==================== design 1
design_1/wires.png
Two of the layers only.
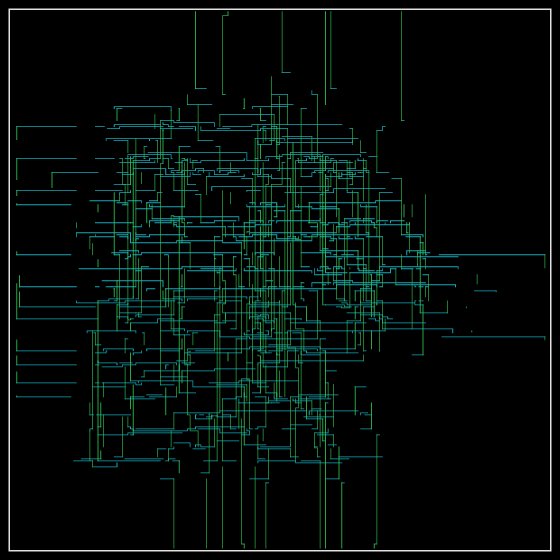

### src/rtl/irq_ctl_pkg.sv
// Shared definitions for the interrupt controller: FSM state codes and
// the priority-window helper used for nested in-service arbitration.
package irq_ctl_pkg;

  localparam int MAX_CHAN = 8;

  typedef enum logic [0:0] {
    IRQ_IDLE = 1'b0,
    IRQ_ACK  = 1'b1
  } irq_state_e;

  // Channels allowed to preempt: every index strictly below the active one,
  // or all channels when nothing is in service.
  function automatic logic [MAX_CHAN-1:0] preempt_window(input logic any, input logic [2:0] idx);
    logic [MAX_CHAN-1:0] win;
    win = any ? MAX_CHAN'((32'd1 << idx) - 32'd1) : {MAX_CHAN{1'b1}};
    return win;
  endfunction

endpackage

### src/rtl/irq_ctl_if.sv
// Device/CPU-side signal bundle of the interrupt controller.
interface irq_ctl_if #(
  parameter int NCHAN = 8,
  parameter int VEC_W = 3
);
  logic [NCHAN-1:0] nreq;
  logic             mask_we;
  logic [NCHAN-1:0] mask_d;
  logic             nack;
  logic             eoi;
  logic             nirq;
  logic [VEC_W-1:0] vector;
  logic             vector_valid;
  logic             spurious;
  logic [NCHAN-1:0] pending;
  logic [NCHAN-1:0] in_service;

  modport master (
    output nreq, mask_we, mask_d, nack, eoi,
    input  nirq, vector, vector_valid, spurious, pending, in_service
  );

  modport slave (
    input  nreq, mask_we, mask_d, nack, eoi,
    output nirq, vector, vector_valid, spurious, pending, in_service
  );
endinterface

### src/rtl/irq_ctl_prio_enc.sv
// Combinational lowest-index-wins priority encoder.
module irq_ctl_prio_enc #(
  parameter int N = 8,
  parameter int W = 3
) (
  input  logic [N-1:0] req_i,
  output logic         any_o,
  output logic [W-1:0] idx_o
);

  // scan from the top so the lowest set index is written last
  always_comb begin
    any_o = |req_i;
    idx_o = {W{1'b0}};
    for (int i = N - 1; i >= 0; i--) begin
      idx_o = req_i[i] ? W'(i) : idx_o;
    end
  end

endmodule

### src/rtl/irq_ctl.sv
// Interrupt controller: falling-edge request latching, mask, fixed priority with
// nesting, active-low nirq/nack handshake and in-service tracking.
module irq_ctl
  import irq_ctl_pkg::*;
#(
  parameter int NCHAN = 8,
  parameter int VEC_W = 3
) (
  input logic      clock_i,
  input logic      reset_i,
  irq_ctl_if.slave bus
);

  irq_state_e       state_q, state_d;
  logic [NCHAN-1:0] nreq_q, pending_q, pending_d, in_service_q, in_service_d;
  logic [NCHAN-1:0] mask_q, mask_d;
  logic             nack_q, nirq_q, nirq_d;
  logic [VEC_W-1:0] vector_q, vector_d;
  logic             vector_valid_q, vector_valid_d, spurious_q, spurious_d;

  logic [NCHAN-1:0]    eligible_s, pend_clr_s, isv_set_s, isv_clr_s, window_s;
  logic [MAX_CHAN-1:0] window_wide_s;
  logic                win_any_s, isv_any_s, ack_fire_s;
  logic [VEC_W-1:0]    win_idx_s, isv_idx_s;

  irq_ctl_prio_enc #(.N(NCHAN), .W(VEC_W)) u_isv_enc (
    .req_i (in_service_q),
    .any_o (isv_any_s),
    .idx_o (isv_idx_s)
  );

  irq_ctl_prio_enc #(.N(NCHAN), .W(VEC_W)) u_win_enc (
    .req_i (eligible_s),
    .any_o (win_any_s),
    .idx_o (win_idx_s)
  );

  // eligibility uses the registered mask, so a write in the ack cycle is not yet seen
  always_comb begin
    window_wide_s = preempt_window(isv_any_s, 3'(isv_idx_s));
    window_s      = window_wide_s[NCHAN-1:0];
    eligible_s    = pending_q & ~mask_q & window_s;
    ack_fire_s    = (state_q == IRQ_IDLE) & nack_q & ~bus.nack & ~nirq_q;
  end

  // state register
  always_ff @(posedge clock_i) begin
    if (reset_i) begin
      state_q <= IRQ_IDLE;
    end else begin
      state_q <= state_d;
    end
  end

  // next-state logic
  always_comb begin
    state_d = state_q;
    case (state_q)
      IRQ_IDLE: state_d = ack_fire_s ? IRQ_ACK : IRQ_IDLE;
      IRQ_ACK:  state_d = bus.nack ? IRQ_IDLE : IRQ_ACK;
      default:  state_d = IRQ_IDLE;
    endcase
  end

  // output and bookkeeping next-state
  always_comb begin
    nirq_d         = nirq_q;
    vector_d       = vector_q;
    vector_valid_d = vector_valid_q;
    spurious_d     = spurious_q;
    pend_clr_s     = {NCHAN{1'b0}};
    isv_set_s      = {NCHAN{1'b0}};
    case (state_q)
      IRQ_IDLE: begin
        if (ack_fire_s) begin
          nirq_d         = 1'b1;
          vector_valid_d = 1'b1;
          if (win_any_s) begin
            vector_d   = win_idx_s;
            spurious_d = 1'b0;
            pend_clr_s = {{(NCHAN-1){1'b0}}, 1'b1} << win_idx_s;
            isv_set_s  = {{(NCHAN-1){1'b0}}, 1'b1} << win_idx_s;
          end else begin
            vector_d   = {VEC_W{1'b1}};
            spurious_d = 1'b1;
          end
        end else begin
          nirq_d = ~win_any_s;
        end
      end
      IRQ_ACK: begin
        nirq_d         = 1'b1;
        vector_valid_d = bus.nack ? 1'b0 : vector_valid_q;
      end
      default: nirq_d = 1'b1;
    endcase

    isv_clr_s    = (bus.eoi & isv_any_s) ? ({{(NCHAN-1){1'b0}}, 1'b1} << isv_idx_s)
                                         : {NCHAN{1'b0}};
    // a new edge on the channel being acknowledged keeps it pending
    pending_d    = (pending_q & ~pend_clr_s) | (nreq_q & ~bus.nreq);
    in_service_d = (in_service_q & ~isv_clr_s) | isv_set_s;
    mask_d       = bus.mask_we ? bus.mask_d : mask_q;
  end

  // datapath registers
  always_ff @(posedge clock_i) begin
    if (reset_i) begin
      nreq_q         <= {NCHAN{1'b1}};
      pending_q      <= {NCHAN{1'b0}};
      in_service_q   <= {NCHAN{1'b0}};
      mask_q         <= {NCHAN{1'b1}};
      nack_q         <= 1'b1;
      nirq_q         <= 1'b1;
      vector_q       <= {VEC_W{1'b0}};
      vector_valid_q <= 1'b0;
      spurious_q     <= 1'b0;
    end else begin
      nreq_q         <= bus.nreq;
      pending_q      <= pending_d;
      in_service_q   <= in_service_d;
      mask_q         <= mask_d;
      nack_q         <= bus.nack;
      nirq_q         <= nirq_d;
      vector_q       <= vector_d;
      vector_valid_q <= vector_valid_d;
      spurious_q     <= spurious_d;
    end
  end

  assign bus.nirq         = nirq_q;
  assign bus.vector       = vector_q;
  assign bus.vector_valid = vector_valid_q;
  assign bus.spurious     = spurious_q;
  assign bus.pending      = pending_q;
  assign bus.in_service   = in_service_q;

endmodule

### src/flat_wrapper.sv
// flat-port wrapper written by rule: the top's interface ports become plain ports
module irq_ctl_flat import irq_ctl_pkg::*;
#(
  parameter int NCHAN = 8,
  parameter int VEC_W = 3
)
  (clock_i, reset_i, bus_nreq, bus_mask_we, bus_mask_d, bus_nack, bus_eoi, bus_nirq, bus_vector, bus_vector_valid, bus_spurious, bus_pending, bus_in_service);
  irq_ctl_if #(.NCHAN(NCHAN), .VEC_W(VEC_W)) bus_i ();
  input logic clock_i;
  input logic reset_i;
  input wire logic [$bits(bus_i.nreq)-1:0] bus_nreq;
  input wire logic [$bits(bus_i.mask_we)-1:0] bus_mask_we;
  input wire logic [$bits(bus_i.mask_d)-1:0] bus_mask_d;
  input wire logic [$bits(bus_i.nack)-1:0] bus_nack;
  input wire logic [$bits(bus_i.eoi)-1:0] bus_eoi;
  output wire logic [$bits(bus_i.nirq)-1:0] bus_nirq;
  output wire logic [$bits(bus_i.vector)-1:0] bus_vector;
  output wire logic [$bits(bus_i.vector_valid)-1:0] bus_vector_valid;
  output wire logic [$bits(bus_i.spurious)-1:0] bus_spurious;
  output wire logic [$bits(bus_i.pending)-1:0] bus_pending;
  output wire logic [$bits(bus_i.in_service)-1:0] bus_in_service;
  assign bus_i.nreq = bus_nreq;
  assign bus_i.mask_we = bus_mask_we;
  assign bus_i.mask_d = bus_mask_d;
  assign bus_i.nack = bus_nack;
  assign bus_i.eoi = bus_eoi;
  assign bus_nirq = bus_i.nirq;
  assign bus_vector = bus_i.vector;
  assign bus_vector_valid = bus_i.vector_valid;
  assign bus_spurious = bus_i.spurious;
  assign bus_pending = bus_i.pending;
  assign bus_in_service = bus_i.in_service;
  irq_ctl #(.NCHAN(NCHAN), .VEC_W(VEC_W)) u_core (.clock_i(clock_i), .reset_i(reset_i), .bus(bus_i));
endmodule
### config.mk
export PLATFORM = sky130hd
export DESIGN_NAME = irq_ctl_flat
export DESIGN_NICKNAME = d
export VERILOG_FILES = /design/src/rtl/irq_ctl_pkg.sv /design/src/rtl/irq_ctl_if.sv /design/src/rtl/irq_ctl_prio_enc.sv /design/src/rtl/irq_ctl.sv /design/src/flat_wrapper.sv
export SDC_FILE = /design/constraint.sdc
export NUM_CORES = 1
export LEC_CHECK = 0
export ABC_AREA = 1
export CAP_MARGIN = 10
export CORE_MARGIN = 10
export CORE_UTILIZATION = 35
export DETAILED_ROUTE_END_ITERATION = 16
export GPL_ROUTABILITY_DRIVEN = 1
export GPL_TIMING_DRIVEN = 0
export PLACE_DENSITY = 0.65
export SLEW_MARGIN = 20
export SYNTH_ARGS = -nofsm -noshare
export SYNTH_HDL_FRONTEND = slang
export SYNTH_SLANG_ARGS = --single-unit
### constraint.sdc
create_clock -name clock_i -period 4.35 [get_ports clock_i]
set_input_delay 0.87 -clock clock_i [delete_from_list [all_inputs] [get_ports clock_i]]
set_output_delay 0.87 -clock clock_i [all_outputs]
set_load 0.02 [all_outputs]
==================== design 2
File: src/rtl/SECDED_ECC_pkg.sv
// SECDED(72,64) parity function shared by encoder and decoder.
// parity[6:0]: Hamming check bits over positions 1..71; parity[7]: overall parity.
package SECDED_ECC_pkg;

    // Data bit k occupies the k-th non-power-of-two codeword position
    // (3,5,6,7,9,...,71); check bit j covers positions with bit j set.
    function automatic logic [63:0] check_mask(input logic [2:0] j);
        logic [63:0] mask;
        logic [5:0]  k;
        logic [6:0]  pos;
        mask = '0;
        k    = '0;
        for (int p = 1; p < 72; p++) begin
            pos = 7'(p);
            if ((pos & (pos - 7'd1)) != 7'd0) begin
                mask[k] = pos[j];
                k       = k + 6'd1;
            end
        end
        return mask;
    endfunction

    function automatic logic [7:0] mega_xor(input logic [63:0] d);
        logic [7:0] p;
        p = '0;
        for (int j = 0; j < 7; j++) begin
            p[j] = ^(d & check_mask(3'(j)));
        end
        // Overall parity lets the decoder split single from double errors.
        p[7] = (^d) ^ (^p[6:0]);
        return p;
    endfunction

endpackage

File: src/rtl/secded_encoder_seq.sv
// Sequential SECDED(72,64) encoder with an elastic codeword FIFO.
// Ports: clk, rst_n (async low), in_valid/in_ready/data_in[63:0] (write side),
//        out_valid/out_ready/data_out[71:0] (codeword side), word_count[CNT_W-1:0].
// Optional macro SECDED_ERR_INJECT_EN adds inj_valid and inj_mask[71:0]:
//        an accepted word with inj_valid=1 is stored as codeword ^ inj_mask.
module secded_encoder_seq #(
    parameter int FIFO_DEPTH = 2,
    parameter int CNT_W      = 32
) (
    input  logic             clk,
    input  logic             rst_n,
    input  logic             in_valid,
    output logic             in_ready,
    input  logic [63:0]      data_in,
    output logic             out_valid,
    input  logic             out_ready,
    output logic [71:0]      data_out,
    output logic [CNT_W-1:0] word_count
`ifdef SECDED_ERR_INJECT_EN
    ,
    input  logic             inj_valid,
    input  logic [71:0]      inj_mask
`endif
);
    import SECDED_ECC_pkg::*;

    localparam int PW = (FIFO_DEPTH > 1) ? $clog2(FIFO_DEPTH) : 1;
    localparam int OW = PW + 1;
    localparam logic [OW-1:0] DEPTH_C = OW'(FIFO_DEPTH);

    logic [71:0]      mem_q [FIFO_DEPTH];
    logic [71:0]      mem_d [FIFO_DEPTH];
    logic [PW-1:0]    wr_ptr_q, wr_ptr_d;
    logic [PW-1:0]    rd_ptr_q, rd_ptr_d;
    logic [OW-1:0]    occ_q, occ_d;
    logic [CNT_W-1:0] cnt_q, cnt_d;
    logic [71:0]      codeword;
    logic             push;
    logic             pop;

    // Handshake flags come from registered occupancy only.
    assign in_ready   = (occ_q < DEPTH_C);
    assign out_valid  = (occ_q != '0);
    assign data_out   = out_valid ? mem_q[rd_ptr_q] : '0;
    assign word_count = cnt_q;

    always_comb begin
        push     = in_valid && in_ready;
        pop      = out_valid && out_ready;
        codeword = {mega_xor(data_in), data_in};
`ifdef SECDED_ERR_INJECT_EN
        if (inj_valid) begin
            codeword = codeword ^ inj_mask;
        end
`endif
        mem_d    = mem_q;
        wr_ptr_d = wr_ptr_q;
        rd_ptr_d = rd_ptr_q;
        occ_d    = occ_q;
        cnt_d    = cnt_q;
        if (push) begin
            mem_d[wr_ptr_q] = codeword;
            wr_ptr_d        = wr_ptr_q + 1'b1;
            cnt_d           = cnt_q + 1'b1;
        end
        if (pop) begin
            rd_ptr_d = rd_ptr_q + 1'b1;
        end
        unique case ({push, pop})
            2'b10:   occ_d = occ_q + 1'b1;
            2'b01:   occ_d = occ_q - 1'b1;
            default: occ_d = occ_q;
        endcase
    end

    always_ff @(posedge clk or negedge rst_n) begin
        if (!rst_n) begin
            for (int i = 0; i < FIFO_DEPTH; i++) begin
                mem_q[i] <= '0;
            end
            wr_ptr_q <= '0;
            rd_ptr_q <= '0;
            occ_q    <= '0;
            cnt_q    <= '0;
        end else begin
            mem_q    <= mem_d;
            wr_ptr_q <= wr_ptr_d;
            rd_ptr_q <= rd_ptr_d;
            occ_q    <= occ_d;
            cnt_q    <= cnt_d;
        end
    end

endmodule

File: config.mk
export PLATFORM = sky130hd
export DESIGN_NAME = secded_encoder_seq
export DESIGN_NICKNAME = d
export VERILOG_FILES = /design/src/rtl/SECDED_ECC_pkg.sv /design/src/rtl/secded_encoder_seq.sv
export SDC_FILE = /design/constraint.sdc
export NUM_CORES = 1
export LEC_CHECK = 0
export ABC_AREA = 1
export CELL_PAD_IN_SITES_DETAIL_PLACEMENT = 1
export CELL_PAD_IN_SITES_GLOBAL_PLACEMENT = 1
export CORE_MARGIN = 3
export CORE_UTILIZATION = 42
export CTS_CLUSTER_SIZE = 25
export DETAILED_ROUTE_END_ITERATION = 16
export GPL_TIMING_DRIVEN = 0
export PLACE_DENSITY = 0.94
export SLEW_MARGIN = 20
export SYNTH_ARGS = -nofsm -noshare
export SYNTH_HDL_FRONTEND = slang
export SYNTH_SLANG_ARGS = --single-unit
export TNS_END_PERCENT = 30
File: constraint.sdc
create_clock -name clk -period 7.05 [get_ports clk]
set_clock_uncertainty 0.2 [all_clocks]
set_input_delay 1.41 -clock clk [delete_from_list [all_inputs] [get_ports clk]]
set_output_delay 1.41 -clock clk [all_outputs]
set_load 0.1 [all_outputs]

==> gallery <==
Register map, names as in the netlist.
picture 1
The bar under the picture is 20 um long.
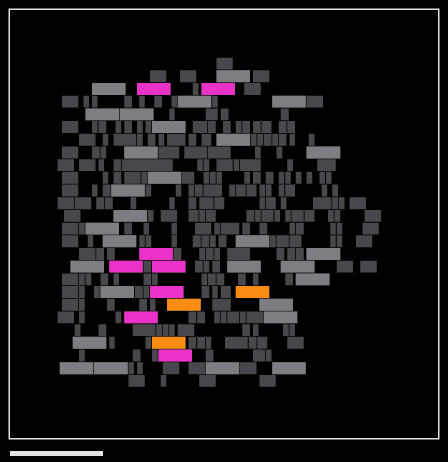
picture 2
The bar under the picture is 50 um long.
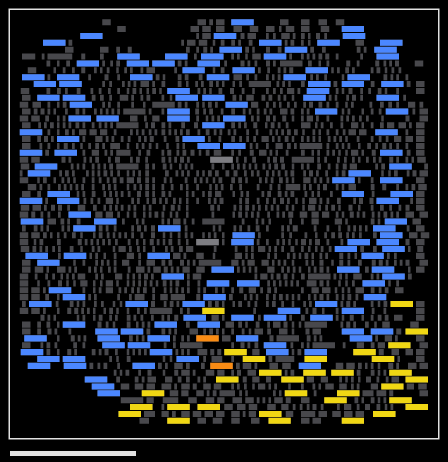
Of these, largest die: picture 2
Of these, most cells: picture 2
For design 2, see picture 2.
For design 1, see picture 1.

design_1/clocks.png
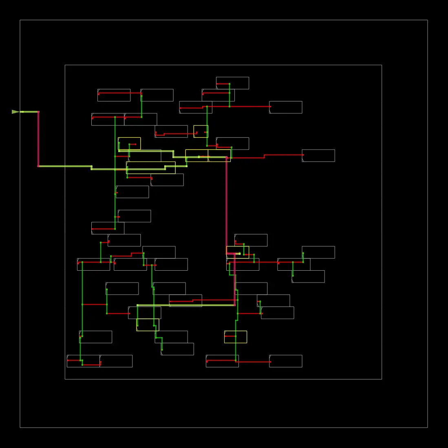
registers: 40
Latency at later pin: 0.30 ns
clock buffer count from CTS: 5
clock group power: 321 uW
clock sink total: 40

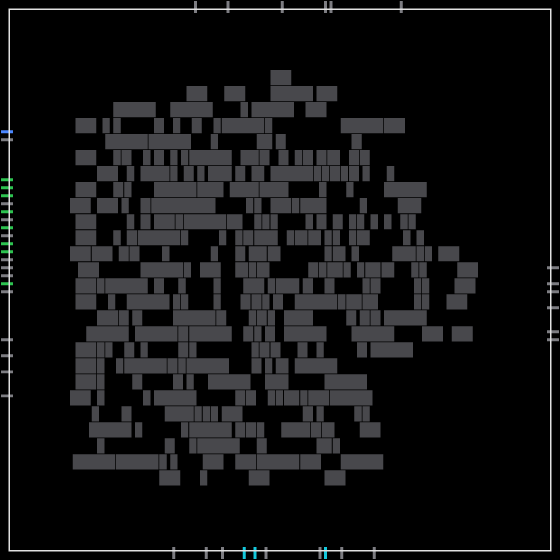
design_1/io_placement.png
Pins as bars across the die edge, other pins in gray.
clock_i -> blue  # pins 1, direction input, edge west
bus_mask_d -> green  # pins 8, direction input, edge west
bus_vector -> cyan  # pins 3, direction output, edge south
all pins by edge = 21 west, 10 south, 6 east, 6 north
PortBufs: 41
Die Y: 91.7 um
Chip Width: 91.7 um

About design_1/wires.png:
metal 1 -> cyan  # wire length 2160 um
metal 2 -> green  # wire length 2060 um
Total GRT Usage: 11.4%
via count: 1674
final WL: 4570 um

==> deck_impl_summary.md, design 1 <==
Flow Results at a Glance

Clock network
  – Clock Tree Root: clkbuf_8
  – Post-cts gate resize count: 0
  – Clock Path Buffers: 2
  – Postcts setup bufs: 0
  – Clock transition at the registers of the reported paths: about 0.080 ns

Synth
  – Synthesized area per cell: about 7.3 um^2
  – Asr flop ratio synth: 0%
  – Mux share of post-synthesis cell area: 0%

Final layout
  – Area grow syn2layout: 34.4%
  – # fillers: between 500 and 600
  – Final-layout non-clock buffer area share: 17.7%

Power and ir drop
  – Clock power share: a little under two fifths
  – Flop pwr share: roughly 47%

Run status
  – Status: finished clean

STA
  – RSZ-0062 raised after global routing: false

Worst setup path
  – Reg2reg path depth: 20
  – Worst setup path category: reg -> reg

Die
  – Chip area: between 0.008 and 0.009 mm^2
-- design 1: state kept, by name, indices dropped and copies added, names as in the netlist --
name,flops
u_core.bus.vector,3
u_core.mask_q,8
u_core.bus.nirq,1
u_core.nack_q,1
u_core.bus.spurious,1
u_core.nreq_q,8
u_core.state_q,1
u_core.bus.pending,8
u_core.bus.vector_valid,1
u_core.bus.in_service,8
-- design 1: per-stage QoR --
step                      util, %  worst slack (ns)  hold slack (ns)  total power [uW]  std cells
after detailed placement     45.6              1.51            0.444               552        359
after global placement       45.6              1.55            0.438               550        359
after CTS                    48.0              1.69            0.450               871        367
after global routing         48.0              1.35            0.467               906        367
final                        48.0              1.70            0.450               863        367
after floorplan                 -              1.98            0.430               490        248
-- design 1: routing by layer --
metal	up-vias	GRT usage (%)
met5	-	0
li1	894	-
met1	736	13.2
met3	7	4.73
met2	37	18.7
met4	0	3.34
-- design 1: power by group through the flow --
stage	clock [uW]	combinational (uW)	sequential, uW
after floorplan	0	68.2	422
after global placement	0	140	411
after detailed placement	0	142	410
after CTS	326	142	402
after global routing	343	158	405
final	321	140	402
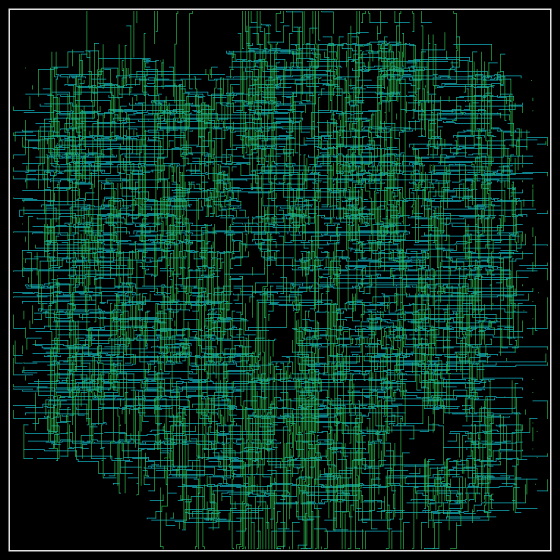
design_2/wires.png
Two of the layers only.
metal 1 -> cyan  # wire length 16700 um
metal 2 -> green  # wire length 19400 um
final WL: 39100 um
Total GRT Usage: 27.4%
DR WL/cell: 17.6 um

==> deck_impl_summary.md, design 2 <==
Flow Results at a Glance

Run status
  – Status: finished clean

Worst setup path
  – Crit path depth: 5
  – Reg-to-Reg End: mem_q[106]
  – CP Capture Type: output port
  – Worst EP arrival: ~3.6 ns
  – WP data required: between 5 and 6 ns
  – Worst Setup EP: data_out[37]
  – Critical path's most frequent cell: clkbuf_1

Route
  – Pre-Repair DR Iteration Count: 4
  – ANT nets after route: 0
  – DRC Markers: 0

Power and ir drop
  – Clock group power: 983 uW
  – Flop pwr share: between 20% and 30%
  – Seq power: roughly 1700 uW
  – Sw Ratio: 59.1%

Global routing
  – Maximum number of pins on one net before global-route repair: around 96
  – First-pass GRT wire length: 63600 um

Synth
  – Mux share of post-synthesis cell area: less than 1%
  – Area leader share: 40.2%

Final layout
  – Most common logic cells in the final layout: nand2_1, dfrtp_1, clkdlybuf4s50_1

Clock network
  – Clock Path Buffers: 2

Min path
  – Hold Path Sink: mem_q[143]
  – Hold Crit Class: reg -> reg

STA
  – RSZ-0062 raised after global routing: false
## design 2: per-stage QoR
stage	cells	TNS [ns]
6_report	2225	0
5_1_grt	2225	0
4_1_cts	2222	0
3_5_place_dp	2190	0
3_3_place_gp	2189	-548.30
2_1_floorplan	1691	0
## design 2: layer usage
metal	vias to the layer above	wire [um]	track usage, %
met5	-	22	0
met4	4	1220	11.2
met3	87	1700	4.78
met2	277	19400	47.6
met1	5870	16700	33.9
li1	5657	-	-
## design 2: registers in the layout (all words and copies together) (netlist names)
name	flops
mem_q	144
occ_q	2
rd_ptr_q	1
word_count	32
wr_ptr_q	1
## design 2: area by class of cell
type / count / area, um^2
plain buffers: 64 / 259
clock inverters: 14 / 155
repair buffers: 164 / 1660
well taps: 335 / 419
inverters: 133 / 499
fillers: 3486 / 12200
multi-input cells: 1314 / 5950
clock buffers: 18 / 429
flip-flops and latches: 180 / 4500
diodes: 3 / 7.51
## design 2: tightest hold or removal path: stages (launching register included)
cell and delay [ns]:
dfrtp_1 0.35, nand2_1 0.05, nand2_1 0.06

==================== design 3
design_3/flops_by_reg.png
The bar under the picture is 20 um long.
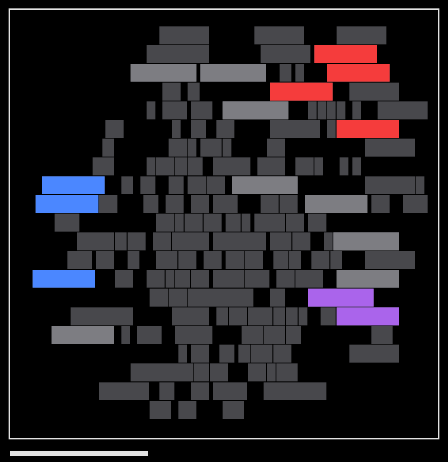

==> src/rtl/line_scan_sequencer.sv <==
// rtl/line_scan_sequencer.sv - steps a 4-to-16 decoder through all lines, samples sense, reports hits
//
// Purpose: drives sel_addr/sel_en into a 4-to-16 line decoder. Each of the 16 lines
//   is held for DWELL cycles. The sense return is sampled on the edge that ends each
//   dwell. A hit is offered on a valid/ready handshake.
// Ports:
//   clk        in   rising-edge clock
//   rst        in   asynchronous active-high reset
//   start      in   begin a sweep at line 0 (IDLE only)
//   stop       in   abort the sweep (wins over start)
//   sense      in   synchronous return line of the selected path
//   sel_addr   out  [3:0] decoder address
//   sel_en     out  decoder enable
//   busy       out  high whenever not IDLE
//   hit_valid  out  hit report valid
//   hit_index  out  [3:0] line that produced the hit
//   hit_ready  in   consumer accepts the hit
//   sweep_done out  one-cycle pulse on normal sweep end
module line_scan_sequencer #(
  parameter int DWELL       = 8,
  parameter bit STOP_ON_HIT = 1'b0,
  parameter bit CONTINUOUS  = 1'b0
) (
  input  logic       clk,
  input  logic       rst,
  input  logic       start,
  input  logic       stop,
  input  logic       sense,
  output logic [3:0] sel_addr,
  output logic       sel_en,
  output logic       busy,
  output logic       hit_valid,
  output logic [3:0] hit_index,
  input  logic       hit_ready,
  output logic       sweep_done
);

  localparam int CW = (DWELL > 1) ? $clog2(DWELL) : 1;
  localparam logic [CW-1:0] LAST = CW'(DWELL - 1);

  typedef enum logic [1:0] {IDLE, DRIVE, REPORT} state_t;

  state_t        state, state_n;
  logic [CW-1:0] cnt, cnt_n;
  logic [3:0]    sel_addr_n, hit_index_n;
  logic          sel_en_n, hit_valid_n, sweep_done_n;
  logic          last_line;

  assign last_line = (sel_addr == 4'd15);

  always_ff @(posedge clk or posedge rst) begin
    if (rst) begin
      state      <= IDLE;
      cnt        <= '0;
      sel_addr   <= 4'd0;
      sel_en     <= 1'b0;
      busy       <= 1'b0;
      hit_valid  <= 1'b0;
      hit_index  <= 4'd0;
      sweep_done <= 1'b0;
    end else begin
      state      <= state_n;
      cnt        <= cnt_n;
      sel_addr   <= sel_addr_n;
      sel_en     <= sel_en_n;
      busy       <= (state_n != IDLE);
      hit_valid  <= hit_valid_n;
      hit_index  <= hit_index_n;
      sweep_done <= sweep_done_n;
    end
  end

  always_comb begin
    state_n      = state;
    cnt_n        = cnt;
    sel_addr_n   = sel_addr;
    sel_en_n     = sel_en;
    hit_valid_n  = hit_valid;
    hit_index_n  = hit_index;
    sweep_done_n = 1'b0;
    case (state)
      IDLE: begin
        if (start && !stop) begin
          state_n    = DRIVE;
          sel_addr_n = 4'd0;
          cnt_n      = '0;
          sel_en_n   = 1'b1;
        end
      end
      DRIVE: begin
        if (stop) begin
          state_n  = IDLE;
          sel_en_n = 1'b0;
        end else if (cnt != LAST) begin
          // settling cycles: sense is ignored until the last dwell cycle
          cnt_n = cnt + 1'b1;
        end else if (sense) begin
          state_n     = REPORT;
          sel_en_n    = 1'b0;
          hit_valid_n = 1'b1;
          hit_index_n = sel_addr;
        end else if (!last_line) begin
          // move to the next line with no enable gap
          sel_addr_n = sel_addr + 4'd1;
          cnt_n      = '0;
        end else if (CONTINUOUS) begin
          sel_addr_n = 4'd0;
          cnt_n      = '0;
        end else begin
          state_n      = IDLE;
          sel_en_n     = 1'b0;
          sweep_done_n = 1'b1;
        end
      end
      REPORT: begin
        if (hit_valid && hit_ready) begin
          // transfer completes this edge even if stop is also asserted
          hit_valid_n = 1'b0;
          if (stop) begin
            state_n = IDLE;
          end else if (STOP_ON_HIT || (last_line && !CONTINUOUS)) begin
            state_n      = IDLE;
            sweep_done_n = 1'b1;
          end else begin
            state_n    = DRIVE;
            sel_addr_n = last_line ? 4'd0 : sel_addr + 4'd1;
            cnt_n      = '0;
            sel_en_n   = 1'b1;
          end
        end else if (stop) begin
          state_n     = IDLE;
          hit_valid_n = 1'b0;
        end
      end
      default: state_n = IDLE;
    endcase
  end

endmodule

==> config.mk <==
export PLATFORM = sky130hd
export DESIGN_NAME = line_scan_sequencer
export DESIGN_NICKNAME = d
export VERILOG_FILES = /design/src/rtl/line_scan_sequencer.sv
export SDC_FILE = /design/constraint.sdc
export NUM_CORES = 1
export LEC_CHECK = 0
export CAP_MARGIN = 20
export CORE_UTILIZATION = 29
export CTS_CLUSTER_DIAMETER = 40
export DETAILED_ROUTE_END_ITERATION = 8
export PLACE_DENSITY_LB_ADDON = 0.25
export SLEW_MARGIN = 20
export SYNTH_ARGS = -nofsm -noshare
export SYNTH_HDL_FRONTEND = slang
export SYNTH_SLANG_ARGS = --single-unit
==> constraint.sdc <==
create_clock -name clk -period 1.8 [get_ports clk]
set_clock_uncertainty 0.15 [all_clocks]
set_input_delay 0.54 -clock clk [delete_from_list [all_inputs] [get_ports clk]]
set_output_delay 0.54 -clock clk [all_outputs]
set_load 0.05 [all_outputs]
==================== design 4
## src/rtl/axi4_s_rd_responder_pkg.sv

```systemverilog
// axi4_s_rd_pkg: shared definitions for the AXI4-Lite read responder.
//   RESP_* : AXI read response codes written into the R FIFO.
//   rd_state_e : responder FSM states.
//   word_shift() : right-shift that turns a byte offset into a local word
//                  index for a given data width.
package axi4_s_rd_pkg;

  localparam logic [1:0] RESP_OKAY   = 2'b00;
  localparam logic [1:0] RESP_SLVERR = 2'b10;
  localparam logic [1:0] RESP_DECERR = 2'b11;

  typedef enum logic [1:0] {
    IDLE,
    REQ,
    PUSH
  } rd_state_e;

  // 32-bit data gives 2, 64-bit data gives 3.
  function automatic int unsigned word_shift(input int unsigned data_width);
    return $clog2(data_width / 8);
  endfunction

endpackage

```

## src/rtl/axi4_s_rd_responder_if.sv

```systemverilog
// axi4_s_rd_responder_if: bundles the three queue/bus sides of the responder.
//   AR FIFO read side : ar_rd_empty, araddr (first-word fall-through), ar_rd_en
//   R FIFO write side : r_wr_full, r_wr_en, rdata, rresp
//   local read port   : mem_rd_req, mem_rd_addr, mem_rd_ack, mem_rd_data, mem_rd_err
// Modport slave is the responder's view; modport master is the environment
// (FIFOs plus local memory) seen from the other side.
interface axi4_s_rd_responder_if #(
  parameter int A  = 32,
  parameter int D  = 32,
  parameter int MA = 10
);

  logic          ar_rd_empty;
  logic [A-1:0]  araddr;
  logic          ar_rd_en;

  logic          r_wr_full;
  logic          r_wr_en;
  logic [D-1:0]  rdata;
  logic [1:0]    rresp;

  logic          mem_rd_req;
  logic [MA-1:0] mem_rd_addr;
  logic          mem_rd_ack;
  logic [D-1:0]  mem_rd_data;
  logic          mem_rd_err;

  modport slave (
    input  ar_rd_empty, araddr,
    output ar_rd_en,
    input  r_wr_full,
    output r_wr_en, rdata, rresp,
    output mem_rd_req, mem_rd_addr,
    input  mem_rd_ack, mem_rd_data, mem_rd_err
  );

  modport master (
    output ar_rd_empty, araddr,
    input  ar_rd_en,
    output r_wr_full,
    input  r_wr_en, rdata, rresp,
    input  mem_rd_req, mem_rd_addr,
    output mem_rd_ack, mem_rd_data, mem_rd_err
  );

endinterface

```

## src/rtl/axi4_s_rd_responder_timeout_cnt.sv

```systemverilog
// axi4_rd_timeout_cnt: watchdog for an outstanding local read request.
//   clk, rst_n : clock, asynchronous active-low reset
//   active     : high while the responder is waiting in REQ
//   ack        : local read acknowledge
//   expired    : high in the REQ cycle where the wait has reached
//                TIMEOUT_CYCLES-1 without an ack; an ack in that cycle wins
module axi4_rd_timeout_cnt #(
  parameter int TIMEOUT_CYCLES = 256
) (
  input  logic clk,
  input  logic rst_n,
  input  logic active,
  input  logic ack,
  output logic expired
);

  localparam int W = (TIMEOUT_CYCLES > 1) ? $clog2(TIMEOUT_CYCLES) : 1;

  logic [W-1:0] cnt;

  // Held at zero outside REQ, so every REQ entry starts counting from zero.
  always_ff @(posedge clk or negedge rst_n) begin
    if (!rst_n) begin
      cnt <= '0;
    end else if (active && !ack) begin
      cnt <= cnt + 1'b1;
    end else begin
      cnt <= '0;
    end
  end

  assign expired = active && !ack && (cnt == W'(TIMEOUT_CYCLES - 1));

endmodule

```

## src/rtl/axi4_s_rd_responder.sv

```systemverilog
// axi4_s_rd_responder: pops AXI4-Lite read addresses from the AR FIFO,
// decodes them against [BASE_ADDR, BASE_ADDR+SPAN), reads the local bus
// with a level req/ack handshake, and pushes data plus response into the
// R FIFO. One transaction in flight; responses stay in AR order.
//   aclk, aresetn : clock, asynchronous active-low reset
//   bus (slave)   : AR FIFO read side, R FIFO write side, local read port
// Optional macro AXI4_S_RD_TIMEOUT_EN adds a TIMEOUT_CYCLES watchdog on the
// local request that aborts with SLVERR; without it REQ waits indefinitely.
module axi4_s_rd_responder
  import axi4_s_rd_pkg::*;
#(
  parameter int           A              = 32,
  parameter int           D              = 32,
  parameter logic [A-1:0] BASE_ADDR      = 32'h0000_0000,
  parameter logic [A-1:0] SPAN           = 32'h0000_1000,
  parameter int           MA             = 10,
  parameter int           TIMEOUT_CYCLES = 256
) (
  input  logic                   aclk,
  input  logic                   aresetn,
  axi4_s_rd_responder_if.slave   bus
);

  localparam int unsigned WORD_SHIFT = word_shift(D);

  // Reject configurations that cannot work instead of building them.
  if (!(D == 32 || D == 64)) begin : g_bad_width
    $error("axi4_s_rd_responder: D must be 32 or 64");
  end
  if (((64'd1 << MA) * 64'(D / 8)) < 64'(SPAN)) begin : g_bad_ma
    $error("axi4_s_rd_responder: MA too small to cover SPAN");
  end
  if (TIMEOUT_CYCLES < 1) begin : g_bad_timeout
    $error("axi4_s_rd_responder: TIMEOUT_CYCLES must be at least 1");
  end

  rd_state_e     state, state_next;
  logic [D-1:0]  rdata_q;
  logic [1:0]    rresp_q;
  logic [MA-1:0] addr_q;

  // One extra bit so BASE_ADDR+SPAN reaching 2**A does not wrap to zero.
  logic [A:0]    addr_ext, win_lo, win_hi;
  logic          hit;
  logic [A-1:0]  offset;
  logic [MA-1:0] word_addr;
  logic          timeout_hit;

  assign addr_ext  = {1'b0, bus.araddr};
  assign win_lo    = {1'b0, BASE_ADDR};
  assign win_hi    = win_lo + {1'b0, SPAN};
  assign hit       = (addr_ext >= win_lo) && (addr_ext < win_hi);
  assign offset    = bus.araddr - BASE_ADDR;
  assign word_addr = MA'(offset >> WORD_SHIFT);

`ifdef AXI4_S_RD_TIMEOUT_EN
  axi4_rd_timeout_cnt #(
    .TIMEOUT_CYCLES (TIMEOUT_CYCLES)
  ) u_timeout (
    .clk     (aclk),
    .rst_n   (aresetn),
    .active  (state == REQ),
    .ack     (bus.mem_rd_ack),
    .expired (timeout_hit)
  );
`else
  assign timeout_hit = 1'b0;
`endif

  // State register; an asynchronous reset drops any transaction in flight.
  always_ff @(posedge aclk or negedge aresetn) begin
    if (!aresetn) begin
      state <= IDLE;
    end else begin
      state <= state_next;
    end
  end

  // Next state and the three strobes. Pop and push are combinational so a
  // miss completes in two cycles and a zero-wait hit in three.
  always_comb begin
    state_next     = state;
    bus.ar_rd_en   = 1'b0;
    bus.r_wr_en    = 1'b0;
    bus.mem_rd_req = 1'b0;
    case (state)
      IDLE: begin
        bus.ar_rd_en = ~bus.ar_rd_empty;
        if (!bus.ar_rd_empty) begin
          state_next = hit ? REQ : PUSH;
        end
      end
      REQ: begin
        bus.mem_rd_req = 1'b1;
        if (bus.mem_rd_ack || timeout_hit) begin
          state_next = PUSH;
        end
      end
      PUSH: begin
        bus.r_wr_en = ~bus.r_wr_full;
        if (!bus.r_wr_full) begin
          state_next = IDLE;
        end
      end
      default: state_next = IDLE;
    endcase
  end

  // Response and local address registers. They only load on a pop or on
  // leaving REQ, so they hold steady through REQ waits and PUSH stalls.
  always_ff @(posedge aclk or negedge aresetn) begin
    if (!aresetn) begin
      rdata_q <= '0;
      rresp_q <= RESP_OKAY;
      addr_q  <= '0;
    end else begin
      case (state)
        IDLE: begin
          if (!bus.ar_rd_empty) begin
            if (hit) begin
              addr_q <= word_addr;
            end else begin
              rdata_q <= '0;
              rresp_q <= RESP_DECERR;
            end
          end
        end
        REQ: begin
          if (bus.mem_rd_ack) begin
            rdata_q <= bus.mem_rd_data;
            rresp_q <= bus.mem_rd_err ? RESP_SLVERR : RESP_OKAY;
          end else if (timeout_hit) begin
            rdata_q <= '0;
            rresp_q <= RESP_SLVERR;
          end
        end
        default: ;
      endcase
    end
  end

  assign bus.rdata       = rdata_q;
  assign bus.rresp       = rresp_q;
  assign bus.mem_rd_addr = addr_q;

endmodule

```

## src/flat_wrapper.sv

```systemverilog
// flat-port wrapper written by rule: the top's interface ports become plain ports
module axi4_s_rd_responder_flat import axi4_s_rd_pkg::*;
#(
  parameter int           A              = 32,
  parameter int           D              = 32,
  parameter logic [A-1:0] BASE_ADDR      = 32'h0000_0000,
  parameter logic [A-1:0] SPAN           = 32'h0000_1000,
  parameter int           MA             = 10,
  parameter int           TIMEOUT_CYCLES = 256
)
  (aclk, aresetn, bus_ar_rd_empty, bus_araddr, bus_ar_rd_en, bus_r_wr_full, bus_r_wr_en, bus_rdata, bus_rresp, bus_mem_rd_req, bus_mem_rd_addr, bus_mem_rd_ack, bus_mem_rd_data, bus_mem_rd_err);
  axi4_s_rd_responder_if #(.A(A), .D(D), .MA(MA)) bus_i ();
  input  logic aclk;
  input  logic aresetn;
  input wire logic [$bits(bus_i.ar_rd_empty)-1:0] bus_ar_rd_empty;
  input wire logic [$bits(bus_i.araddr)-1:0] bus_araddr;
  output wire logic [$bits(bus_i.ar_rd_en)-1:0] bus_ar_rd_en;
  input wire logic [$bits(bus_i.r_wr_full)-1:0] bus_r_wr_full;
  output wire logic [$bits(bus_i.r_wr_en)-1:0] bus_r_wr_en;
  output wire logic [$bits(bus_i.rdata)-1:0] bus_rdata;
  output wire logic [$bits(bus_i.rresp)-1:0] bus_rresp;
  output wire logic [$bits(bus_i.mem_rd_req)-1:0] bus_mem_rd_req;
  output wire logic [$bits(bus_i.mem_rd_addr)-1:0] bus_mem_rd_addr;
  input wire logic [$bits(bus_i.mem_rd_ack)-1:0] bus_mem_rd_ack;
  input wire logic [$bits(bus_i.mem_rd_data)-1:0] bus_mem_rd_data;
  input wire logic [$bits(bus_i.mem_rd_err)-1:0] bus_mem_rd_err;
  assign bus_i.ar_rd_empty = bus_ar_rd_empty;
  assign bus_i.araddr = bus_araddr;
  assign bus_ar_rd_en = bus_i.ar_rd_en;
  assign bus_i.r_wr_full = bus_r_wr_full;
  assign bus_r_wr_en = bus_i.r_wr_en;
  assign bus_rdata = bus_i.rdata;
  assign bus_rresp = bus_i.rresp;
  assign bus_mem_rd_req = bus_i.mem_rd_req;
  assign bus_mem_rd_addr = bus_i.mem_rd_addr;
  assign bus_i.mem_rd_ack = bus_mem_rd_ack;
  assign bus_i.mem_rd_data = bus_mem_rd_data;
  assign bus_i.mem_rd_err = bus_mem_rd_err;
  axi4_s_rd_responder #(.A(A), .D(D), .BASE_ADDR(BASE_ADDR), .SPAN(SPAN), .MA(MA), .TIMEOUT_CYCLES(TIMEOUT_CYCLES)) u_core (.aclk(aclk), .aresetn(aresetn), .bus(bus_i));
endmodule
```

## config.mk

```make
export PLATFORM = sky130hd
export DESIGN_NAME = axi4_s_rd_responder_flat
export DESIGN_NICKNAME = d
export VERILOG_FILES = /design/src/rtl/axi4_s_rd_responder_pkg.sv /design/src/rtl/axi4_s_rd_responder_if.sv /design/src/rtl/axi4_s_rd_responder_timeout_cnt.sv /design/src/rtl/axi4_s_rd_responder.sv /design/src/flat_wrapper.sv
export SDC_FILE = /design/constraint.sdc
export NUM_CORES = 1
export LEC_CHECK = 0
export CAP_MARGIN = 20
export CORE_MARGIN = 1
export CORE_UTILIZATION = 40
export CTS_BUF_LIST = sky130_fd_sc_hd__clkbuf_8
export CTS_CLUSTER_DIAMETER = 60
export CTS_CLUSTER_SIZE = 10
export DETAILED_ROUTE_END_ITERATION = 6
export HOLD_SLACK_MARGIN = 0.03
export PLACE_DENSITY = 0.82
export SETUP_SLACK_MARGIN = 0.2
export SLEW_MARGIN = 20
export SYNTH_ARGS = -nofsm -noshare
export SYNTH_HDL_FRONTEND = slang
export SYNTH_SLANG_ARGS = --single-unit
```

## constraint.sdc

```tcl
create_clock -name aclk -period 3.65 [get_ports aclk]
set_input_delay 0.5475 -clock aclk [delete_from_list [all_inputs] [get_ports aclk]]
set_output_delay 0.5475 -clock aclk [all_outputs]
set_load 0.1 [all_outputs]
```

==================== design 5
**src/rtl/req_priority_encoder_if.sv**
```systemverilog
// Handshake and status bundle for req_priority_encoder.
// The master side (request source and code consumer) drives req_in, ovf_clr
// and out_ready. The slave side (the encoder) returns the code, the pending
// vector and the overflow flag.
interface req_priority_encoder_if #(
  parameter int N = 8
);
  localparam int CW = $clog2(N);

  logic [N-1:0]  req_in;
  logic          ovf_clr;
  logic          out_valid;
  logic          out_ready;
  logic [CW-1:0] out_code;
  logic [N-1:0]  pending;
  logic          ovf;

  modport master (
    output req_in, ovf_clr, out_ready,
    input  out_valid, out_code, pending, ovf
  );

  modport slave (
    input  req_in, ovf_clr, out_ready,
    output out_valid, out_code, pending, ovf
  );
endinterface

```
**src/rtl/req_priority_encoder.sv**
```systemverilog
// req_priority_encoder: latches up to N request lines into a pending register
// and delivers the index of the selected pending request over a valid/ready
// handshake. A served request is cleared on acceptance unless it is re-raised
// in the same cycle, in which case it stays pending.
// Default build: fixed priority, bit 0 highest.
// Optional macro ROUND_ROBIN_EN: rotating priority starting at rr_ptr, which
// moves to one past the accepted code on every handshake.
module req_priority_encoder #(
  parameter int N = 8
) (
  input logic                  clk,
  input logic                  rst,
  req_priority_encoder_if.slave bus
);
  localparam int CW = $clog2(N);

  typedef enum logic [0:0] {
    IDLE = 1'b0,
    HOLD = 1'b1
  } state_t;

  state_t        state;
  state_t        state_next;
  logic [N-1:0]  pending_q;
  logic [N-1:0]  pending_next;
  logic          out_valid_q;
  logic          out_valid_next;
  logic [CW-1:0] out_code_q;
  logic [CW-1:0] out_code_next;
  logic          ovf_q;
  logic          ovf_next;

  logic          handshake;
  logic [N-1:0]  serve_mask;
  logic [N-1:0]  sel_vec;
  logic          sel_any;
  logic [CW-1:0] sel_idx;
  logic          sel_found;

  // Decode the code register into a one-hot mask of the request being served.
  function automatic logic [N-1:0] code_onehot(input logic [CW-1:0] code);
    logic [N-1:0] mask;
    mask = {N{1'b0}};
    for (int i = 0; i < N; i++) begin
      mask[i] = (code == CW'(i)) ? 1'b1 : 1'b0;
    end
    return mask;
  endfunction

`ifdef ROUND_ROBIN_EN
  logic [CW-1:0] rr_ptr;
  logic [CW-1:0] rr_ptr_next;

  // Rotating scan: first set bit of sel_vec at or after rr_ptr, wrapping at N.
  always_comb begin
    sel_idx   = {CW{1'b0}};
    sel_found = 1'b0;
    for (int i = 0; i < N; i++) begin
      sel_idx   = (!sel_found && sel_vec[(int'(rr_ptr) + i) % N])
                  ? CW'((int'(rr_ptr) + i) % N) : sel_idx;
      sel_found = sel_found | sel_vec[(int'(rr_ptr) + i) % N];
    end
  end

  // Pointer moves one past the accepted code, wrapping from N-1 to 0.
  always_comb begin
    if (!handshake) begin
      rr_ptr_next = rr_ptr;
    end else if (out_code_q == CW'(N - 1)) begin
      rr_ptr_next = {CW{1'b0}};
    end else begin
      rr_ptr_next = out_code_q + {{(CW-1){1'b0}}, 1'b1};
    end
  end

  // Round-robin pointer register.
  always_ff @(posedge clk) begin
    if (rst) begin
      rr_ptr <= {CW{1'b0}};
    end else begin
      rr_ptr <= rr_ptr_next;
    end
  end
`else
  // Fixed scan: lowest set bit of sel_vec wins.
  always_comb begin
    sel_idx   = {CW{1'b0}};
    sel_found = 1'b0;
    for (int i = N - 1; i >= 0; i--) begin
      sel_idx   = sel_vec[i] ? CW'(i) : sel_idx;
      sel_found = sel_found | sel_vec[i];
    end
  end
`endif

  assign handshake  = out_valid_q & bus.out_ready;
  assign serve_mask = handshake ? code_onehot(out_code_q) : {N{1'b0}};
  // In IDLE serve_mask is zero, so this is pending_q there; req_in never enters.
  assign sel_vec    = pending_q & ~serve_mask;
  assign sel_any    = |sel_vec;

  // Pending/overflow next values: a re-raised served bit stays set, and a new
  // overflow beats a simultaneous clear.
  always_comb begin
    pending_next = sel_vec | bus.req_in;
    if ((bus.req_in & sel_vec) != {N{1'b0}}) begin
      ovf_next = 1'b1;
    end else if (bus.ovf_clr) begin
      ovf_next = 1'b0;
    end else begin
      ovf_next = ovf_q;
    end
  end

  // Handshake FSM: next state, next valid and next code.
  always_comb begin
    state_next     = state;
    out_valid_next = out_valid_q;
    out_code_next  = out_code_q;
    case (state)
      IDLE: begin
        if (sel_any) begin
          out_code_next  = sel_idx;
          out_valid_next = 1'b1;
          state_next     = HOLD;
        end else begin
          out_valid_next = 1'b0;
        end
      end
      HOLD: begin
        if (handshake && sel_any) begin
          out_code_next = sel_idx;
        end else if (handshake) begin
          out_valid_next = 1'b0;
          state_next     = IDLE;
        end else begin
          out_valid_next = 1'b1;
        end
      end
      default: begin
        out_valid_next = 1'b0;
        state_next     = IDLE;
      end
    endcase
  end

  // State, output and pending registers with synchronous reset.
  always_ff @(posedge clk) begin
    if (rst) begin
      state       <= IDLE;
      pending_q   <= {N{1'b0}};
      out_valid_q <= 1'b0;
      out_code_q  <= {CW{1'b0}};
      ovf_q       <= 1'b0;
    end else begin
      state       <= state_next;
      pending_q   <= pending_next;
      out_valid_q <= out_valid_next;
      out_code_q  <= out_code_next;
      ovf_q       <= ovf_next;
    end
  end

  assign bus.out_valid = out_valid_q;
  assign bus.out_code  = out_code_q;
  assign bus.pending   = pending_q;
  assign bus.ovf       = ovf_q;
endmodule

```
**src/flat_wrapper.sv**
```systemverilog
// flat-port wrapper written by rule: the top's interface ports become plain ports
module req_priority_encoder_flat 
#(
  parameter int N = 8
)
  (clk, rst, bus_req_in, bus_ovf_clr, bus_out_ready, bus_out_valid, bus_out_code, bus_pending, bus_ovf);
  req_priority_encoder_if #(.N(N)) bus_i ();
  input logic clk;
  input logic rst;
  input wire logic [$bits(bus_i.req_in)-1:0] bus_req_in;
  input wire logic [$bits(bus_i.ovf_clr)-1:0] bus_ovf_clr;
  input wire logic [$bits(bus_i.out_ready)-1:0] bus_out_ready;
  output wire logic [$bits(bus_i.out_valid)-1:0] bus_out_valid;
  output wire logic [$bits(bus_i.out_code)-1:0] bus_out_code;
  output wire logic [$bits(bus_i.pending)-1:0] bus_pending;
  output wire logic [$bits(bus_i.ovf)-1:0] bus_ovf;
  assign bus_i.req_in = bus_req_in;
  assign bus_i.ovf_clr = bus_ovf_clr;
  assign bus_i.out_ready = bus_out_ready;
  assign bus_out_valid = bus_i.out_valid;
  assign bus_out_code = bus_i.out_code;
  assign bus_pending = bus_i.pending;
  assign bus_ovf = bus_i.ovf;
  req_priority_encoder #(.N(N)) u_core (.clk(clk), .rst(rst), .bus(bus_i));
endmodule
```
**config.mk**
```make
export PLATFORM = sky130hd
export DESIGN_NAME = req_priority_encoder_flat
export DESIGN_NICKNAME = d
export VERILOG_FILES = /design/src/rtl/req_priority_encoder_if.sv /design/src/rtl/req_priority_encoder.sv /design/src/flat_wrapper.sv
export SDC_FILE = /design/constraint.sdc
export NUM_CORES = 1
export LEC_CHECK = 0
export CORE_MARGIN = 2
export CORE_UTILIZATION = 38
export DETAILED_ROUTE_END_ITERATION = 8
export GPL_ROUTABILITY_DRIVEN = 0
export HOLD_SLACK_MARGIN = 0.03
export PLACE_DENSITY_LB_ADDON = 0.12
export SLEW_MARGIN = 40
export SYNTH_ARGS = -nofsm -noshare
export SYNTH_HDL_FRONTEND = slang
export SYNTH_SLANG_ARGS = --single-unit
```
**constraint.sdc**
```tcl
create_clock -name clk -period 1.63 [get_ports clk]
set_input_delay 0.163 -clock clk [delete_from_list [all_inputs] [get_ports clk]]
set_output_delay 0.163 -clock clk [all_outputs]
set_load 0.01 [all_outputs]
```
==================== design 6
### src/rtl/avg_sched_pkg.sv
// Shared types and sizing helpers for the multi-channel moving-average scheduler.
package avg_sched_pkg;

  typedef enum logic [1:0] {
    IDLE   = 2'd0,
    READ   = 2'd1,
    UPDATE = 2'd2,
    OUTPUT = 2'd3
  } state_t;

  // Accumulator width that cannot overflow when summing win samples of data_w bits.
  function automatic int acc_width(input int data_w, input int win);
    return data_w + $clog2(win);
  endfunction

  // Right-shift that divides a window sum by the window length.
  function automatic int shift_amt(input int win);
    return $clog2(win);
  endfunction

endpackage

### src/rtl/avg_history_ram.sv
// Sample history store for all channels, addressed as {channel, pointer}.
// Synchronous read, no reset: fill counters decide whether contents are meaningful.
module avg_history_ram #(
  parameter int DATA_WIDTH = 12,
  parameter int DEPTH      = 32,
  parameter int ADDR_W     = 5
) (
  input  logic                  clk,
  input  logic                  we,
  input  logic [ADDR_W-1:0]     waddr,
  input  logic [DATA_WIDTH-1:0] wdata,
  input  logic [ADDR_W-1:0]     raddr,
  output logic [DATA_WIDTH-1:0] rdata
);

  logic [DATA_WIDTH-1:0] mem [DEPTH];

  // Write port plus registered read port (read returns pre-write contents).
  always_ff @(posedge clk) begin
    if (we) begin
      mem[waddr] <= wdata;
    end
    rdata <= mem[raddr];
  end

endmodule

### src/rtl/multi_channel_average_scheduler.sv
// Round-robin scheduler sharing one moving-average datapath across NUM_CH channels.
// Each accepted sample walks IDLE -> READ -> UPDATE -> OUTPUT; result appears
// three cycles after the input handshake and is held until out_ready.
module multi_channel_average_scheduler
  import avg_sched_pkg::*;
#(
  parameter  int NUM_CH      = 2,
  parameter  int DATA_WIDTH  = 12,
  parameter  int WINDOW_SIZE = 16,
  localparam int CH_W        = (NUM_CH > 1) ? $clog2(NUM_CH) : 1
) (
  input  logic                         clk,
  input  logic                         rst,
  input  logic [NUM_CH-1:0]            in_valid,
  input  logic [NUM_CH*DATA_WIDTH-1:0] in_data,
  output logic [NUM_CH-1:0]            in_ready,
  input  logic                         cfg_clear,
  output logic                         out_valid,
  input  logic                         out_ready,
  output logic [CH_W-1:0]              out_ch,
  output logic signed [DATA_WIDTH-1:0] out_data
);

  localparam int SHIFT  = shift_amt(WINDOW_SIZE);
  localparam int ACC_W  = acc_width(DATA_WIDTH, WINDOW_SIZE);
  localparam int PTR_W  = SHIFT;
  localparam int FILL_W = PTR_W + 1;
  localparam int ADDR_W = CH_W + PTR_W;
  localparam logic [FILL_W-1:0] FULL = FILL_W'(WINDOW_SIZE);

  // Sign-extend a sample to accumulator width.
  function automatic logic signed [ACC_W-1:0] sext(input logic signed [DATA_WIDTH-1:0] v);
    return {{SHIFT{v[DATA_WIDTH-1]}}, v};
  endfunction

  // Window sum divided by the window length (arithmetic shift, floor).
  function automatic logic signed [DATA_WIDTH-1:0] avg_of(input logic signed [ACC_W-1:0] a);
    logic signed [ACC_W-1:0] t;
    t = a >>> SHIFT;
    return t[DATA_WIDTH-1:0];
  endfunction

  state_t                        state;
  logic [CH_W-1:0]               prio;
  logic [CH_W-1:0]               ch_p0;
  logic signed [DATA_WIDTH-1:0]  sample_p0;
  logic signed [ACC_W-1:0]       acc  [NUM_CH];
  logic [FILL_W-1:0]             fill [NUM_CH];
  logic [PTR_W-1:0]              wptr [NUM_CH];

  logic signed [DATA_WIDTH-1:0]  samp [NUM_CH];
  logic                          gnt_found;
  logic [CH_W-1:0]               gnt_ch;
  logic [CH_W-1:0]               next_prio;
  logic                          grant;
  logic [ADDR_W-1:0]             ram_addr;
  logic [DATA_WIDTH-1:0]         ram_rdata;
  logic signed [DATA_WIDTH-1:0]  oldest;
  logic signed [ACC_W-1:0]       acc_new;

  // Unpack the flat input bus into per-channel samples.
  always_comb begin
    for (int i = 0; i < NUM_CH; i++) begin
      samp[i] = in_data[i*DATA_WIDTH +: DATA_WIDTH];
    end
  end

  // Round-robin search: first requester at or after the priority pointer.
  always_comb begin
    int unsigned     idx;
    logic [CH_W-1:0] idx_c;
    gnt_found = 1'b0;
    gnt_ch    = '0;
    idx       = 0;
    idx_c     = '0;
    for (int i = 0; i < NUM_CH; i++) begin
      idx   = (int'(prio) + i) % NUM_CH;
      idx_c = CH_W'(idx);
      if (!gnt_found && in_valid[idx_c]) begin
        gnt_found = 1'b1;
        gnt_ch    = idx_c;
      end
    end
    next_prio = CH_W'((int'(gnt_ch) + 1) % NUM_CH);
  end

  // Accept strobe: only in IDLE, never during reset or a clear cycle.
  always_comb begin
    in_ready = '0;
    if (!rst && state == IDLE && !cfg_clear && gnt_found) begin
      in_ready[gnt_ch] = 1'b1;
    end
    grant = |(in_valid & in_ready);
  end

  // Oldest history entry counts as zero until the window has filled.
  always_comb begin
    ram_addr = {ch_p0, wptr[ch_p0]};
    oldest   = (fill[ch_p0] < FULL) ? '0 : $signed(ram_rdata);
    acc_new  = acc[ch_p0] + sext(sample_p0) - sext(oldest);
  end

  avg_history_ram #(
    .DATA_WIDTH (DATA_WIDTH),
    .DEPTH      (NUM_CH * WINDOW_SIZE),
    .ADDR_W     (ADDR_W)
  ) u_hist (
    .clk   (clk),
    .we    (state == UPDATE),
    .waddr (ram_addr),
    .wdata (sample_p0),
    .raddr (ram_addr),
    .rdata (ram_rdata)
  );

  // Capture the granted sample for the shared datapath.
  always_ff @(posedge clk) begin
    if (grant) begin
      sample_p0 <= samp[gnt_ch];
    end
  end

  // Sequencing FSM with registered result outputs.
  always_ff @(posedge clk or posedge rst) begin
    if (rst) begin
      state     <= IDLE;
      prio      <= '0;
      ch_p0     <= '0;
      out_valid <= 1'b0;
      out_data  <= '0;
      out_ch    <= '0;
    end else begin
      case (state)
        IDLE: begin
          if (grant) begin
            ch_p0 <= gnt_ch;
            prio  <= next_prio;
            state <= READ;
          end
        end
        READ: begin
          state <= UPDATE;
        end
        UPDATE: begin
          out_valid <= 1'b1;
          out_data  <= avg_of(acc_new);
          out_ch    <= ch_p0;
          state     <= OUTPUT;
        end
        OUTPUT: begin
          if (out_ready) begin
            out_valid <= 1'b0;
            state     <= IDLE;
          end
        end
        default: state <= IDLE;
      endcase
    end
  end

  // Per-channel window bookkeeping: clear in IDLE, update on the UPDATE cycle.
  always_ff @(posedge clk or posedge rst) begin
    if (rst) begin
      for (int i = 0; i < NUM_CH; i++) begin
        acc[i]  <= '0;
        fill[i] <= '0;
        wptr[i] <= '0;
      end
    end else if (state == IDLE && cfg_clear) begin
      for (int i = 0; i < NUM_CH; i++) begin
        acc[i]  <= '0;
        fill[i] <= '0;
        wptr[i] <= '0;
      end
    end else if (state == UPDATE) begin
      acc[ch_p0]  <= acc_new;
      wptr[ch_p0] <= wptr[ch_p0] + 1'b1;
      if (fill[ch_p0] != FULL) begin
        fill[ch_p0] <= fill[ch_p0] + 1'b1;
      end
    end
  end

endmodule

### config.mk
export PLATFORM = sky130hd
export DESIGN_NAME = multi_channel_average_scheduler
export DESIGN_NICKNAME = d
export VERILOG_FILES = /design/src/rtl/avg_sched_pkg.sv /design/src/rtl/avg_history_ram.sv /design/src/rtl/multi_channel_average_scheduler.sv
export SDC_FILE = /design/constraint.sdc
export NUM_CORES = 1
export LEC_CHECK = 0
export CELL_PAD_IN_SITES_DETAIL_PLACEMENT = 0
export CELL_PAD_IN_SITES_GLOBAL_PLACEMENT = 1
export CORE_ASPECT_RATIO = 0.6
export CORE_UTILIZATION = 51
export CTS_CLUSTER_DIAMETER = 200
export DETAILED_ROUTE_END_ITERATION = 10
export PLACE_DENSITY_LB_ADDON = 0.1
export SYNTH_ARGS = -nofsm -noshare
export SYNTH_HDL_FRONTEND = slang
export SYNTH_HIERARCHICAL = 1
export SYNTH_SLANG_ARGS = --single-unit
### constraint.sdc
create_clock -name clk -period 4.9 [get_ports clk]
set_clock_uncertainty 0.1 [all_clocks]
set_input_delay 0.98 -clock clk [delete_from_list [all_inputs] [get_ports clk]]
set_output_delay 0.98 -clock clk [all_outputs]
set_load 0.01 [all_outputs]
design_6/clocks.png
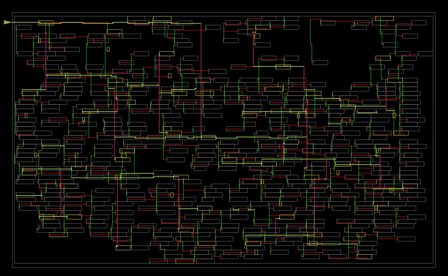
clock group power: 3680 uW
registers: 476
Clock buffer cells: 60
clock sink total: 476
Latency at later pin: 0.57 ns

==> deck_impl_summary.md, design 6 <==
Flow Results at a Glance

Final layout
  – Nets: between 1500 and 2000
  – Layout cell share with drive strength beyond 1: approximately an eighth
  – Area grow syn2layout: 13.2%
  – Commonest Layout Cell: edfxtp_1
  – Post-route insts no fill: approximately 2000
  – Flop area: between 0.01 and 0.015 mm^2
  – Clock-cell share: under 10%

Synth
  – Mapped Cells: ~1400
  – Post-synth EDFFs: 396
  – Comb area leader: multiplexers
  – Register area share after synthesis: roughly two thirds
  – Yosys stat chip area: between 0.02 and 0.025 mm^2

Global routing
  – First-pass GRT wire length: 75000 um
  – Number of global-route vias before repair: 11300
  – GR Util met3: between 7 and 8%

Clock network
  – Clock buffer count from CTS: 43
  – Postcts setup bufs: 0
  – Post-cts gate resize count: 0

Worst setup path
  – Worst EP arrival: 4.20 ns
  – Worst setup path category: reg -> reg

STA
  – Min Hold Slack: 0.382 ns
  – Final Setup Violations: 0
  – Tcrit/Tclk final: between 70% and 80%
  – Slew margin rel.: a little over a third
  – Final setup margin: approximately 1.1 ns
  – Fmax: between 200 and 300 MHz

Die
  – Initial Util: 52.2%

Route
  – Met2 wire length: ~20000 um

Power and ir drop
  – Max VDD drop: 0.420 mV

Run status
  – Status: finished clean
-- design 6: power breakdown --
group          switching, uW  internal, uW
Combinational           3750          2330
Clock                   1500          2170
Sequential               213          4860
-- design 6: path summary, 6_finish.rpt --
check | from | to | slack, ns | cells after the start
min in group asynchronous | rst | ch_p0 | 0.85 | 2
min reg2reg | fill[8] | fill[8] | 0.38 | 2
max reg2reg | ch_p0 | acc[29] | 1.09 | 11
max | ch_p0 | acc[29] | 1.09 | 11
max in group asynchronous | rst | acc[26] | 3.06 | 3
min | fill[8] | fill[8] | 0.38 | 2
-- design 6: worst max-delay path: cells and delay by family (launching register included) --
kind / cells / cell delay (ns)
multiplexers: 2 / 0.58
AND-OR/OR-AND: 5 / 1.27
flip-flops: 1 / 0.37
buffers and inverters: 2 / 0.53
adder cells (fa/ha/maj): 2 / 0.88
-- design 6: cells in the mapped netlist (all sizes together) (30+ instances only) --
master	instances	area share, %
inv	47	0.86
a21oi	58	1.4
nor2	71	1.3
edfxtp	396	58
o21ai	30	0.73
a22oi	51	1.9
mux2	31	1.7
nand3	34	0.83
nand2	87	1.6
mux2i	209	10
buf	50	2.1
dfrtp	68	8.3
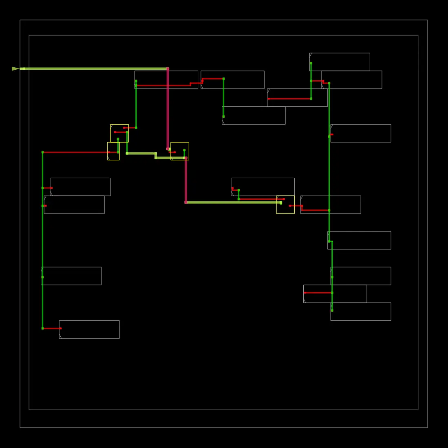
design_3/clocks.png
clock buffer count from CTS: 3
clock group power: 202 uW
clock sink total: 17

## Picture notes: design_3/flops_by_reg.png
cnt -> blue  # sequential cells 3
hit_index -> red  # sequential cells 4, where north-east
state -> purple  # sequential cells 2
not colored = 8
Final Util: 51.9%
Seq/total area: 24.6%
Seq power: 517 uW
Flop area: 433 um^2

==> deck_impl_summary.md, design 3 <==
Flow Results at a Glance

Route
  – DRC Markers: 0

Run status
  – Failing checks: setup timing
  – Status: complete, but fails checks

Final layout
  – Post-route insts no fill: between 200 and 250

STA
  – Slew Limit Fails: 0
  – Tcrit/Tclk final: 102%
  – RSZ-0062 raised after global routing: true
  – Final Setup Violations: 7
  – Post-route setup TNS: -0.142 ns
  – Final setup margin: -0.0399 ns

Global routing
  – Grt ovf: 0

Worst setup path
  – Top cell family by delay on the critical path: flip-flops
  – CP max stage delay: roughly 0.43 ns

Die
  – Row cnt: 21
  – Chip area: 0.00386 mm^2
  – Core ar.: between 0.003 and 0.004 mm^2

Clock network
  – # hold bufs at CTS: 0
  – Clock Tree Root: clkbuf_4

Power and ir drop
  – Pwr dens: ~1100 mW/mm^2
  – Leakage: approximately 0.00078 uW

Placement
  – Placed insts: around 200

Synth
  – Yosys top cell by instances: dfrtp_1

Min path
  – Hold Crit Class: reg -> reg
design 3: cell families (layout without fill, tap and decap cells):
kind of cell | after synthesis | count (layout) | synth area share [%]
fa+ha+maj | 7 | 7 | 8.34
simple gates | 40 | 40 | 20.7
flops | 17 | 17 | 40.5
compound gates | 31 | 31 | 22.8
buf+inv | 9 | 60 | 4.29
mux | 3 | 3 | 3.34
design 3: cell type report:
type / count / share of cell area [%]
flip-flops and latches: 17 / 24.6
well taps: 46 / 3.27
inverters: 7 / 1.49
repair buffers: 49 / 30.1
clock buffers: 3 / 1.28
multi-input cells: 81 / 38.9
clock inverters: 1 / 0.285
design 3: per-stage QoR:
stage | hold WS (ns) | setup WS, ns | cell area (um^2)
detailed placement | 0.342 | -0.446 | 1630
global route | 0.397 | -0.104 | 1760
global placement | 0.329 | -0.417 | 1630
finish | 0.365 | -0.0399 | 1760
CTS | 0.372 | -0.0314 | 1720
floorplan | 0.316 | -0.0495 | 1100
design 3: power by group:
group / internal [uW] / switching (uW)
registers: 455 / 62.1
logic: 575 / 561
clock network: 82.7 / 119
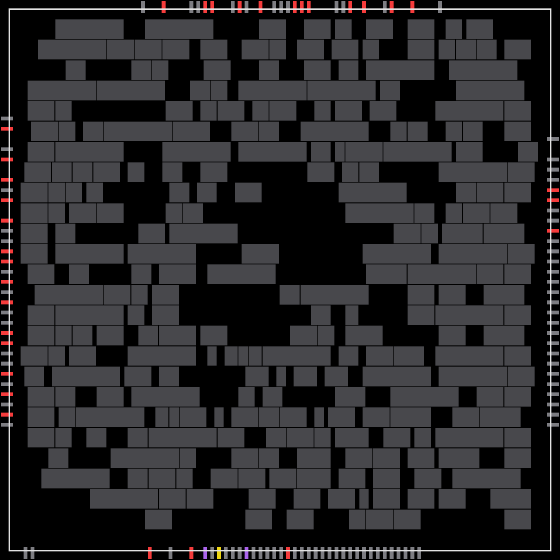
design_4/io_placement.png
Pins as bars across the die edge, other pins in gray.
bus_rresp -> purple  # pins 2, direction output, edge south
bus_mem_rd_data -> red  # pins 32, direction input, edge 14 west, 12 north, 3 east, 3 south
bus_ar_rd_empty -> yellow  # pins 1, direction input, edge south
all pins by edge = 37 south, 28 west, 28 east, 24 north
Die Y: 71.9 um
Chip Width: 71.9 um

==> deck_impl_summary.md, design 4 <==
Flow Results at a Glance

Synth
  – Basic Gates by Area: around 17%
  – Area share of fa/ha/maj cells after synthesis: 0%
  – Register area share after synthesis: between 50% and 60%

Worst setup path
  – Worst EP arrival: approximately 1.8 ns
  – Worst setup path start: u_core.bus.rdata[21]
  – Worst-path maximum fanout: 2

Run status
  – Status: finished clean

Route
  – Final WL: between 4000 and 5000 um
  – 1st-iter DRT viols: 34

Global routing
  – Grt ovf: 0

Final layout
  – Clock buffer cells: 6
  – Area grow syn2layout: 65.7%
  – Leading cell kind: non-clock buffers
  – Logic share of the area: between 20% and 30%
  – Post-route insts no fill: 337

Clock network
  – Clock Tree Root: clkbuf_8

Die
  – Num ports: 117
design 4: sequential cells by signal (all words and copies together), names as in the netlist:
register / flops
u_core.bus.mem_rd_addr: 10
u_core.state: 2
u_core.bus.rdata: 32
u_core.bus.rresp: 2
design 4: metrics by stage:
stage / area, um^2 / hold WS [ns] / worst slack (ns) / util [%] / power [uW]
after floorplan: 1960 / 0.252 / 0.367 / - / 565
after global placement: 3150 / 0.458 / 1.05 / 66.6 / 659
after detailed placement: 3150 / 0.464 / 1.01 / 66.6 / 660
after CTS: 3240 / 0.455 / 1.28 / 68.6 / 972
after global routing: 3240 / 0.288 / 1.24 / 68.6 / 1000
final: 3240 / 0.248 / 1.29 / 68.6 / 960
design 4: layer usage:
| layer | track usage, % | wire length [um] | vias to the layer above |
|---|---|---|---|
| met4 | 4.58 | 33 | 0 |
| met3 | 7.36 | 389 | 4 |
| li1 | - | - | 784 |
| met5 | 0 | 0 | - |
| met1 | 20.7 | 1900 | 794 |
| met2 | 35.2 | 2350 | 64 |
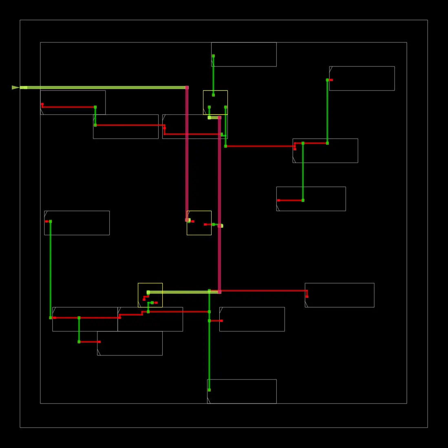
design_5/clocks.png
registers: 14
clock buffer count from CTS: 3

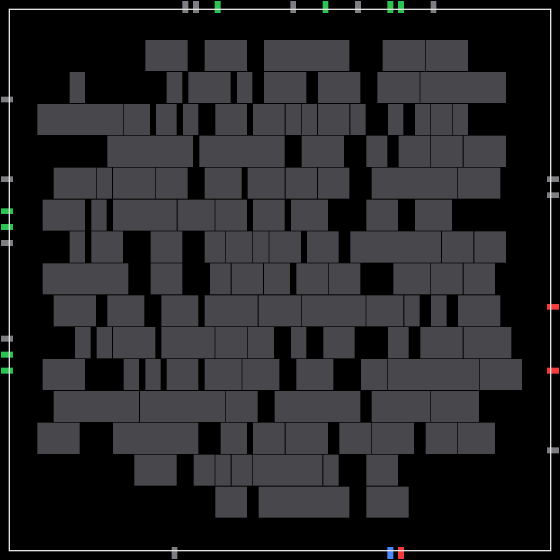
design_5/io_placement.png
Pins as bars across the die edge, other pins in gray.
bus_req_in -> green  # pins 8, direction input, edge 4 west, 4 north
bus_out_valid -> blue  # pins 1, direction output, edge south
bus_out_code -> red  # pins 3, direction output, edge 2 east, 1 south
PortBufs: 24
Chip Width: 46.1 um
Die Y: 46.1 um

==> deck_impl_summary.md, design 5 <==
Flow Results at a Glance

STA
  – RSZ-0062 raised after global routing: true
  – Fin. Hold Viols: 0
  – Final Setup Violations: 2
  – Final setup margin: -0.0648 ns

Placement
  – Placed insts: between 100 and 150

Synth
  – Unique masters post-synth: 30
  – Nets at Floorplan: 94
  – Synthesized area per cell: roughly 8.2 um^2
  – Yosys Warn Count: 0
  – Synth Flop Type: dfxtp_1

Run status
  – Status: complete, but fails checks
  – Failing checks: setup timing

Global routing
  – Global Route met2 Usage: between 30% and 40%

Final layout
  – Signal inverters: 5
  – Leading cell kind: multi-input combinational cells
==> design 5: metrics by stage <==
stage | power, uW | setup slack, ns | cell area, um^2 | TNS (ns) | hold slack, ns
2_1_floorplan | 523 | -0.0236 | 696 | -0.0236 | 0.232
3_3_place_gp | 681 | -0.372 | 1110 | -1.84 | 0.462
3_5_place_dp | 684 | -0.403 | 1110 | -1.97 | 0.466
4_1_cts | 883 | -0.0632 | 1150 | -0.0809 | 0.442
5_1_grt | 945 | -0.111 | 1190 | -0.271 | 0.442
6_report | 895 | -0.0648 | 1190 | -0.0724 | 0.443
==> design 5: worst max-delay path, stage by stage, from the launching register on <==
cell and delay (ns):
dfxtp_2 0.33, or3b_4 0.42, o21ai_2 0.16, a41oi_2 0.14, or4b_1 0.48, o31ai_1 0.07
==> design 5: cell families after synthesis <==
| group | synth area share, % |
|---|---|
| compound gates | 31.7 |
| buf+inv | 3.35 |
| flops | 41.7 |
| simple gates | 23.3 |
==> design 5: report_power, final <==
group | internal [uW] | total (uW) | switching (uW)
registers | 371 | 394 | 22.6
clock network | 85.8 | 196 | 110
logic | 172 | 305 | 133

==> screenshots <==
Selected gate families.
(a)
The bar under the picture is 20 um long.
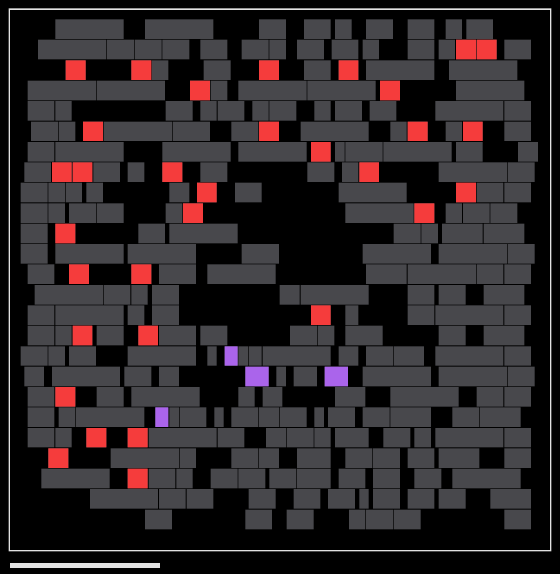
(b)
The bar under the picture is 10 um long.
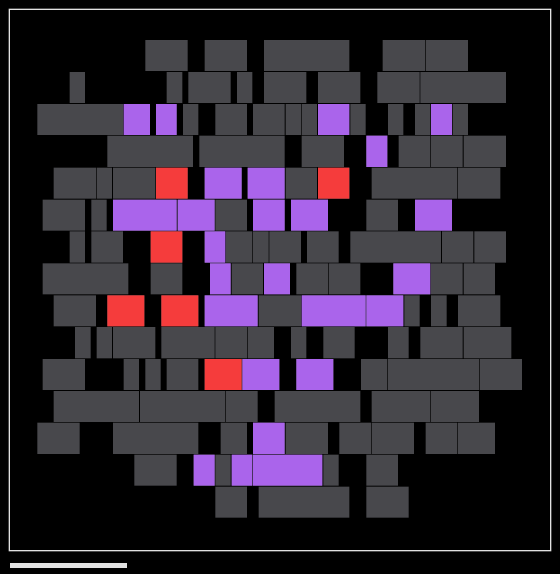
(c)
The bar under the picture is 20 um long.
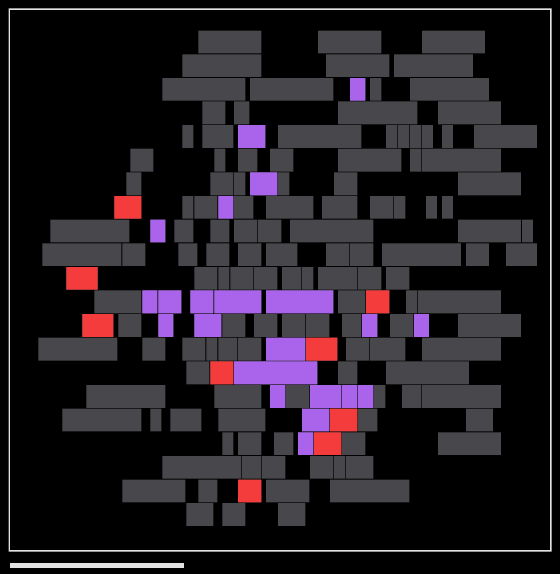
(d)
The bar under the picture is 100 um long.
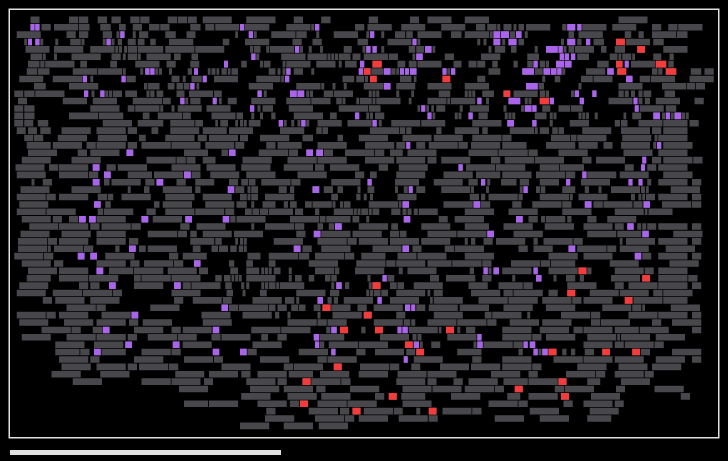
design 6 -> (d)
design 5 -> (b)
design 4 -> (a)
design 3 -> (c)
Of these, smallest die: (b)

Key to (a):
aoi and oai cells -> purple  # cells 4
non-inverting ao/oa cells -> red  # cells 32, most used a21o_1, where spread over the die


==================== design 7
--- config.mk ---
export PLATFORM = sky130hd
export DESIGN_NAME = q8_24_divider
export DESIGN_NICKNAME = d
export VERILOG_FILES = /design/src/rtl/q8_24_divider.sv
export SDC_FILE = /design/constraint.sdc
export NUM_CORES = 1
export LEC_CHECK = 0
export CORE_MARGIN = 1.5
export CORE_UTILIZATION = 60
export DETAILED_ROUTE_END_ITERATION = 16
export PLACE_DENSITY = 0.83
export SLEW_MARGIN = 20
export SYNTH_ARGS = -nofsm -noshare
export SYNTH_HDL_FRONTEND = slang
export SYNTH_SLANG_ARGS = --single-unit
--- constraint.sdc ---
create_clock -name clk -period 8.4 [get_ports clk]
set_input_delay 1.68 -clock clk [delete_from_list [all_inputs] [get_ports clk]]
set_output_delay 1.68 -clock clk [all_outputs]
set_load 0.02 [all_outputs]
--- src/rtl/q8_24_divider.sv ---
// Signed Q8.24 fixed-point divider: restoring division on magnitudes,
// one quotient bit per cycle, then sign, truncation and saturation.
module q8_24_divider #(
  parameter int WIDTH     = 32,
  parameter int FRAC_BITS = 24
) (
  input  logic             clk,
  input  logic             rst,
  input  logic             start,
  input  logic [WIDTH-1:0] dividend,
  input  logic [WIDTH-1:0] divisor,
  output logic             busy,
  output logic             done,
  output logic [WIDTH-1:0] quotient,
  output logic             overflow,
  output logic             div_by_zero
);

  localparam int N  = WIDTH + FRAC_BITS;
  localparam int CW = $clog2(N + 1);
  localparam logic [CW-1:0] LAST = CW'(N);

  localparam logic [N-1:0] POS_LIM =
    {{(N-WIDTH+1){1'b0}}, {(WIDTH-1){1'b1}}};
  localparam logic [N-1:0] NEG_LIM = POS_LIM + 1'b1;
  localparam logic [WIDTH-1:0] SAT_P = {1'b0, {(WIDTH-1){1'b1}}};
  localparam logic [WIDTH-1:0] SAT_N = {1'b1, {(WIDTH-1){1'b0}}};

  typedef enum logic [1:0] {IDLE, CALC, DONE} state_t;

  state_t state, state_nx;

  logic [N-1:0]     num;
  logic [WIDTH-1:0] rem;
  logic [WIDTH:0]   dvs;
  logic [CW-1:0]    cnt;
  logic             sign;
  logic             zero;
  logic             neg_dd;

  logic             accept;
  logic [WIDTH:0]   dd_ext, dv_ext;
  logic [WIDTH:0]   dd_mag, dv_mag;
  logic [WIDTH:0]   rem_sh, rem_sub;
  logic             fits;
  logic [WIDTH-1:0] res_q;
  logic             res_ov;

  always_comb begin
    accept  = start && (state != CALC);
    dd_ext  = {dividend[WIDTH-1], dividend};
    dv_ext  = {divisor[WIDTH-1], divisor};
    dd_mag  = dd_ext[WIDTH] ? -dd_ext : dd_ext;
    dv_mag  = dv_ext[WIDTH] ? -dv_ext : dv_ext;
    rem_sh  = {rem, num[N-1]};
    fits    = rem_sh >= dvs;
    rem_sub = rem_sh - dvs;
  end

  // num doubles as the quotient: numerator bits shift out the top
  // while quotient bits shift in at the bottom.
  always_comb begin
    res_q  = sign ? -num[WIDTH-1:0] : num[WIDTH-1:0];
    res_ov = 1'b0;
    if (zero) begin
      res_q = neg_dd ? SAT_N : SAT_P;
    end else if (!sign && num > POS_LIM) begin
      res_q  = SAT_P;
      res_ov = 1'b1;
    end else if (sign && num > NEG_LIM) begin
      res_q  = SAT_N;
      res_ov = 1'b1;
    end
  end

  always_comb begin
    state_nx = state;
    unique case (state)
      IDLE: if (accept) state_nx = CALC;
      CALC: if (cnt == LAST) state_nx = DONE;
      DONE: state_nx = accept ? CALC : IDLE;
      default: state_nx = IDLE;
    endcase
  end

  always_ff @(posedge clk or posedge rst) begin
    if (rst) state <= IDLE;
    else     state <= state_nx;
  end

  always_ff @(posedge clk or posedge rst) begin
    if (rst) begin
      num         <= '0;
      rem         <= '0;
      dvs         <= '0;
      cnt         <= '0;
      sign        <= 1'b0;
      zero        <= 1'b0;
      neg_dd      <= 1'b0;
      quotient    <= '0;
      overflow    <= 1'b0;
      div_by_zero <= 1'b0;
    end else if (accept) begin
      num    <= N'({dd_mag, {FRAC_BITS{1'b0}}});
      rem    <= '0;
      dvs    <= dv_mag;
      cnt    <= '0;
      sign   <= dividend[WIDTH-1] ^ divisor[WIDTH-1];
      zero   <= (divisor == '0);
      neg_dd <= dividend[WIDTH-1];
    end else if (state == CALC) begin
      if (cnt != LAST) begin
        rem <= WIDTH'(fits ? rem_sub : rem_sh);
        num <= {num[N-2:0], fits};
        cnt <= cnt + 1'b1;
      end else begin
        quotient    <= res_q;
        overflow    <= res_ov;
        div_by_zero <= zero;
      end
    end
  end

  assign busy = (state == CALC);
  assign done = (state == DONE);

endmodule
==================== design 8
### config.mk
export PLATFORM = sky130hd
export DESIGN_NAME = elementwise_divider_flat
export DESIGN_NICKNAME = d
export VERILOG_FILES = /design/src/rtl/elementwise_divider_if.sv /design/src/rtl/elementwise_divider.sv /design/src/flat_wrapper.sv
export SDC_FILE = /design/constraint.sdc
export NUM_CORES = 1
export LEC_CHECK = 0
export CORE_UTILIZATION = 50
export CTS_CLUSTER_SIZE = 14
export DETAILED_ROUTE_END_ITERATION = 10
export PLACE_DENSITY = 0.89
export SETUP_SLACK_MARGIN = 0.1
export SYNTH_ARGS = -nofsm -noshare
export SYNTH_HDL_FRONTEND = slang
export SYNTH_SLANG_ARGS = --single-unit
### constraint.sdc
create_clock -name clk -period 5.6 [get_ports clk]
set_input_delay 1.12 -clock clk [delete_from_list [all_inputs] [get_ports clk]]
set_output_delay 1.12 -clock clk [all_outputs]
set_load 0.01 [all_outputs]
### src/rtl/elementwise_divider_if.sv
// Handshake and vector bus between a producer, the element-wise divider and its consumer.
// Operands flow in on n*/d*, and results come back on q*/r*/dz.
interface elementwise_divider_if #(
    parameter int WIDTH = 8
);
    logic             in_valid;
    logic             in_ready;
    logic [WIDTH-1:0] n1, n2, n3, n4;
    logic [WIDTH-1:0] d1, d2, d3, d4;
    logic             out_valid;
    logic             out_ready;
    logic [WIDTH-1:0] q1, q2, q3, q4;
    logic [WIDTH-1:0] r1, r2, r3, r4;
    logic [3:0]       dz;

    modport master (
        output in_valid, n1, n2, n3, n4, d1, d2, d3, d4, out_ready,
        input  in_ready, out_valid, q1, q2, q3, q4, r1, r2, r3, r4, dz
    );

    modport slave (
        input  in_valid, n1, n2, n3, n4, d1, d2, d3, d4, out_ready,
        output in_ready, out_valid, q1, q2, q3, q4, r1, r2, r3, r4, dz
    );
endinterface

### src/rtl/elementwise_divider.sv
// Four-lane unsigned divider: one shared restoring-division step per clock, lanes processed
// in order, so every operation takes exactly 4*WIDTH DIV cycles regardless of the data.
module elementwise_divider #(
    parameter int WIDTH = 8
) (
    input  logic                   clk,
    input  logic                   rst_n,
    elementwise_divider_if.slave   bus
);
    localparam int BW = (WIDTH > 1) ? $clog2(WIDTH) : 1;

    typedef enum logic [1:0] {IDLE, DIV, DONE} state_t;

    state_t           state_reg;
    logic             out_valid_reg;
    logic [1:0]       lane_reg;
    logic [BW-1:0]    bit_reg;
    logic [WIDTH:0]   p_reg;
    logic [WIDTH-2:0] qacc_reg;
    logic [3:0]       dz_reg;
    logic [WIDTH-1:0] n_reg [4];
    logic [WIDTH-1:0] d_reg [4];
    logic [WIDTH-1:0] q_reg [4];
    logic [WIDTH-1:0] r_reg [4];

    logic [WIDTH-1:0] n_in [4];
    logic [WIDTH-1:0] d_in [4];

    assign n_in[0] = bus.n1;
    assign n_in[1] = bus.n2;
    assign n_in[2] = bus.n3;
    assign n_in[3] = bus.n4;
    assign d_in[0] = bus.d1;
    assign d_in[1] = bus.d2;
    assign d_in[2] = bus.d3;
    assign d_in[3] = bus.d4;

    // Shared datapath: shift in the next dividend bit, trial-subtract the divisor.
    logic [WIDTH-1:0] n_lane;
    logic [WIDTH-1:0] d_lane;
    logic [WIDTH+1:0] shifted;
    logic             q_bit;
    logic [WIDTH:0]   p_next;
    logic [WIDTH-1:0] q_next;

    assign n_lane = n_reg[lane_reg];
    assign d_lane = d_reg[lane_reg];

    always_comb begin
        shifted = {p_reg, n_lane[bit_reg]};
        q_bit   = (shifted >= {2'b00, d_lane});
        p_next  = shifted[WIDTH:0];
        if (q_bit) begin
            p_next = shifted[WIDTH:0] - {1'b0, d_lane};
        end
        q_next  = {qacc_reg, q_bit};
    end

    always_ff @(posedge clk or negedge rst_n) begin
        if (!rst_n) begin
            state_reg     <= IDLE;
            out_valid_reg <= 1'b0;
            lane_reg      <= '0;
            bit_reg       <= '0;
            p_reg         <= '0;
            qacc_reg      <= '0;
            dz_reg        <= '0;
            for (int i = 0; i < 4; i++) begin
                n_reg[i] <= '0;
                d_reg[i] <= '0;
                q_reg[i] <= '0;
                r_reg[i] <= '0;
            end
        end else begin
            case (state_reg)
                IDLE: begin
                    if (bus.in_valid) begin
                        for (int i = 0; i < 4; i++) begin
                            n_reg[i] <= n_in[i];
                            d_reg[i] <= d_in[i];
                            q_reg[i] <= '0;
                            r_reg[i] <= '0;
                        end
                        dz_reg    <= '0;
                        lane_reg  <= '0;
                        bit_reg   <= BW'(WIDTH - 1);
                        p_reg     <= '0;
                        qacc_reg  <= '0;
                        state_reg <= DIV;
                    end
                end
                DIV: begin
                    p_reg    <= p_next;
                    qacc_reg <= q_next[WIDTH-2:0];
                    if (bit_reg == '0) begin
                        // Last bit of this lane: commit the result and move on.
                        q_reg[lane_reg]  <= q_next;
                        r_reg[lane_reg]  <= p_next[WIDTH-1:0];
                        dz_reg[lane_reg] <= (d_lane == '0);
                        p_reg            <= '0;
                        qacc_reg         <= '0;
                        bit_reg          <= BW'(WIDTH - 1);
                        lane_reg         <= lane_reg + 2'd1;
                        if (lane_reg == 2'd3) begin
                            state_reg     <= DONE;
                            out_valid_reg <= 1'b1;
                        end
                    end else begin
                        bit_reg <= bit_reg - BW'(1);
                    end
                end
                DONE: begin
                    if (bus.out_ready) begin
                        state_reg     <= IDLE;
                        out_valid_reg <= 1'b0;
                    end
                end
                default: begin
                    state_reg     <= IDLE;
                    out_valid_reg <= 1'b0;
                end
            endcase
        end
    end

    assign bus.in_ready  = (state_reg == IDLE);
    assign bus.out_valid = out_valid_reg;
    assign bus.q1 = q_reg[0];
    assign bus.q2 = q_reg[1];
    assign bus.q3 = q_reg[2];
    assign bus.q4 = q_reg[3];
    assign bus.r1 = r_reg[0];
    assign bus.r2 = r_reg[1];
    assign bus.r3 = r_reg[2];
    assign bus.r4 = r_reg[3];
    assign bus.dz = dz_reg;
endmodule
### src/flat_wrapper.sv
// flat-port wrapper written by rule: the top's interface ports become plain ports
module elementwise_divider_flat 
#(
    parameter int WIDTH = 8
)
  (clk, rst_n, bus_in_valid, bus_n1, bus_n2, bus_n3, bus_n4, bus_d1, bus_d2, bus_d3, bus_d4, bus_out_ready, bus_in_ready, bus_out_valid, bus_q1, bus_q2, bus_q3, bus_q4, bus_r1, bus_r2, bus_r3, bus_r4, bus_dz);
  elementwise_divider_if #(.WIDTH(WIDTH)) bus_i ();
  input  logic clk;
  input  logic rst_n;
  input wire logic [$bits(bus_i.in_valid)-1:0] bus_in_valid;
  input wire logic [$bits(bus_i.n1)-1:0] bus_n1;
  input wire logic [$bits(bus_i.n2)-1:0] bus_n2;
  input wire logic [$bits(bus_i.n3)-1:0] bus_n3;
  input wire logic [$bits(bus_i.n4)-1:0] bus_n4;
  input wire logic [$bits(bus_i.d1)-1:0] bus_d1;
  input wire logic [$bits(bus_i.d2)-1:0] bus_d2;
  input wire logic [$bits(bus_i.d3)-1:0] bus_d3;
  input wire logic [$bits(bus_i.d4)-1:0] bus_d4;
  input wire logic [$bits(bus_i.out_ready)-1:0] bus_out_ready;
  output wire logic [$bits(bus_i.in_ready)-1:0] bus_in_ready;
  output wire logic [$bits(bus_i.out_valid)-1:0] bus_out_valid;
  output wire logic [$bits(bus_i.q1)-1:0] bus_q1;
  output wire logic [$bits(bus_i.q2)-1:0] bus_q2;
  output wire logic [$bits(bus_i.q3)-1:0] bus_q3;
  output wire logic [$bits(bus_i.q4)-1:0] bus_q4;
  output wire logic [$bits(bus_i.r1)-1:0] bus_r1;
  output wire logic [$bits(bus_i.r2)-1:0] bus_r2;
  output wire logic [$bits(bus_i.r3)-1:0] bus_r3;
  output wire logic [$bits(bus_i.r4)-1:0] bus_r4;
  output wire logic [$bits(bus_i.dz)-1:0] bus_dz;
  assign bus_i.in_valid = bus_in_valid;
  assign bus_i.n1 = bus_n1;
  assign bus_i.n2 = bus_n2;
  assign bus_i.n3 = bus_n3;
  assign bus_i.n4 = bus_n4;
  assign bus_i.d1 = bus_d1;
  assign bus_i.d2 = bus_d2;
  assign bus_i.d3 = bus_d3;
  assign bus_i.d4 = bus_d4;
  assign bus_i.out_ready = bus_out_ready;
  assign bus_in_ready = bus_i.in_ready;
  assign bus_out_valid = bus_i.out_valid;
  assign bus_q1 = bus_i.q1;
  assign bus_q2 = bus_i.q2;
  assign bus_q3 = bus_i.q3;
  assign bus_q4 = bus_i.q4;
  assign bus_r1 = bus_i.r1;
  assign bus_r2 = bus_i.r2;
  assign bus_r3 = bus_i.r3;
  assign bus_r4 = bus_i.r4;
  assign bus_dz = bus_i.dz;
  elementwise_divider #(.WIDTH(WIDTH)) u_core (.clk(clk), .rst_n(rst_n), .bus(bus_i));
endmodule
==================== design 9
### src/rtl/mips_sim_pkg.sv
// Shared types for the simulation write monitor: status encoding and FSM state.
package mips_sim_pkg;

  // Status as seen on the status port; the FSM state uses the same encoding.
  typedef enum logic [1:0] {
    ST_RUN     = 2'b00,
    ST_PASS    = 2'b01,
    ST_FAIL    = 2'b10,
    ST_TIMEOUT = 2'b11
  } status_e;

  typedef status_e state_t;

endpackage

### src/rtl/wtrace_buf.sv
// Circular trace of the most recent accepted writes (address + data).
module wtrace_buf #(
  parameter int AW     = 64,
  parameter int DW     = 64,
  parameter int TDEPTH = 4
) (
  input  logic                      clk,
  input  logic                      reset,
  input  logic                      wr_en,
  input  logic [AW-1:0]             wr_adr,
  input  logic [DW-1:0]             wr_data,
  input  logic [$clog2(TDEPTH)-1:0] sel,
  output logic [AW-1:0]             rd_adr,
  output logic [DW-1:0]             rd_data
);
  localparam int TW = $clog2(TDEPTH);

  logic [TDEPTH-1:0][AW-1:0] adr_mem;
  logic [TDEPTH-1:0][DW-1:0] data_mem;
  logic [TDEPTH-1:0]         vld;
  logic [TW-1:0]             wr_ptr;
  logic [TW-1:0]             rd_ptr;

  // Pointer and valid bits; TDEPTH is a power of 2 so the pointer wraps for free.
  always_ff @(posedge clk) begin
    if (reset) begin
      wr_ptr <= '0;
      vld    <= '0;
    end else if (wr_en) begin
      wr_ptr      <= wr_ptr + TW'(1);
      vld[wr_ptr] <= 1'b1;
    end
  end

  // Storage is not reset; the valid bits mask stale contents.
  always_ff @(posedge clk) begin
    if (wr_en && !reset) begin
      adr_mem[wr_ptr]  <= wr_adr;
      data_mem[wr_ptr] <= wr_data;
    end
  end

  // sel = 0 is the newest entry, one slot behind the write pointer.
  always_comb begin
    rd_ptr  = wr_ptr - TW'(1) - sel;
    rd_adr  = vld[rd_ptr] ? adr_mem[rd_ptr]  : '0;
    rd_data = vld[rd_ptr] ? data_mem[rd_ptr] : '0;
  end

endmodule

### src/rtl/sim_write_monitor.sv
// Watches memory writes from a simulated CPU and reports pass/fail/timeout.
module sim_write_monitor
  import mips_sim_pkg::*;
#(
  parameter int DW      = 64,
  parameter int AW      = 64,
  parameter int NSIG    = 2,
  parameter int CW      = 10,
  parameter int TIMEOUT = 192,
  parameter int TDEPTH  = 4
) (
  input  logic                                 clk,
  input  logic                                 reset,
  input  logic [1:0]                           memwrite,
  input  logic [AW-1:0]                        dataadr,
  input  logic [DW-1:0]                        writedata,
  input  logic [NSIG*AW-1:0]                   sig_adr,
  input  logic [NSIG*DW-1:0]                   sig_data,
  input  logic [AW-1:0]                        fail_adr,
  input  logic [DW-1:0]                        fail_data,
  input  logic [$clog2(TDEPTH)-1:0]            trace_sel,
  output logic [1:0]                           status,
  output logic                                 done,
  output logic [((NSIG > 1) ? $clog2(NSIG) : 1)-1:0] hit_idx,
  output logic [CW-1:0]                        cycles,
  output logic [CW-1:0]                        wr_count,
  output logic [AW-1:0]                        trace_adr,
  output logic [DW-1:0]                        trace_data
);
  localparam int HW      = (NSIG > 1) ? $clog2(NSIG) : 1;
  localparam int TO_LAST = (TIMEOUT > 0) ? TIMEOUT - 1 : 0;

  state_t          state_q, state_d;
  logic            acc;
  logic [NSIG-1:0] pmatch;
  logic            fmatch;
  logic [HW-1:0]   pidx;
  logic            to_hit;

  assign acc = (state_q == ST_RUN) && (memwrite != 2'b00);

  generate
    for (genvar i = 0; i < NSIG; i++) begin : g_sig
      assign pmatch[i] = (dataadr == sig_adr[i*AW +: AW]) &&
                         (writedata == sig_data[i*DW +: DW]);
    end
  endgenerate

  assign fmatch = (dataadr == fail_adr) && (writedata == fail_data);
  assign to_hit = (TIMEOUT != 0) && (cycles == CW'(TO_LAST));

  // Lowest matching signature index: scan downward so the smallest hit wins.
  always_comb begin
    pidx = '0;
    for (int i = NSIG - 1; i >= 0; i--)
      if (pmatch[i]) pidx = HW'(i);
  end

  // Next state: fail beats pass, any match beats timeout; non-RUN states hold.
  always_comb begin
    state_d = state_q;
    if (state_q == ST_RUN) begin
      if (acc && fmatch)       state_d = ST_FAIL;
      else if (acc && |pmatch) state_d = ST_PASS;
      else if (to_hit)         state_d = ST_TIMEOUT;
    end
  end

  // State register.
  always_ff @(posedge clk) begin
    if (reset) state_q <= ST_RUN;
    else       state_q <= state_d;
  end

  // Counters and hit index; cycles counts only edges that stay in RUN, so a
  // timeout freezes it at TIMEOUT-1.
  always_ff @(posedge clk) begin
    if (reset) begin
      cycles   <= '0;
      wr_count <= '0;
      hit_idx  <= '0;
    end else if (state_q == ST_RUN) begin
      if (state_d == ST_RUN && cycles != '1) cycles <= cycles + CW'(1);
      if (acc && wr_count != '1)             wr_count <= wr_count + CW'(1);
      if (state_d == ST_PASS)                hit_idx <= pidx;
    end
  end

  assign status = state_q;
  assign done   = (state_q != ST_RUN);

  wtrace_buf #(.AW(AW), .DW(DW), .TDEPTH(TDEPTH)) u_trace (
    .clk     (clk),
    .reset   (reset),
    .wr_en   (acc),
    .wr_adr  (dataadr),
    .wr_data (writedata),
    .sel     (trace_sel),
    .rd_adr  (trace_adr),
    .rd_data (trace_data)
  );

endmodule

### config.mk
export PLATFORM = sky130hd
export DESIGN_NAME = sim_write_monitor
export DESIGN_NICKNAME = d
export VERILOG_FILES = /design/src/rtl/mips_sim_pkg.sv /design/src/rtl/wtrace_buf.sv /design/src/rtl/sim_write_monitor.sv
export SDC_FILE = /design/constraint.sdc
export NUM_CORES = 1
export LEC_CHECK = 0
export CAP_MARGIN = 10
export CORE_AREA = 2 2 262 264
export DETAILED_ROUTE_END_ITERATION = 10
export DIE_AREA = 0 0 264 266
export PLACE_DENSITY_LB_ADDON = 0.25
export SLEW_MARGIN = 20
export SYNTH_ARGS = -nofsm -noshare
export SYNTH_HDL_FRONTEND = slang
export SYNTH_SLANG_ARGS = --single-unit
### constraint.sdc
create_clock -name clk -period 12.9 [get_ports clk]
set_input_delay 1.935 -clock clk [delete_from_list [all_inputs] [get_ports clk]]
set_output_delay 1.935 -clock clk [all_outputs]
set_load 0.02 [all_outputs]

==> screenshots <==
Clock nets.
shot_01.png
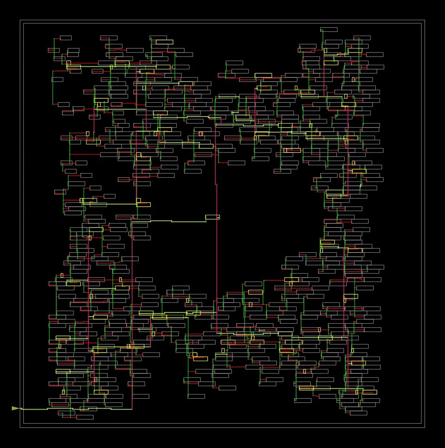
shot_02.png
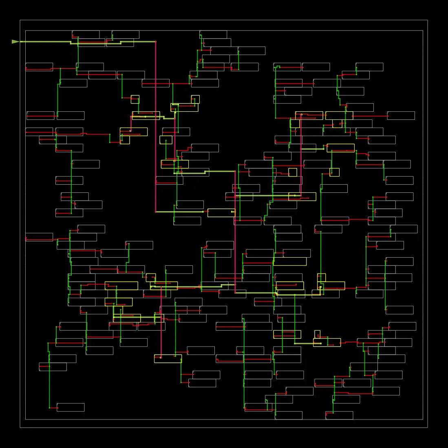
shot_03.png
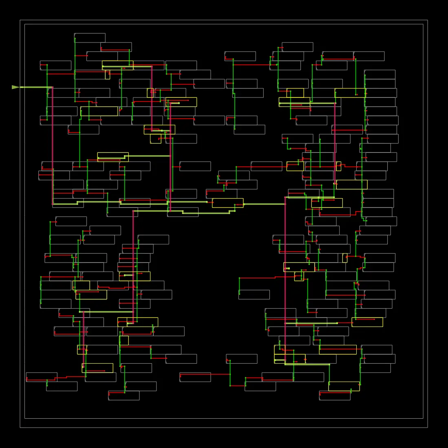
shot_03.png is design 8.
shot_01.png is design 9.
shot_02.png is design 7.

design_9/flops_by_reg.png
The bar under the picture is 100 um long.
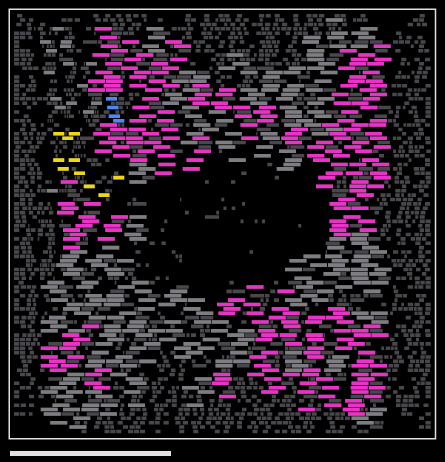
u_trace.vld -> blue  # sequential cells 4, where north-west
u_trace.data_mem -> magenta  # sequential cells 256, where spread over the die
wr_count -> yellow  # sequential cells 10
not colored = 271
Final Util: 51.0%
Seq power: 2030 uW
Flop area: 0.0160 mm^2
Seq/total area: 46.2%

==> deck_impl_summary.md, design 9 <==
Flow Results at a Glance

Global routing
  – Maximum number of pins on one net before global-route repair: 73
  – First-pass GRT wire length: approximately 140000 um

Worst setup path
  – Worst-path maximum fanout: ~72
  – WP data required: around 11 ns
  – Reg2reg path depth: 8
  – Crit path depth: 11
  – Worst setup path start: trace_sel[0]
  – Worst EP arrival: ~6.1 ns

Min path
  – HP Start: u_trace.vld[0]
  – Hold Path Depth: 1

Final layout
  – Area grow syn2layout: 38.6%
  – Post-route cell area: ~0.035 mm^2

Route
  – DRC Markers: 0

STA
  – Min Hold Slack: ~0.46 ns
  – Fmax: between 100 and 150 MHz

Synth
  – Yosys Warn Count: 0
  – Register area share after synthesis: 64.0%
  – Synth Area in XOR/XNOR: approximately 14%
  – Comb area leader: XOR/XNOR gates
  – Yosys top cell by instances: edfxtp_1

Clock network
  – # H-tree levels: 2
  – Post-cts gate resize count: 0

Die
  – Chip Width: between 200 and 300 um
  – Row cnt: ~96

Run status
  – Status: finished clean

Job
  – Max Cap Viol: 0
[design 9: flip-flops by register name, summed over array words and instances (netlist names)]
| signal | count |
|---|---|
| status | 2 |
| wr_count | 10 |
| u_trace.data_mem | 256 |
| cycles | 10 |
| u_trace.wr_ptr | 2 |
| u_trace.vld | 4 |
| u_trace.adr_mem | 256 |
| hit_idx | 1 |
[design 9: cells by family after synthesis]
kind of cell	Yosys count
muxes	134
buffers and inverters	64
xor gates and xnor gates	385
and+or+nand+nor	331
AOI/OAI and AO/OA	40
DFF	541
adders and majority gates	7
[design 9: power by group]
group	switching, uW	leakage (uW)	total [uW]	internal, uW
clock	658	0.000802	1490	829
sequential	19.4	0.00491	2030	2010
combinational	654	0.00568	1220	569
[design 9: layout make-up]
cell class	count	area (um^2)
tap	882	1100
antenna	2	5.00
fill	5686	33200
sequential	541	16000
inverter	16	60.1
clock inverter	39	287
clock buffer	58	1350
timing repair buffer	708	7000
multi-input combinational	897	8790
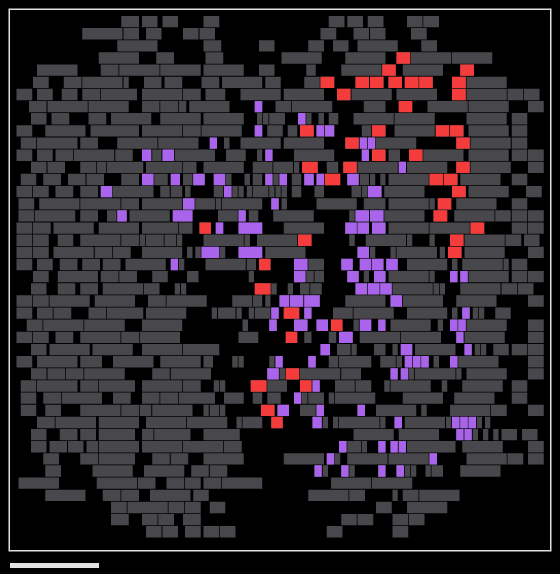
design_8/logic_types.png
The bar under the picture is 20 um long.
aoi and oai cells -> purple  # cells 104, most used o21ai_0
non-inverting ao/oa cells -> red  # cells 45, most used a22o_1
Commonest Layout Cell: dfrtp_1
post-route insts no fill: 897
logic share of the area: 32.3%

==> deck_impl_summary.md, design 8 <==
Flow Results at a Glance

Final layout
  – Layout cell share with drive strength beyond 1: between 10% and 20%
  – Clock buffer cells: 23
  – Signal inverters: 17
  – Post-route cell area: slightly above 0.009 mm^2
  – Clock-cell share: 6.46%

Synth
  – Unique masters post-synth: around 57
  – Top cells by area: dfrtp_1, mux2_2, a22o_1
  – Post-synth EDFFs: 0
  – Area leader, netlist: dfrtp_1
  – Synth Flop Type: dfrtp_1

Route
  – DRC Markers: 0
  – Max layer used: met4
  – WL met3: around 1100 um

Run status
  – Status: finished clean

Placement
  – Post-DP Area: 0.00855 mm^2
  – Dpl hpwl: 12000 um

Min path
  – Hold Path Sink: u_core.bus.dz[1]
  – HP Start: u_core.bus.dz[1]

Worst setup path
  – CP max stage delay: 0.89 ns
  – Worst EP arrival: 4.92 ns

Clock network
  – Clock transition at the registers of the reported paths: ~0.06 ns
  – # hold bufs at CTS: 0

Global routing
  – First-pass GRT wire length: around 28000 um
  – Grt ovf: 0

STA
  – Slew Limit Fails: 0
  – Worst Tran Pin Value: about 1.3 ns

Power and ir drop
  – Highest-power group: combinational logic

Die
  – Tap cells: between 150 and 200
design 8: cells in the final DEF (no fill, tap or decap), drive strengths merged, types with 3 or more instances in the layout:
cell type      count
a21o               3
a21oi              8
a22o              32
a22oi              4
a31oi              3
and2               8
buf                5
clkbuf            23
clkdlybuf4s50    136
clkinv             3
clkinvlp           4
dfrtp            156
ha                14
inv               17
mux2              72
mux2i              8
mux4              12
nand2             68
nand2b             3
nand3              3
nor2              10
nor2b              6
nor4               3
o211ai            15
o21a               3
o21ai             51
o22ai              5
o311ai             4
o31a               3
o31ai              5
or3                3
design 8: worst max-delay path: cells and delay by family (launching register included):
kind,cells,cell delay [ns]
AND/OR/NAND/NOR,2,0.41
flip-flops,1,0.89
buffers and inverters,1,0.06
multiplexers,1,0.61
adder cells (fa/ha/maj),2,0.60
AND-OR/OR-AND,6,1.93
design 8: cell families after synthesis:
logic type | Yosys count | synth area share, %
fa+ha+maj | 15 | 2.76
compound gates | 149 | 15.0
mux | 92 | 16.4
simple gates | 113 | 7.40
flops | 156 | 55.2
xor+xnor | 2 | 0.248
buf+inv | 49 | 3.01
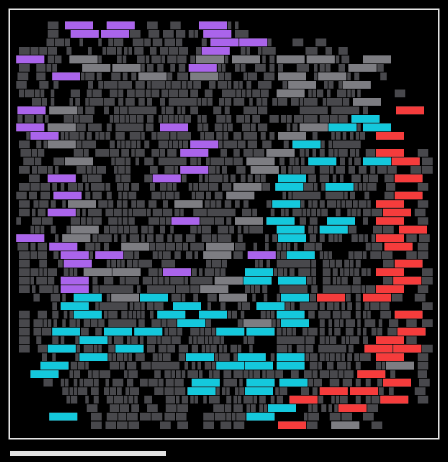
design_7/flops_by_reg.png
The bar under the picture is 50 um long.
quotient -> red  # sequential cells 32
dvs -> purple  # sequential cells 33
num -> cyan  # sequential cells 56
Seq power: 1490 uW
Final Util: 71.0%
Seq/total area: 33.6%
Flop area: 0.00415 mm^2

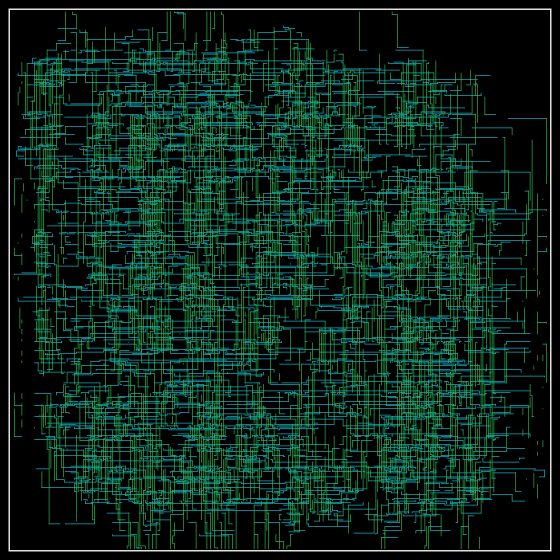
design_7/wires.png
Two of the layers only.
metal 1 -> cyan  # wire length 11700 um
metal 2 -> green  # wire length 12400 um
final WL: 26000 um
via count: 9859

==> deck_impl_summary.md, design 7 <==
Flow Results at a Glance

Die
  – Row cnt: roughly 48
  – Chip area: between 0.015 and 0.02 mm^2

Final layout
  – Post-route cell area: 0.0124 mm^2
  – Comb gates: between 900 and 1000

STA
  – Tmin final: ~4.4 ns
  – Final Setup Violations: 0

Placement
  – Dpl hpwl: 17900 um
  – PortBufs: 102

Synth
  – Aoi share: 22.2%
  – Basic Gates by Area: between 20 and 25%
  – Top cells by area: dfrtp_1, nand2_1, xor2_1

Clock network
  – Clock sink total: ~170

Power and ir drop
  – Leakage: between 0.005 and 0.006 uW

Worst setup path
  – CP max stage delay: 0.60 ns

Run status
  – Status: finished clean
-- design 7: layer usage --
metal  up-vias  share of wire, %  track usage [%]
met1      4697                45             40.8
met4         0               1.6             7.54
li1       4763                 -                -
met3        43               5.7             4.81
met2       356                48             46.6
met5         -                 0                0
-- design 7: worst paths after layout --
| path | start | endpoint | slack, ns | cells after the start |
|---|---|---|---|---|
| max | dividend[8] | num[55] | 3.99 | 9 |
| min | dvs[22] | dvs[22] | 0.48 | 2 |
| max reg2reg | rem[10] | rem[4] | 4.53 | 10 |
| min reg2reg | dvs[22] | dvs[22] | 0.48 | 2 |
| max in group asynchronous | rst | rem[18] | 5.11 | 3 |
| min in group asynchronous | rst | quotient[27] | 1.82 | 2 |
-- design 7: kinds of logic (layout without fill, tap and decap cells) --
| kind of cell | after synthesis | in the layout |
|---|---|---|
| compound gates | 368 | 368 |
| fa+ha+maj | 39 | 39 |
| xor+xnor | 95 | 95 |
| buf+inv | 140 | 197 |
| simple gates | 482 | 482 |
| mux | 9 | 9 |
| flops | 166 | 166 |
-- design 7: power by group --
part	leakage [uW]	internal [uW]	total [uW]	switching (uW)
clock	0.000280	445	791	346
combinational	0.00278	1220	2970	1750
sequential	0.00211	1180	1490	315

==================== design 10
### src/rtl/cpu_output_monitor.sv
// cpu_output_monitor: tracks CPU run state, counts run cycles,
// captures OutReg changes into a FWFT FIFO, watchdog on Halt.
module cpu_output_monitor #(
  parameter int DataWidth = 16,
  parameter int FifoDepth = 8,
  parameter int CntWidth  = 16,
  parameter int Timeout   = 1000
) (
  input  logic                         Clk,
  input  logic                         Reset,
  input  logic                         Ready,
  input  logic                         Halt,
  input  logic [DataWidth-1:0]         OutReg,
  input  logic                         Pop,
  output logic [DataWidth-1:0]         PopData,
  output logic                         PopValid,
  output logic [$clog2(FifoDepth):0]   Count,
  output logic                         Overflow,
  output logic [CntWidth-1:0]          CycleCount,
  output logic                         Running,
  output logic                         Halted,
  output logic                         TimedOut
);

  localparam int AW = $clog2(FifoDepth);
  localparam int CW = AW + 1;
  localparam logic [CntWidth-1:0] ToLast = CntWidth'(Timeout - 1);
  localparam logic [CW-1:0] Full = CW'(FifoDepth);

  typedef enum logic [1:0] {
    S_Idle,
    S_Run,
    S_Halted,
    S_TimedOut
  } state_e;

  state_e                state_q, state_d;
  logic [CntWidth-1:0]   cyc_q, cyc_d;
  logic [DataWidth-1:0]  last_q, last_d;
  logic                  push;

  logic [DataWidth-1:0]  mem_q [FifoDepth];
  logic [AW-1:0]         wptr_q, rptr_q;
  logic [CW-1:0]         cnt_q;
  logic                  ovf_q;
  logic                  run_q, halt_q, tout_q;

  logic                  pop_ok;
  logic                  push_ok;
  logic                  full;

  // Next state, cycle counter and capture decision
  always_comb begin
    state_d = state_q;
    cyc_d   = cyc_q;
    last_d  = last_q;
    push    = 1'b0;
    unique case (state_q)
      S_Idle: begin
        if (Ready) begin
          state_d = S_Run;
          cyc_d   = '0;
          last_d  = OutReg;
        end
      end
      S_Run: begin
        if (!Ready) begin
          state_d = S_Idle;
        end else begin
          if (cyc_q != '1)
            cyc_d = cyc_q + 1'b1;
          if (OutReg != last_q) begin
            push   = 1'b1;
            last_d = OutReg;
          end
          if (Halt)
            state_d = S_Halted;
          else if (Timeout != 0 && cyc_q == ToLast)
            state_d = S_TimedOut;
        end
      end
      S_Halted, S_TimedOut: begin
        if (!Ready)
          state_d = S_Idle;
      end
      default: state_d = S_Idle;
    endcase
  end

  // State, counter, baseline and registered status decodes
  always_ff @(posedge Clk) begin
    if (!Reset) begin
      state_q <= S_Idle;
      cyc_q   <= '0;
      last_q  <= '0;
      run_q   <= 1'b0;
      halt_q  <= 1'b0;
      tout_q  <= 1'b0;
    end else begin
      state_q <= state_d;
      cyc_q   <= cyc_d;
      last_q  <= last_d;
      run_q   <= (state_d == S_Run);
      halt_q  <= (state_d == S_Halted);
      tout_q  <= (state_d == S_TimedOut);
    end
  end

  assign full    = (cnt_q == Full);
  assign pop_ok  = Pop && (cnt_q != '0);
  assign push_ok = push && (!full || pop_ok);

  // FIFO pointers, occupancy and sticky overflow
  always_ff @(posedge Clk) begin
    if (!Reset) begin
      wptr_q <= '0;
      rptr_q <= '0;
      cnt_q  <= '0;
      ovf_q  <= 1'b0;
    end else begin
      if (push_ok)
        wptr_q <= wptr_q + 1'b1;
      if (pop_ok)
        rptr_q <= rptr_q + 1'b1;
      cnt_q <= cnt_q + CW'(push_ok) - CW'(pop_ok);
      if (push && !push_ok)
        ovf_q <= 1'b1;
    end
  end

  // FIFO storage; contents are masked while empty
  always_ff @(posedge Clk) begin
    if (push_ok)
      mem_q[wptr_q] <= OutReg;
  end

  assign PopValid   = (cnt_q != '0);
  assign PopData    = PopValid ? mem_q[rptr_q] : '0;
  assign Count      = cnt_q;
  assign Overflow   = ovf_q;
  assign CycleCount = cyc_q;
  assign Running    = run_q;
  assign Halted     = halt_q;
  assign TimedOut   = tout_q;

endmodule

### config.mk
export PLATFORM = sky130hd
export DESIGN_NAME = cpu_output_monitor
export DESIGN_NICKNAME = d
export VERILOG_FILES = /design/src/rtl/cpu_output_monitor.sv
export SDC_FILE = /design/constraint.sdc
export NUM_CORES = 1
export LEC_CHECK = 0
export CAP_MARGIN = 10
export CORE_UTILIZATION = 58
export CTS_BUF_LIST = sky130_fd_sc_hd__clkbuf_8 sky130_fd_sc_hd__clkbuf_16
export CTS_CLUSTER_DIAMETER = 40
export CTS_CLUSTER_SIZE = 10
export DETAILED_ROUTE_END_ITERATION = 7
export GPL_ROUTABILITY_DRIVEN = 0
export PLACE_DENSITY = 0.8
export SYNTH_ARGS = -nofsm -noshare
export SYNTH_HDL_FRONTEND = slang
export SYNTH_SLANG_ARGS = --single-unit
### constraint.sdc
create_clock -name Clk -period 4.7 [get_ports Clk]
set_input_delay 1.175 -clock Clk [delete_from_list [all_inputs] [get_ports Clk]]
set_output_delay 1.175 -clock Clk [all_outputs]
set_load 0.05 [all_outputs]
==================== design 11
$ cat config.mk
export PLATFORM = sky130hd
export DESIGN_NAME = calc_bin2bcd_seq
export DESIGN_NICKNAME = d
export VERILOG_FILES = /design/src/rtl/calc_bin2bcd_seq.sv
export SDC_FILE = /design/constraint.sdc
export NUM_CORES = 1
export LEC_CHECK = 0
export CAP_MARGIN = 10
export CORE_ASPECT_RATIO = 2
export CORE_MARGIN = 2
export CORE_UTILIZATION = 48
export CTS_CLUSTER_SIZE = 25
export DETAILED_ROUTE_END_ITERATION = 7
export PLACE_DENSITY = 0.86
export SYNTH_ARGS = -nofsm -noshare
export SYNTH_HDL_FRONTEND = slang
export SYNTH_SLANG_ARGS = --single-unit
export TNS_END_PERCENT = 10
$ cat constraint.sdc
create_clock -name clock -period 1.3 [get_ports clock]
set_input_delay 0.26 -clock clock [delete_from_list [all_inputs] [get_ports clock]]
set_output_delay 0.26 -clock clock [all_outputs]
set_load 0.005 [all_outputs]
$ cat src/rtl/calc_bin2bcd_seq.sv
// Sequential 8-bit binary to 3-digit BCD converter (double-dabble, one bit per clock)
// with sign, leading-zero blank flags and a start/busy/done handshake.
module calc_bin2bcd_seq #(
  parameter bit SIGNED_MODE = 1'b1
) (
  input  logic       clock,
  input  logic       reset,
  input  logic       start,
  input  logic [7:0] x,
  output logic       busy,
  output logic       done,
  output logic       neg,
  output logic [3:0] bcd2,
  output logic [3:0] bcd1,
  output logic [3:0] bcd0,
  output logic [2:0] blank
);

  typedef enum logic [1:0] {IDLE, CONV, FINISH} state_t;

  state_t      state;
  logic [7:0]  bin;
  logic [11:0] scratch;
  logic        sign_pend;
  logic [3:0]  count;

  logic        in_sign;
  logic [7:0]  mag;
  logic [11:0] adj;

  // 8'h80 negates to 8'h80, which is the correct unsigned magnitude 128.
  assign in_sign = SIGNED_MODE && x[7];
  assign mag     = in_sign ? (~x + 8'd1) : x;

  for (genvar d = 0; d < 3; d++) begin : g_add3
    assign adj[4*d +: 4] = (scratch[4*d +: 4] >= 4'd5) ? scratch[4*d +: 4] + 4'd3
                                                        : scratch[4*d +: 4];
  end

  always_ff @(posedge clock) begin
    if (reset) begin
      state     <= IDLE;
      bin       <= '0;
      scratch   <= '0;
      sign_pend <= 1'b0;
      count     <= '0;
      busy      <= 1'b0;
      done      <= 1'b0;
      neg       <= 1'b0;
      bcd2      <= '0;
      bcd1      <= '0;
      bcd0      <= '0;
      blank     <= 3'b110;
    end else begin
      done <= 1'b0;
      case (state)
        IDLE: begin
          if (start) begin
            bin       <= mag;
            scratch   <= '0;
            sign_pend <= in_sign;
            count     <= '0;
            busy      <= 1'b1;
            state     <= CONV;
          end
        end
        CONV: begin
          {scratch, bin} <= {adj, bin} << 1;
          count          <= count + 4'd1;
          if (count == 4'd7) state <= FINISH;
        end
        FINISH: begin
          bcd2  <= scratch[11:8];
          bcd1  <= scratch[7:4];
          bcd0  <= scratch[3:0];
          neg   <= sign_pend;
          blank <= {scratch[11:8] == 4'd0, scratch[11:4] == 8'd0, 1'b0};
          busy  <= 1'b0;
          done  <= 1'b1;
          state <= IDLE;
        end
        default: state <= IDLE;
      endcase
    end
  end

endmodule

design_10/wires.png
Two of the layers only.
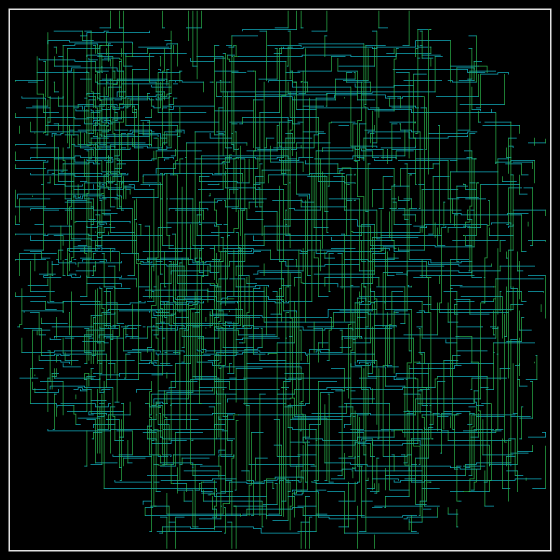
metal 2 -> green  # wire length 7450 um
metal 1 -> cyan  # wire length 6120 um
final WL: 14500 um
Total GRT Usage: 24.6%
DR WL/cell: 19.9 um
via count: 4258

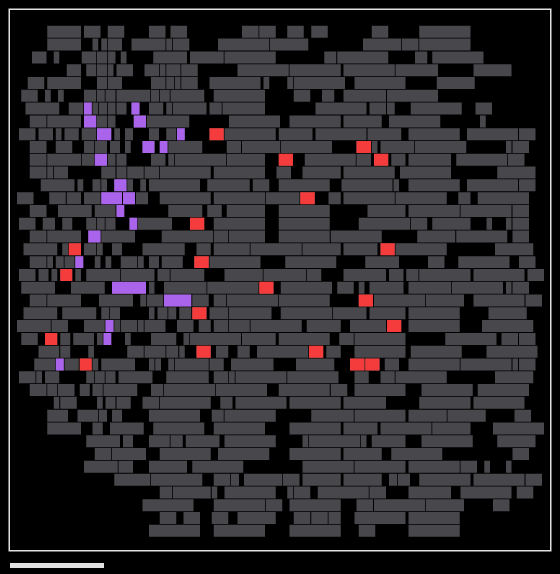
design_10/logic_types.png
The bar under the picture is 20 um long.
non-inverting ao/oa cells -> red  # cells 20, most used a22o_1
aoi and oai cells -> purple  # cells 21, most used o21ai_0
Commonest Layout Cell: edfxtp_1
post-route insts no fill: 728

==> deck_impl_summary.md, design 10 <==
Flow Results at a Glance

STA
  – Tcrit/Tclk final: a little under nine tenths
  – Slew Limit Fails: 0
  – Final setup margin: about 0.69 ns
  – Post-route setup TNS: 0 ns
  – Tmin final: approximately 4.0 ns

Synth
  – Synth Flop Type: edfxtp_1
  – Ys flops: approximately 180

Worst setup path
  – Worst setup path category: reg -> out
  – Startpoint types: flop
  – Reg-to-reg slack, setup: 1.73 ns
  – CP max-delay cell: clkdlybuf4s50_1
  – Crit-path cells: buf_4 > mux4_2 > mux2i_1 > nor2_1 > clkdlybuf4s50_1

Global routing
  – First-pass GRT wire length: 23500 um

Route
  – 1st-iter DRT viols: about 340
  – DRC Markers: 0
  – Pre-Repair DR Iteration Count: 5

Run status
  – Status: finished clean

Power and ir drop
  – Clock group power: ~1400 uW
  – Max VDD drop: between 0.4 and 0.5 mV
  – Highest-power group: sequential cells
  – Pwr dens: slightly above 500 mW/mm^2

Placement
  – Pre-CTS WS: about 0.68 ns

Clock network
  – Postcts setup bufs: 0
  – Clock Tree Root: clkbuf_16

Final layout
  – Nets: ~580
[design 10: registers in the layout (all words and copies together), names as in the netlist, named ones only]
register    count
mem_q         128
Halted          1
Count           4
wptr_q          3
Overflow        1
last_q         16
TimedOut        1
state_q         2
rptr_q          3
Running         1
CycleCount     16
[design 10: final timing paths]
path | start | end | depth (start not counted)
hold / removal | Overflow | Overflow | 1
setup reg to reg | Count[2] | Count[2] | 11
hold reg to reg | Overflow | Overflow | 1
setup / recovery | flop | PopData[3] | 5
[design 10: logic make-up after synthesis]
group,count (synthesis)
simple gates,125
xor+xnor,32
flops,179
buf+inv,28
mux,53
compound gates,41
fa+ha+maj,9
[design 10: cells in the mapped netlist (all sizes together), types with 8 or more instances]
master | number | area share (%)
buf | 10 | 0.83
edfxtp | 128 | 52
nor2 | 35 | 1.8
clkbuf | 9 | 0.46
ha | 8 | 1.4
nor3 | 9 | 0.61
nand2 | 17 | 0.86
inv | 9 | 0.46
and2 | 12 | 1.0
mux2i | 21 | 2.8
a22o | 16 | 1.9
dfxtp | 51 | 14
nor4 | 10 | 1.7
mux4 | 32 | 9.8
nand3 | 10 | 0.68
xor2 | 25 | 3.0
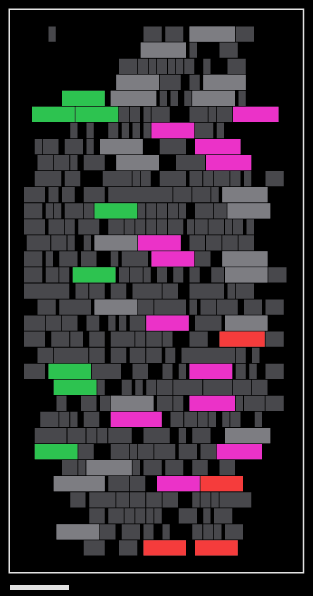
design_11/flops_by_reg.png
The bar under the picture is 10 um long.
bin -> green  # sequential cells 8
bcd0 -> red  # sequential cells 4
scratch -> magenta  # sequential cells 12
Seq power: 1390 uW
Flop area: 905 um^2

==> deck_impl_summary.md, design 11 <==
Flow Results at a Glance

Worst setup path
  – Crit path depth: 7
  – CP max stage delay: between 0.3 and 0.4 ns
  – Worst Setup EP: scratch[5]

Clock network
  – Latency at later pin: 0.30 ns
  – Clock Tree Root: clkbuf_8

Synth
  – Mapped Cells: between 200 and 250
  – Area leader share: between 40% and 50%
  – Post-synth EDFFs: 0
  – Top cells by area: dfxtp_1, a21oi_1, nand2_1

Final layout
  – Post-route insts no fill: ~350
  – Post-route cell area: around 0.0028 mm^2
  – Commonest Layout Cell: buf_4
  – Area grow syn2layout: 39.8%

Min path
  – Hold Crit Class: reg -> reg

Run status
  – Failing checks: setup timing
  – Status: complete, but fails checks

STA
  – Final setup margin: -0.0610 ns
  – Final Setup Violations: 7
  – Tmin final: between 1 and 1.5 ns

Route
  – ANT nets after route: 0

Die
  – Initial Util: 49.4%
  – Chip area: about 0.0047 mm^2
design 11: logic make-up after synthesis:
kind of cell / count (synthesis)
compound gates: 61
xor+xnor: 7
fa+ha+maj: 9
buf+inv: 22
flops: 44
mux: 4
other cells: 1
simple gates: 87
design 11: per-layer routing:
metal / up-vias / track usage (%)
li1: 949 / -
met1: 921 / 20.8
met2: 41 / 45.8
met3: 9 / 3.45
met4: 0 / 11.3
met5: - / 0
design 11: power by group:
group          total (uW)  switching [uW]  leakage, uW  internal [uW]
combinational         292             153     0.000734            138
sequential           1390            20.6     0.000363           1370
clock                1040             475    0.0000541            569
total                2730             649      0.00115           2080
design 11: registers in the layout, summed over array words and instances, names as in the netlist, 2 cells and up:
name,flops
scratch,12
bin,8
bcd0,4
bcd1,4
bcd2,4
count,4
blank,2
state,2
design 11: area by class of cell:
type	count	area (um^2)	share of cell area, %
flip-flops and latches	44	905	32.4
inverters	10	40.0	1.43
well taps	52	65.1	2.33
multi-input cells	169	1120	40.1
clock inverters	3	42.5	1.52
repair buffers	68	552	19.8
clock buffers	5	68.8	2.47


## Gallery

Register map, names as in the netlist.
image #1
The bar under the picture is 20 um long.
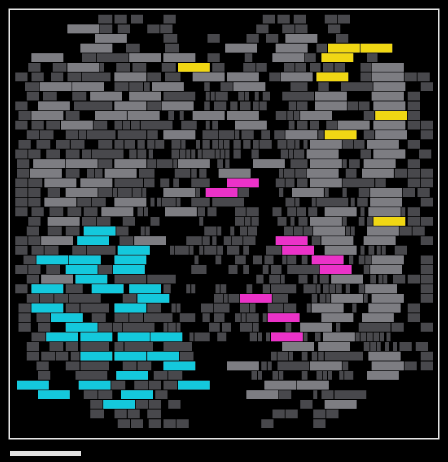
image #2
The bar under the picture is 10 um long.
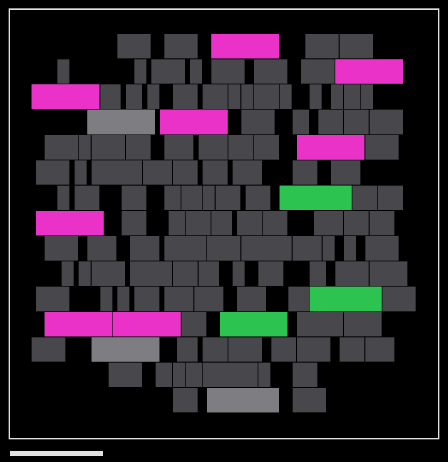
image #3
The bar under the picture is 100 um long.
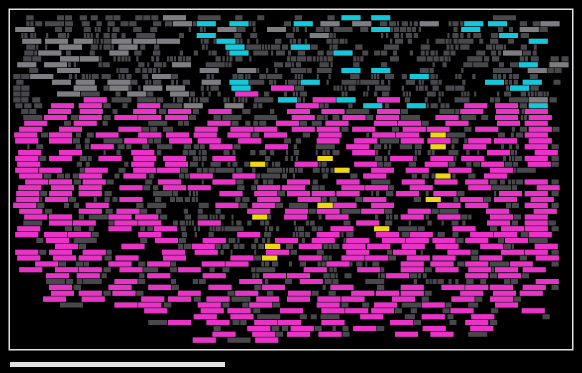
image #4
The bar under the picture is 20 um long.
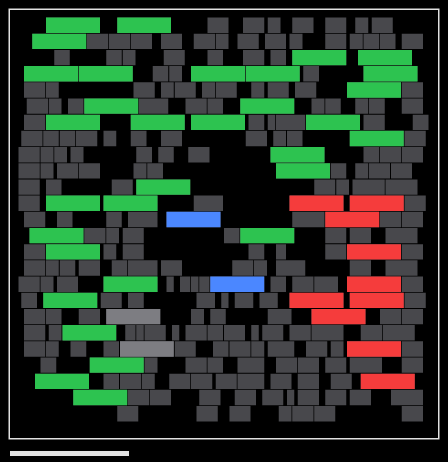
image #5
The bar under the picture is 20 um long.
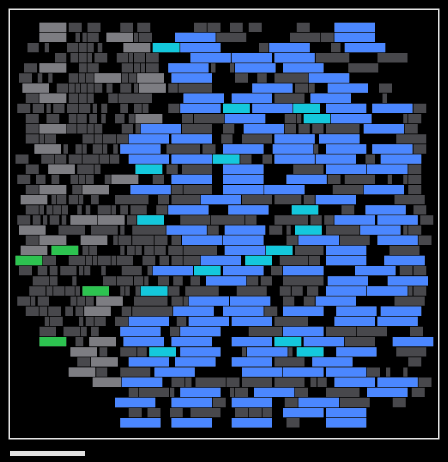
The one with the smallest die is image #2.
| picture | from |
|---|---|
| image #4 | design 4 |
| image #5 | design 10 |
| image #2 | design 5 |
| image #3 | design 6 |
| image #1 | design 8 |

Key to image #2:
u_core.bus.pending -> magenta  # sequential cells 8, where spread over the die
u_core.bus.out_code -> green  # sequential cells 3


==> screenshots <==
Selected gate families.
Plate I
The bar under the picture is 20 um long.
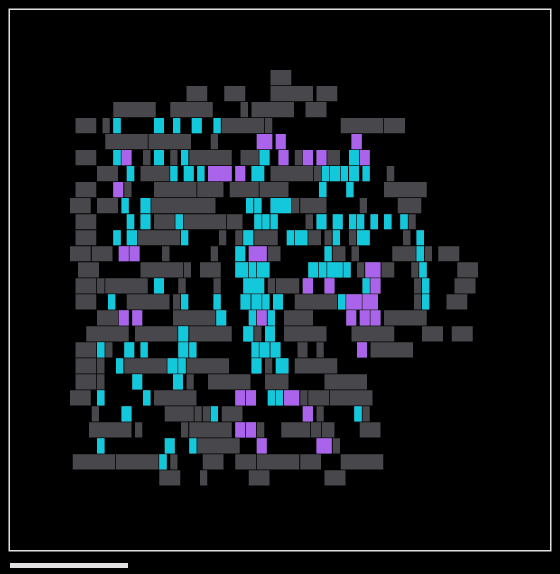
Plate II
The bar under the picture is 50 um long.
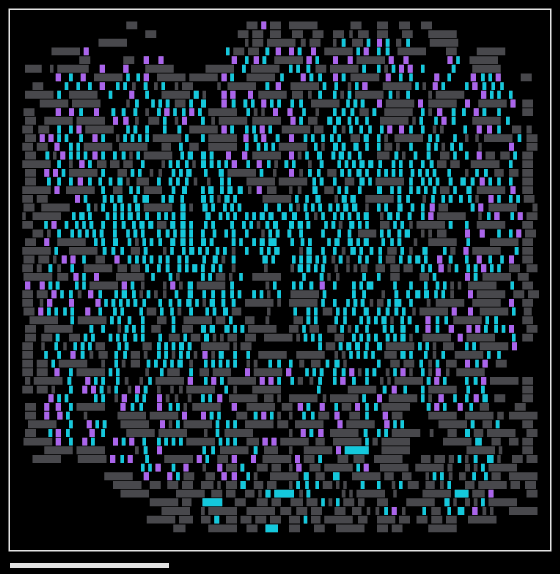
Plate III
The bar under the picture is 100 um long.
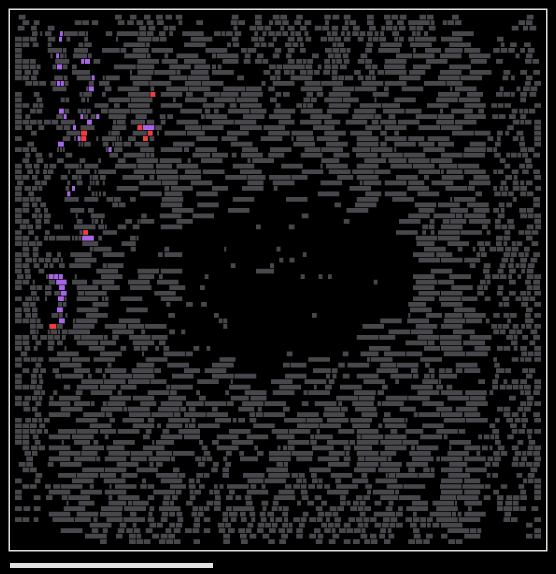
Plate IV
The bar under the picture is 50 um long.
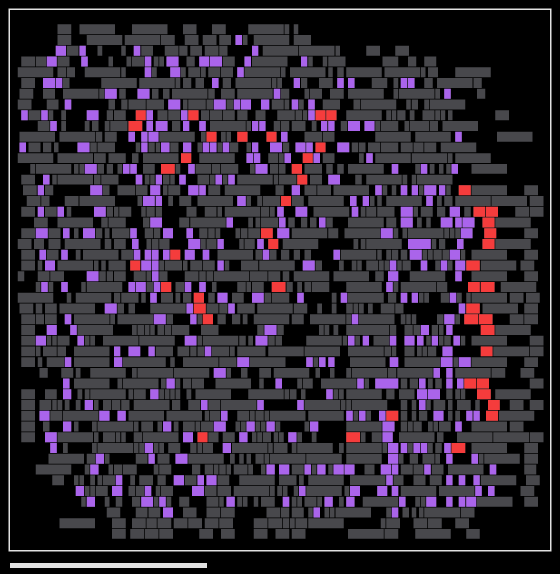
Plate V
The bar under the picture is 10 um long.
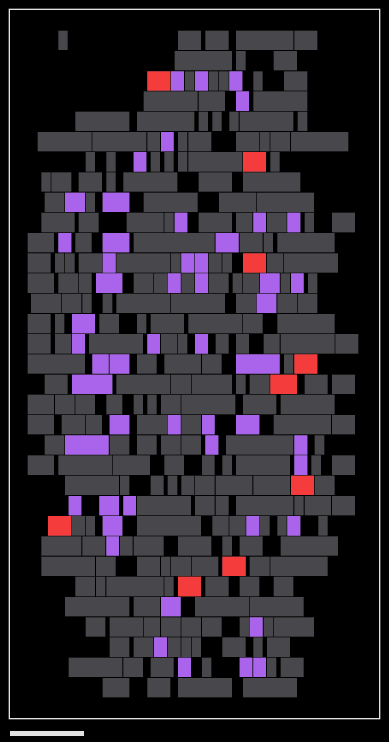
The one with the most cells is Plate III.
The one with the smallest die is Plate V.
| from | picture |
|---|---|
| design 9 | Plate III |
| design 11 | Plate V |
| design 7 | Plate IV |
| design 1 | Plate I |
| design 2 | Plate II |

Power and IR drop assume default switching activity.
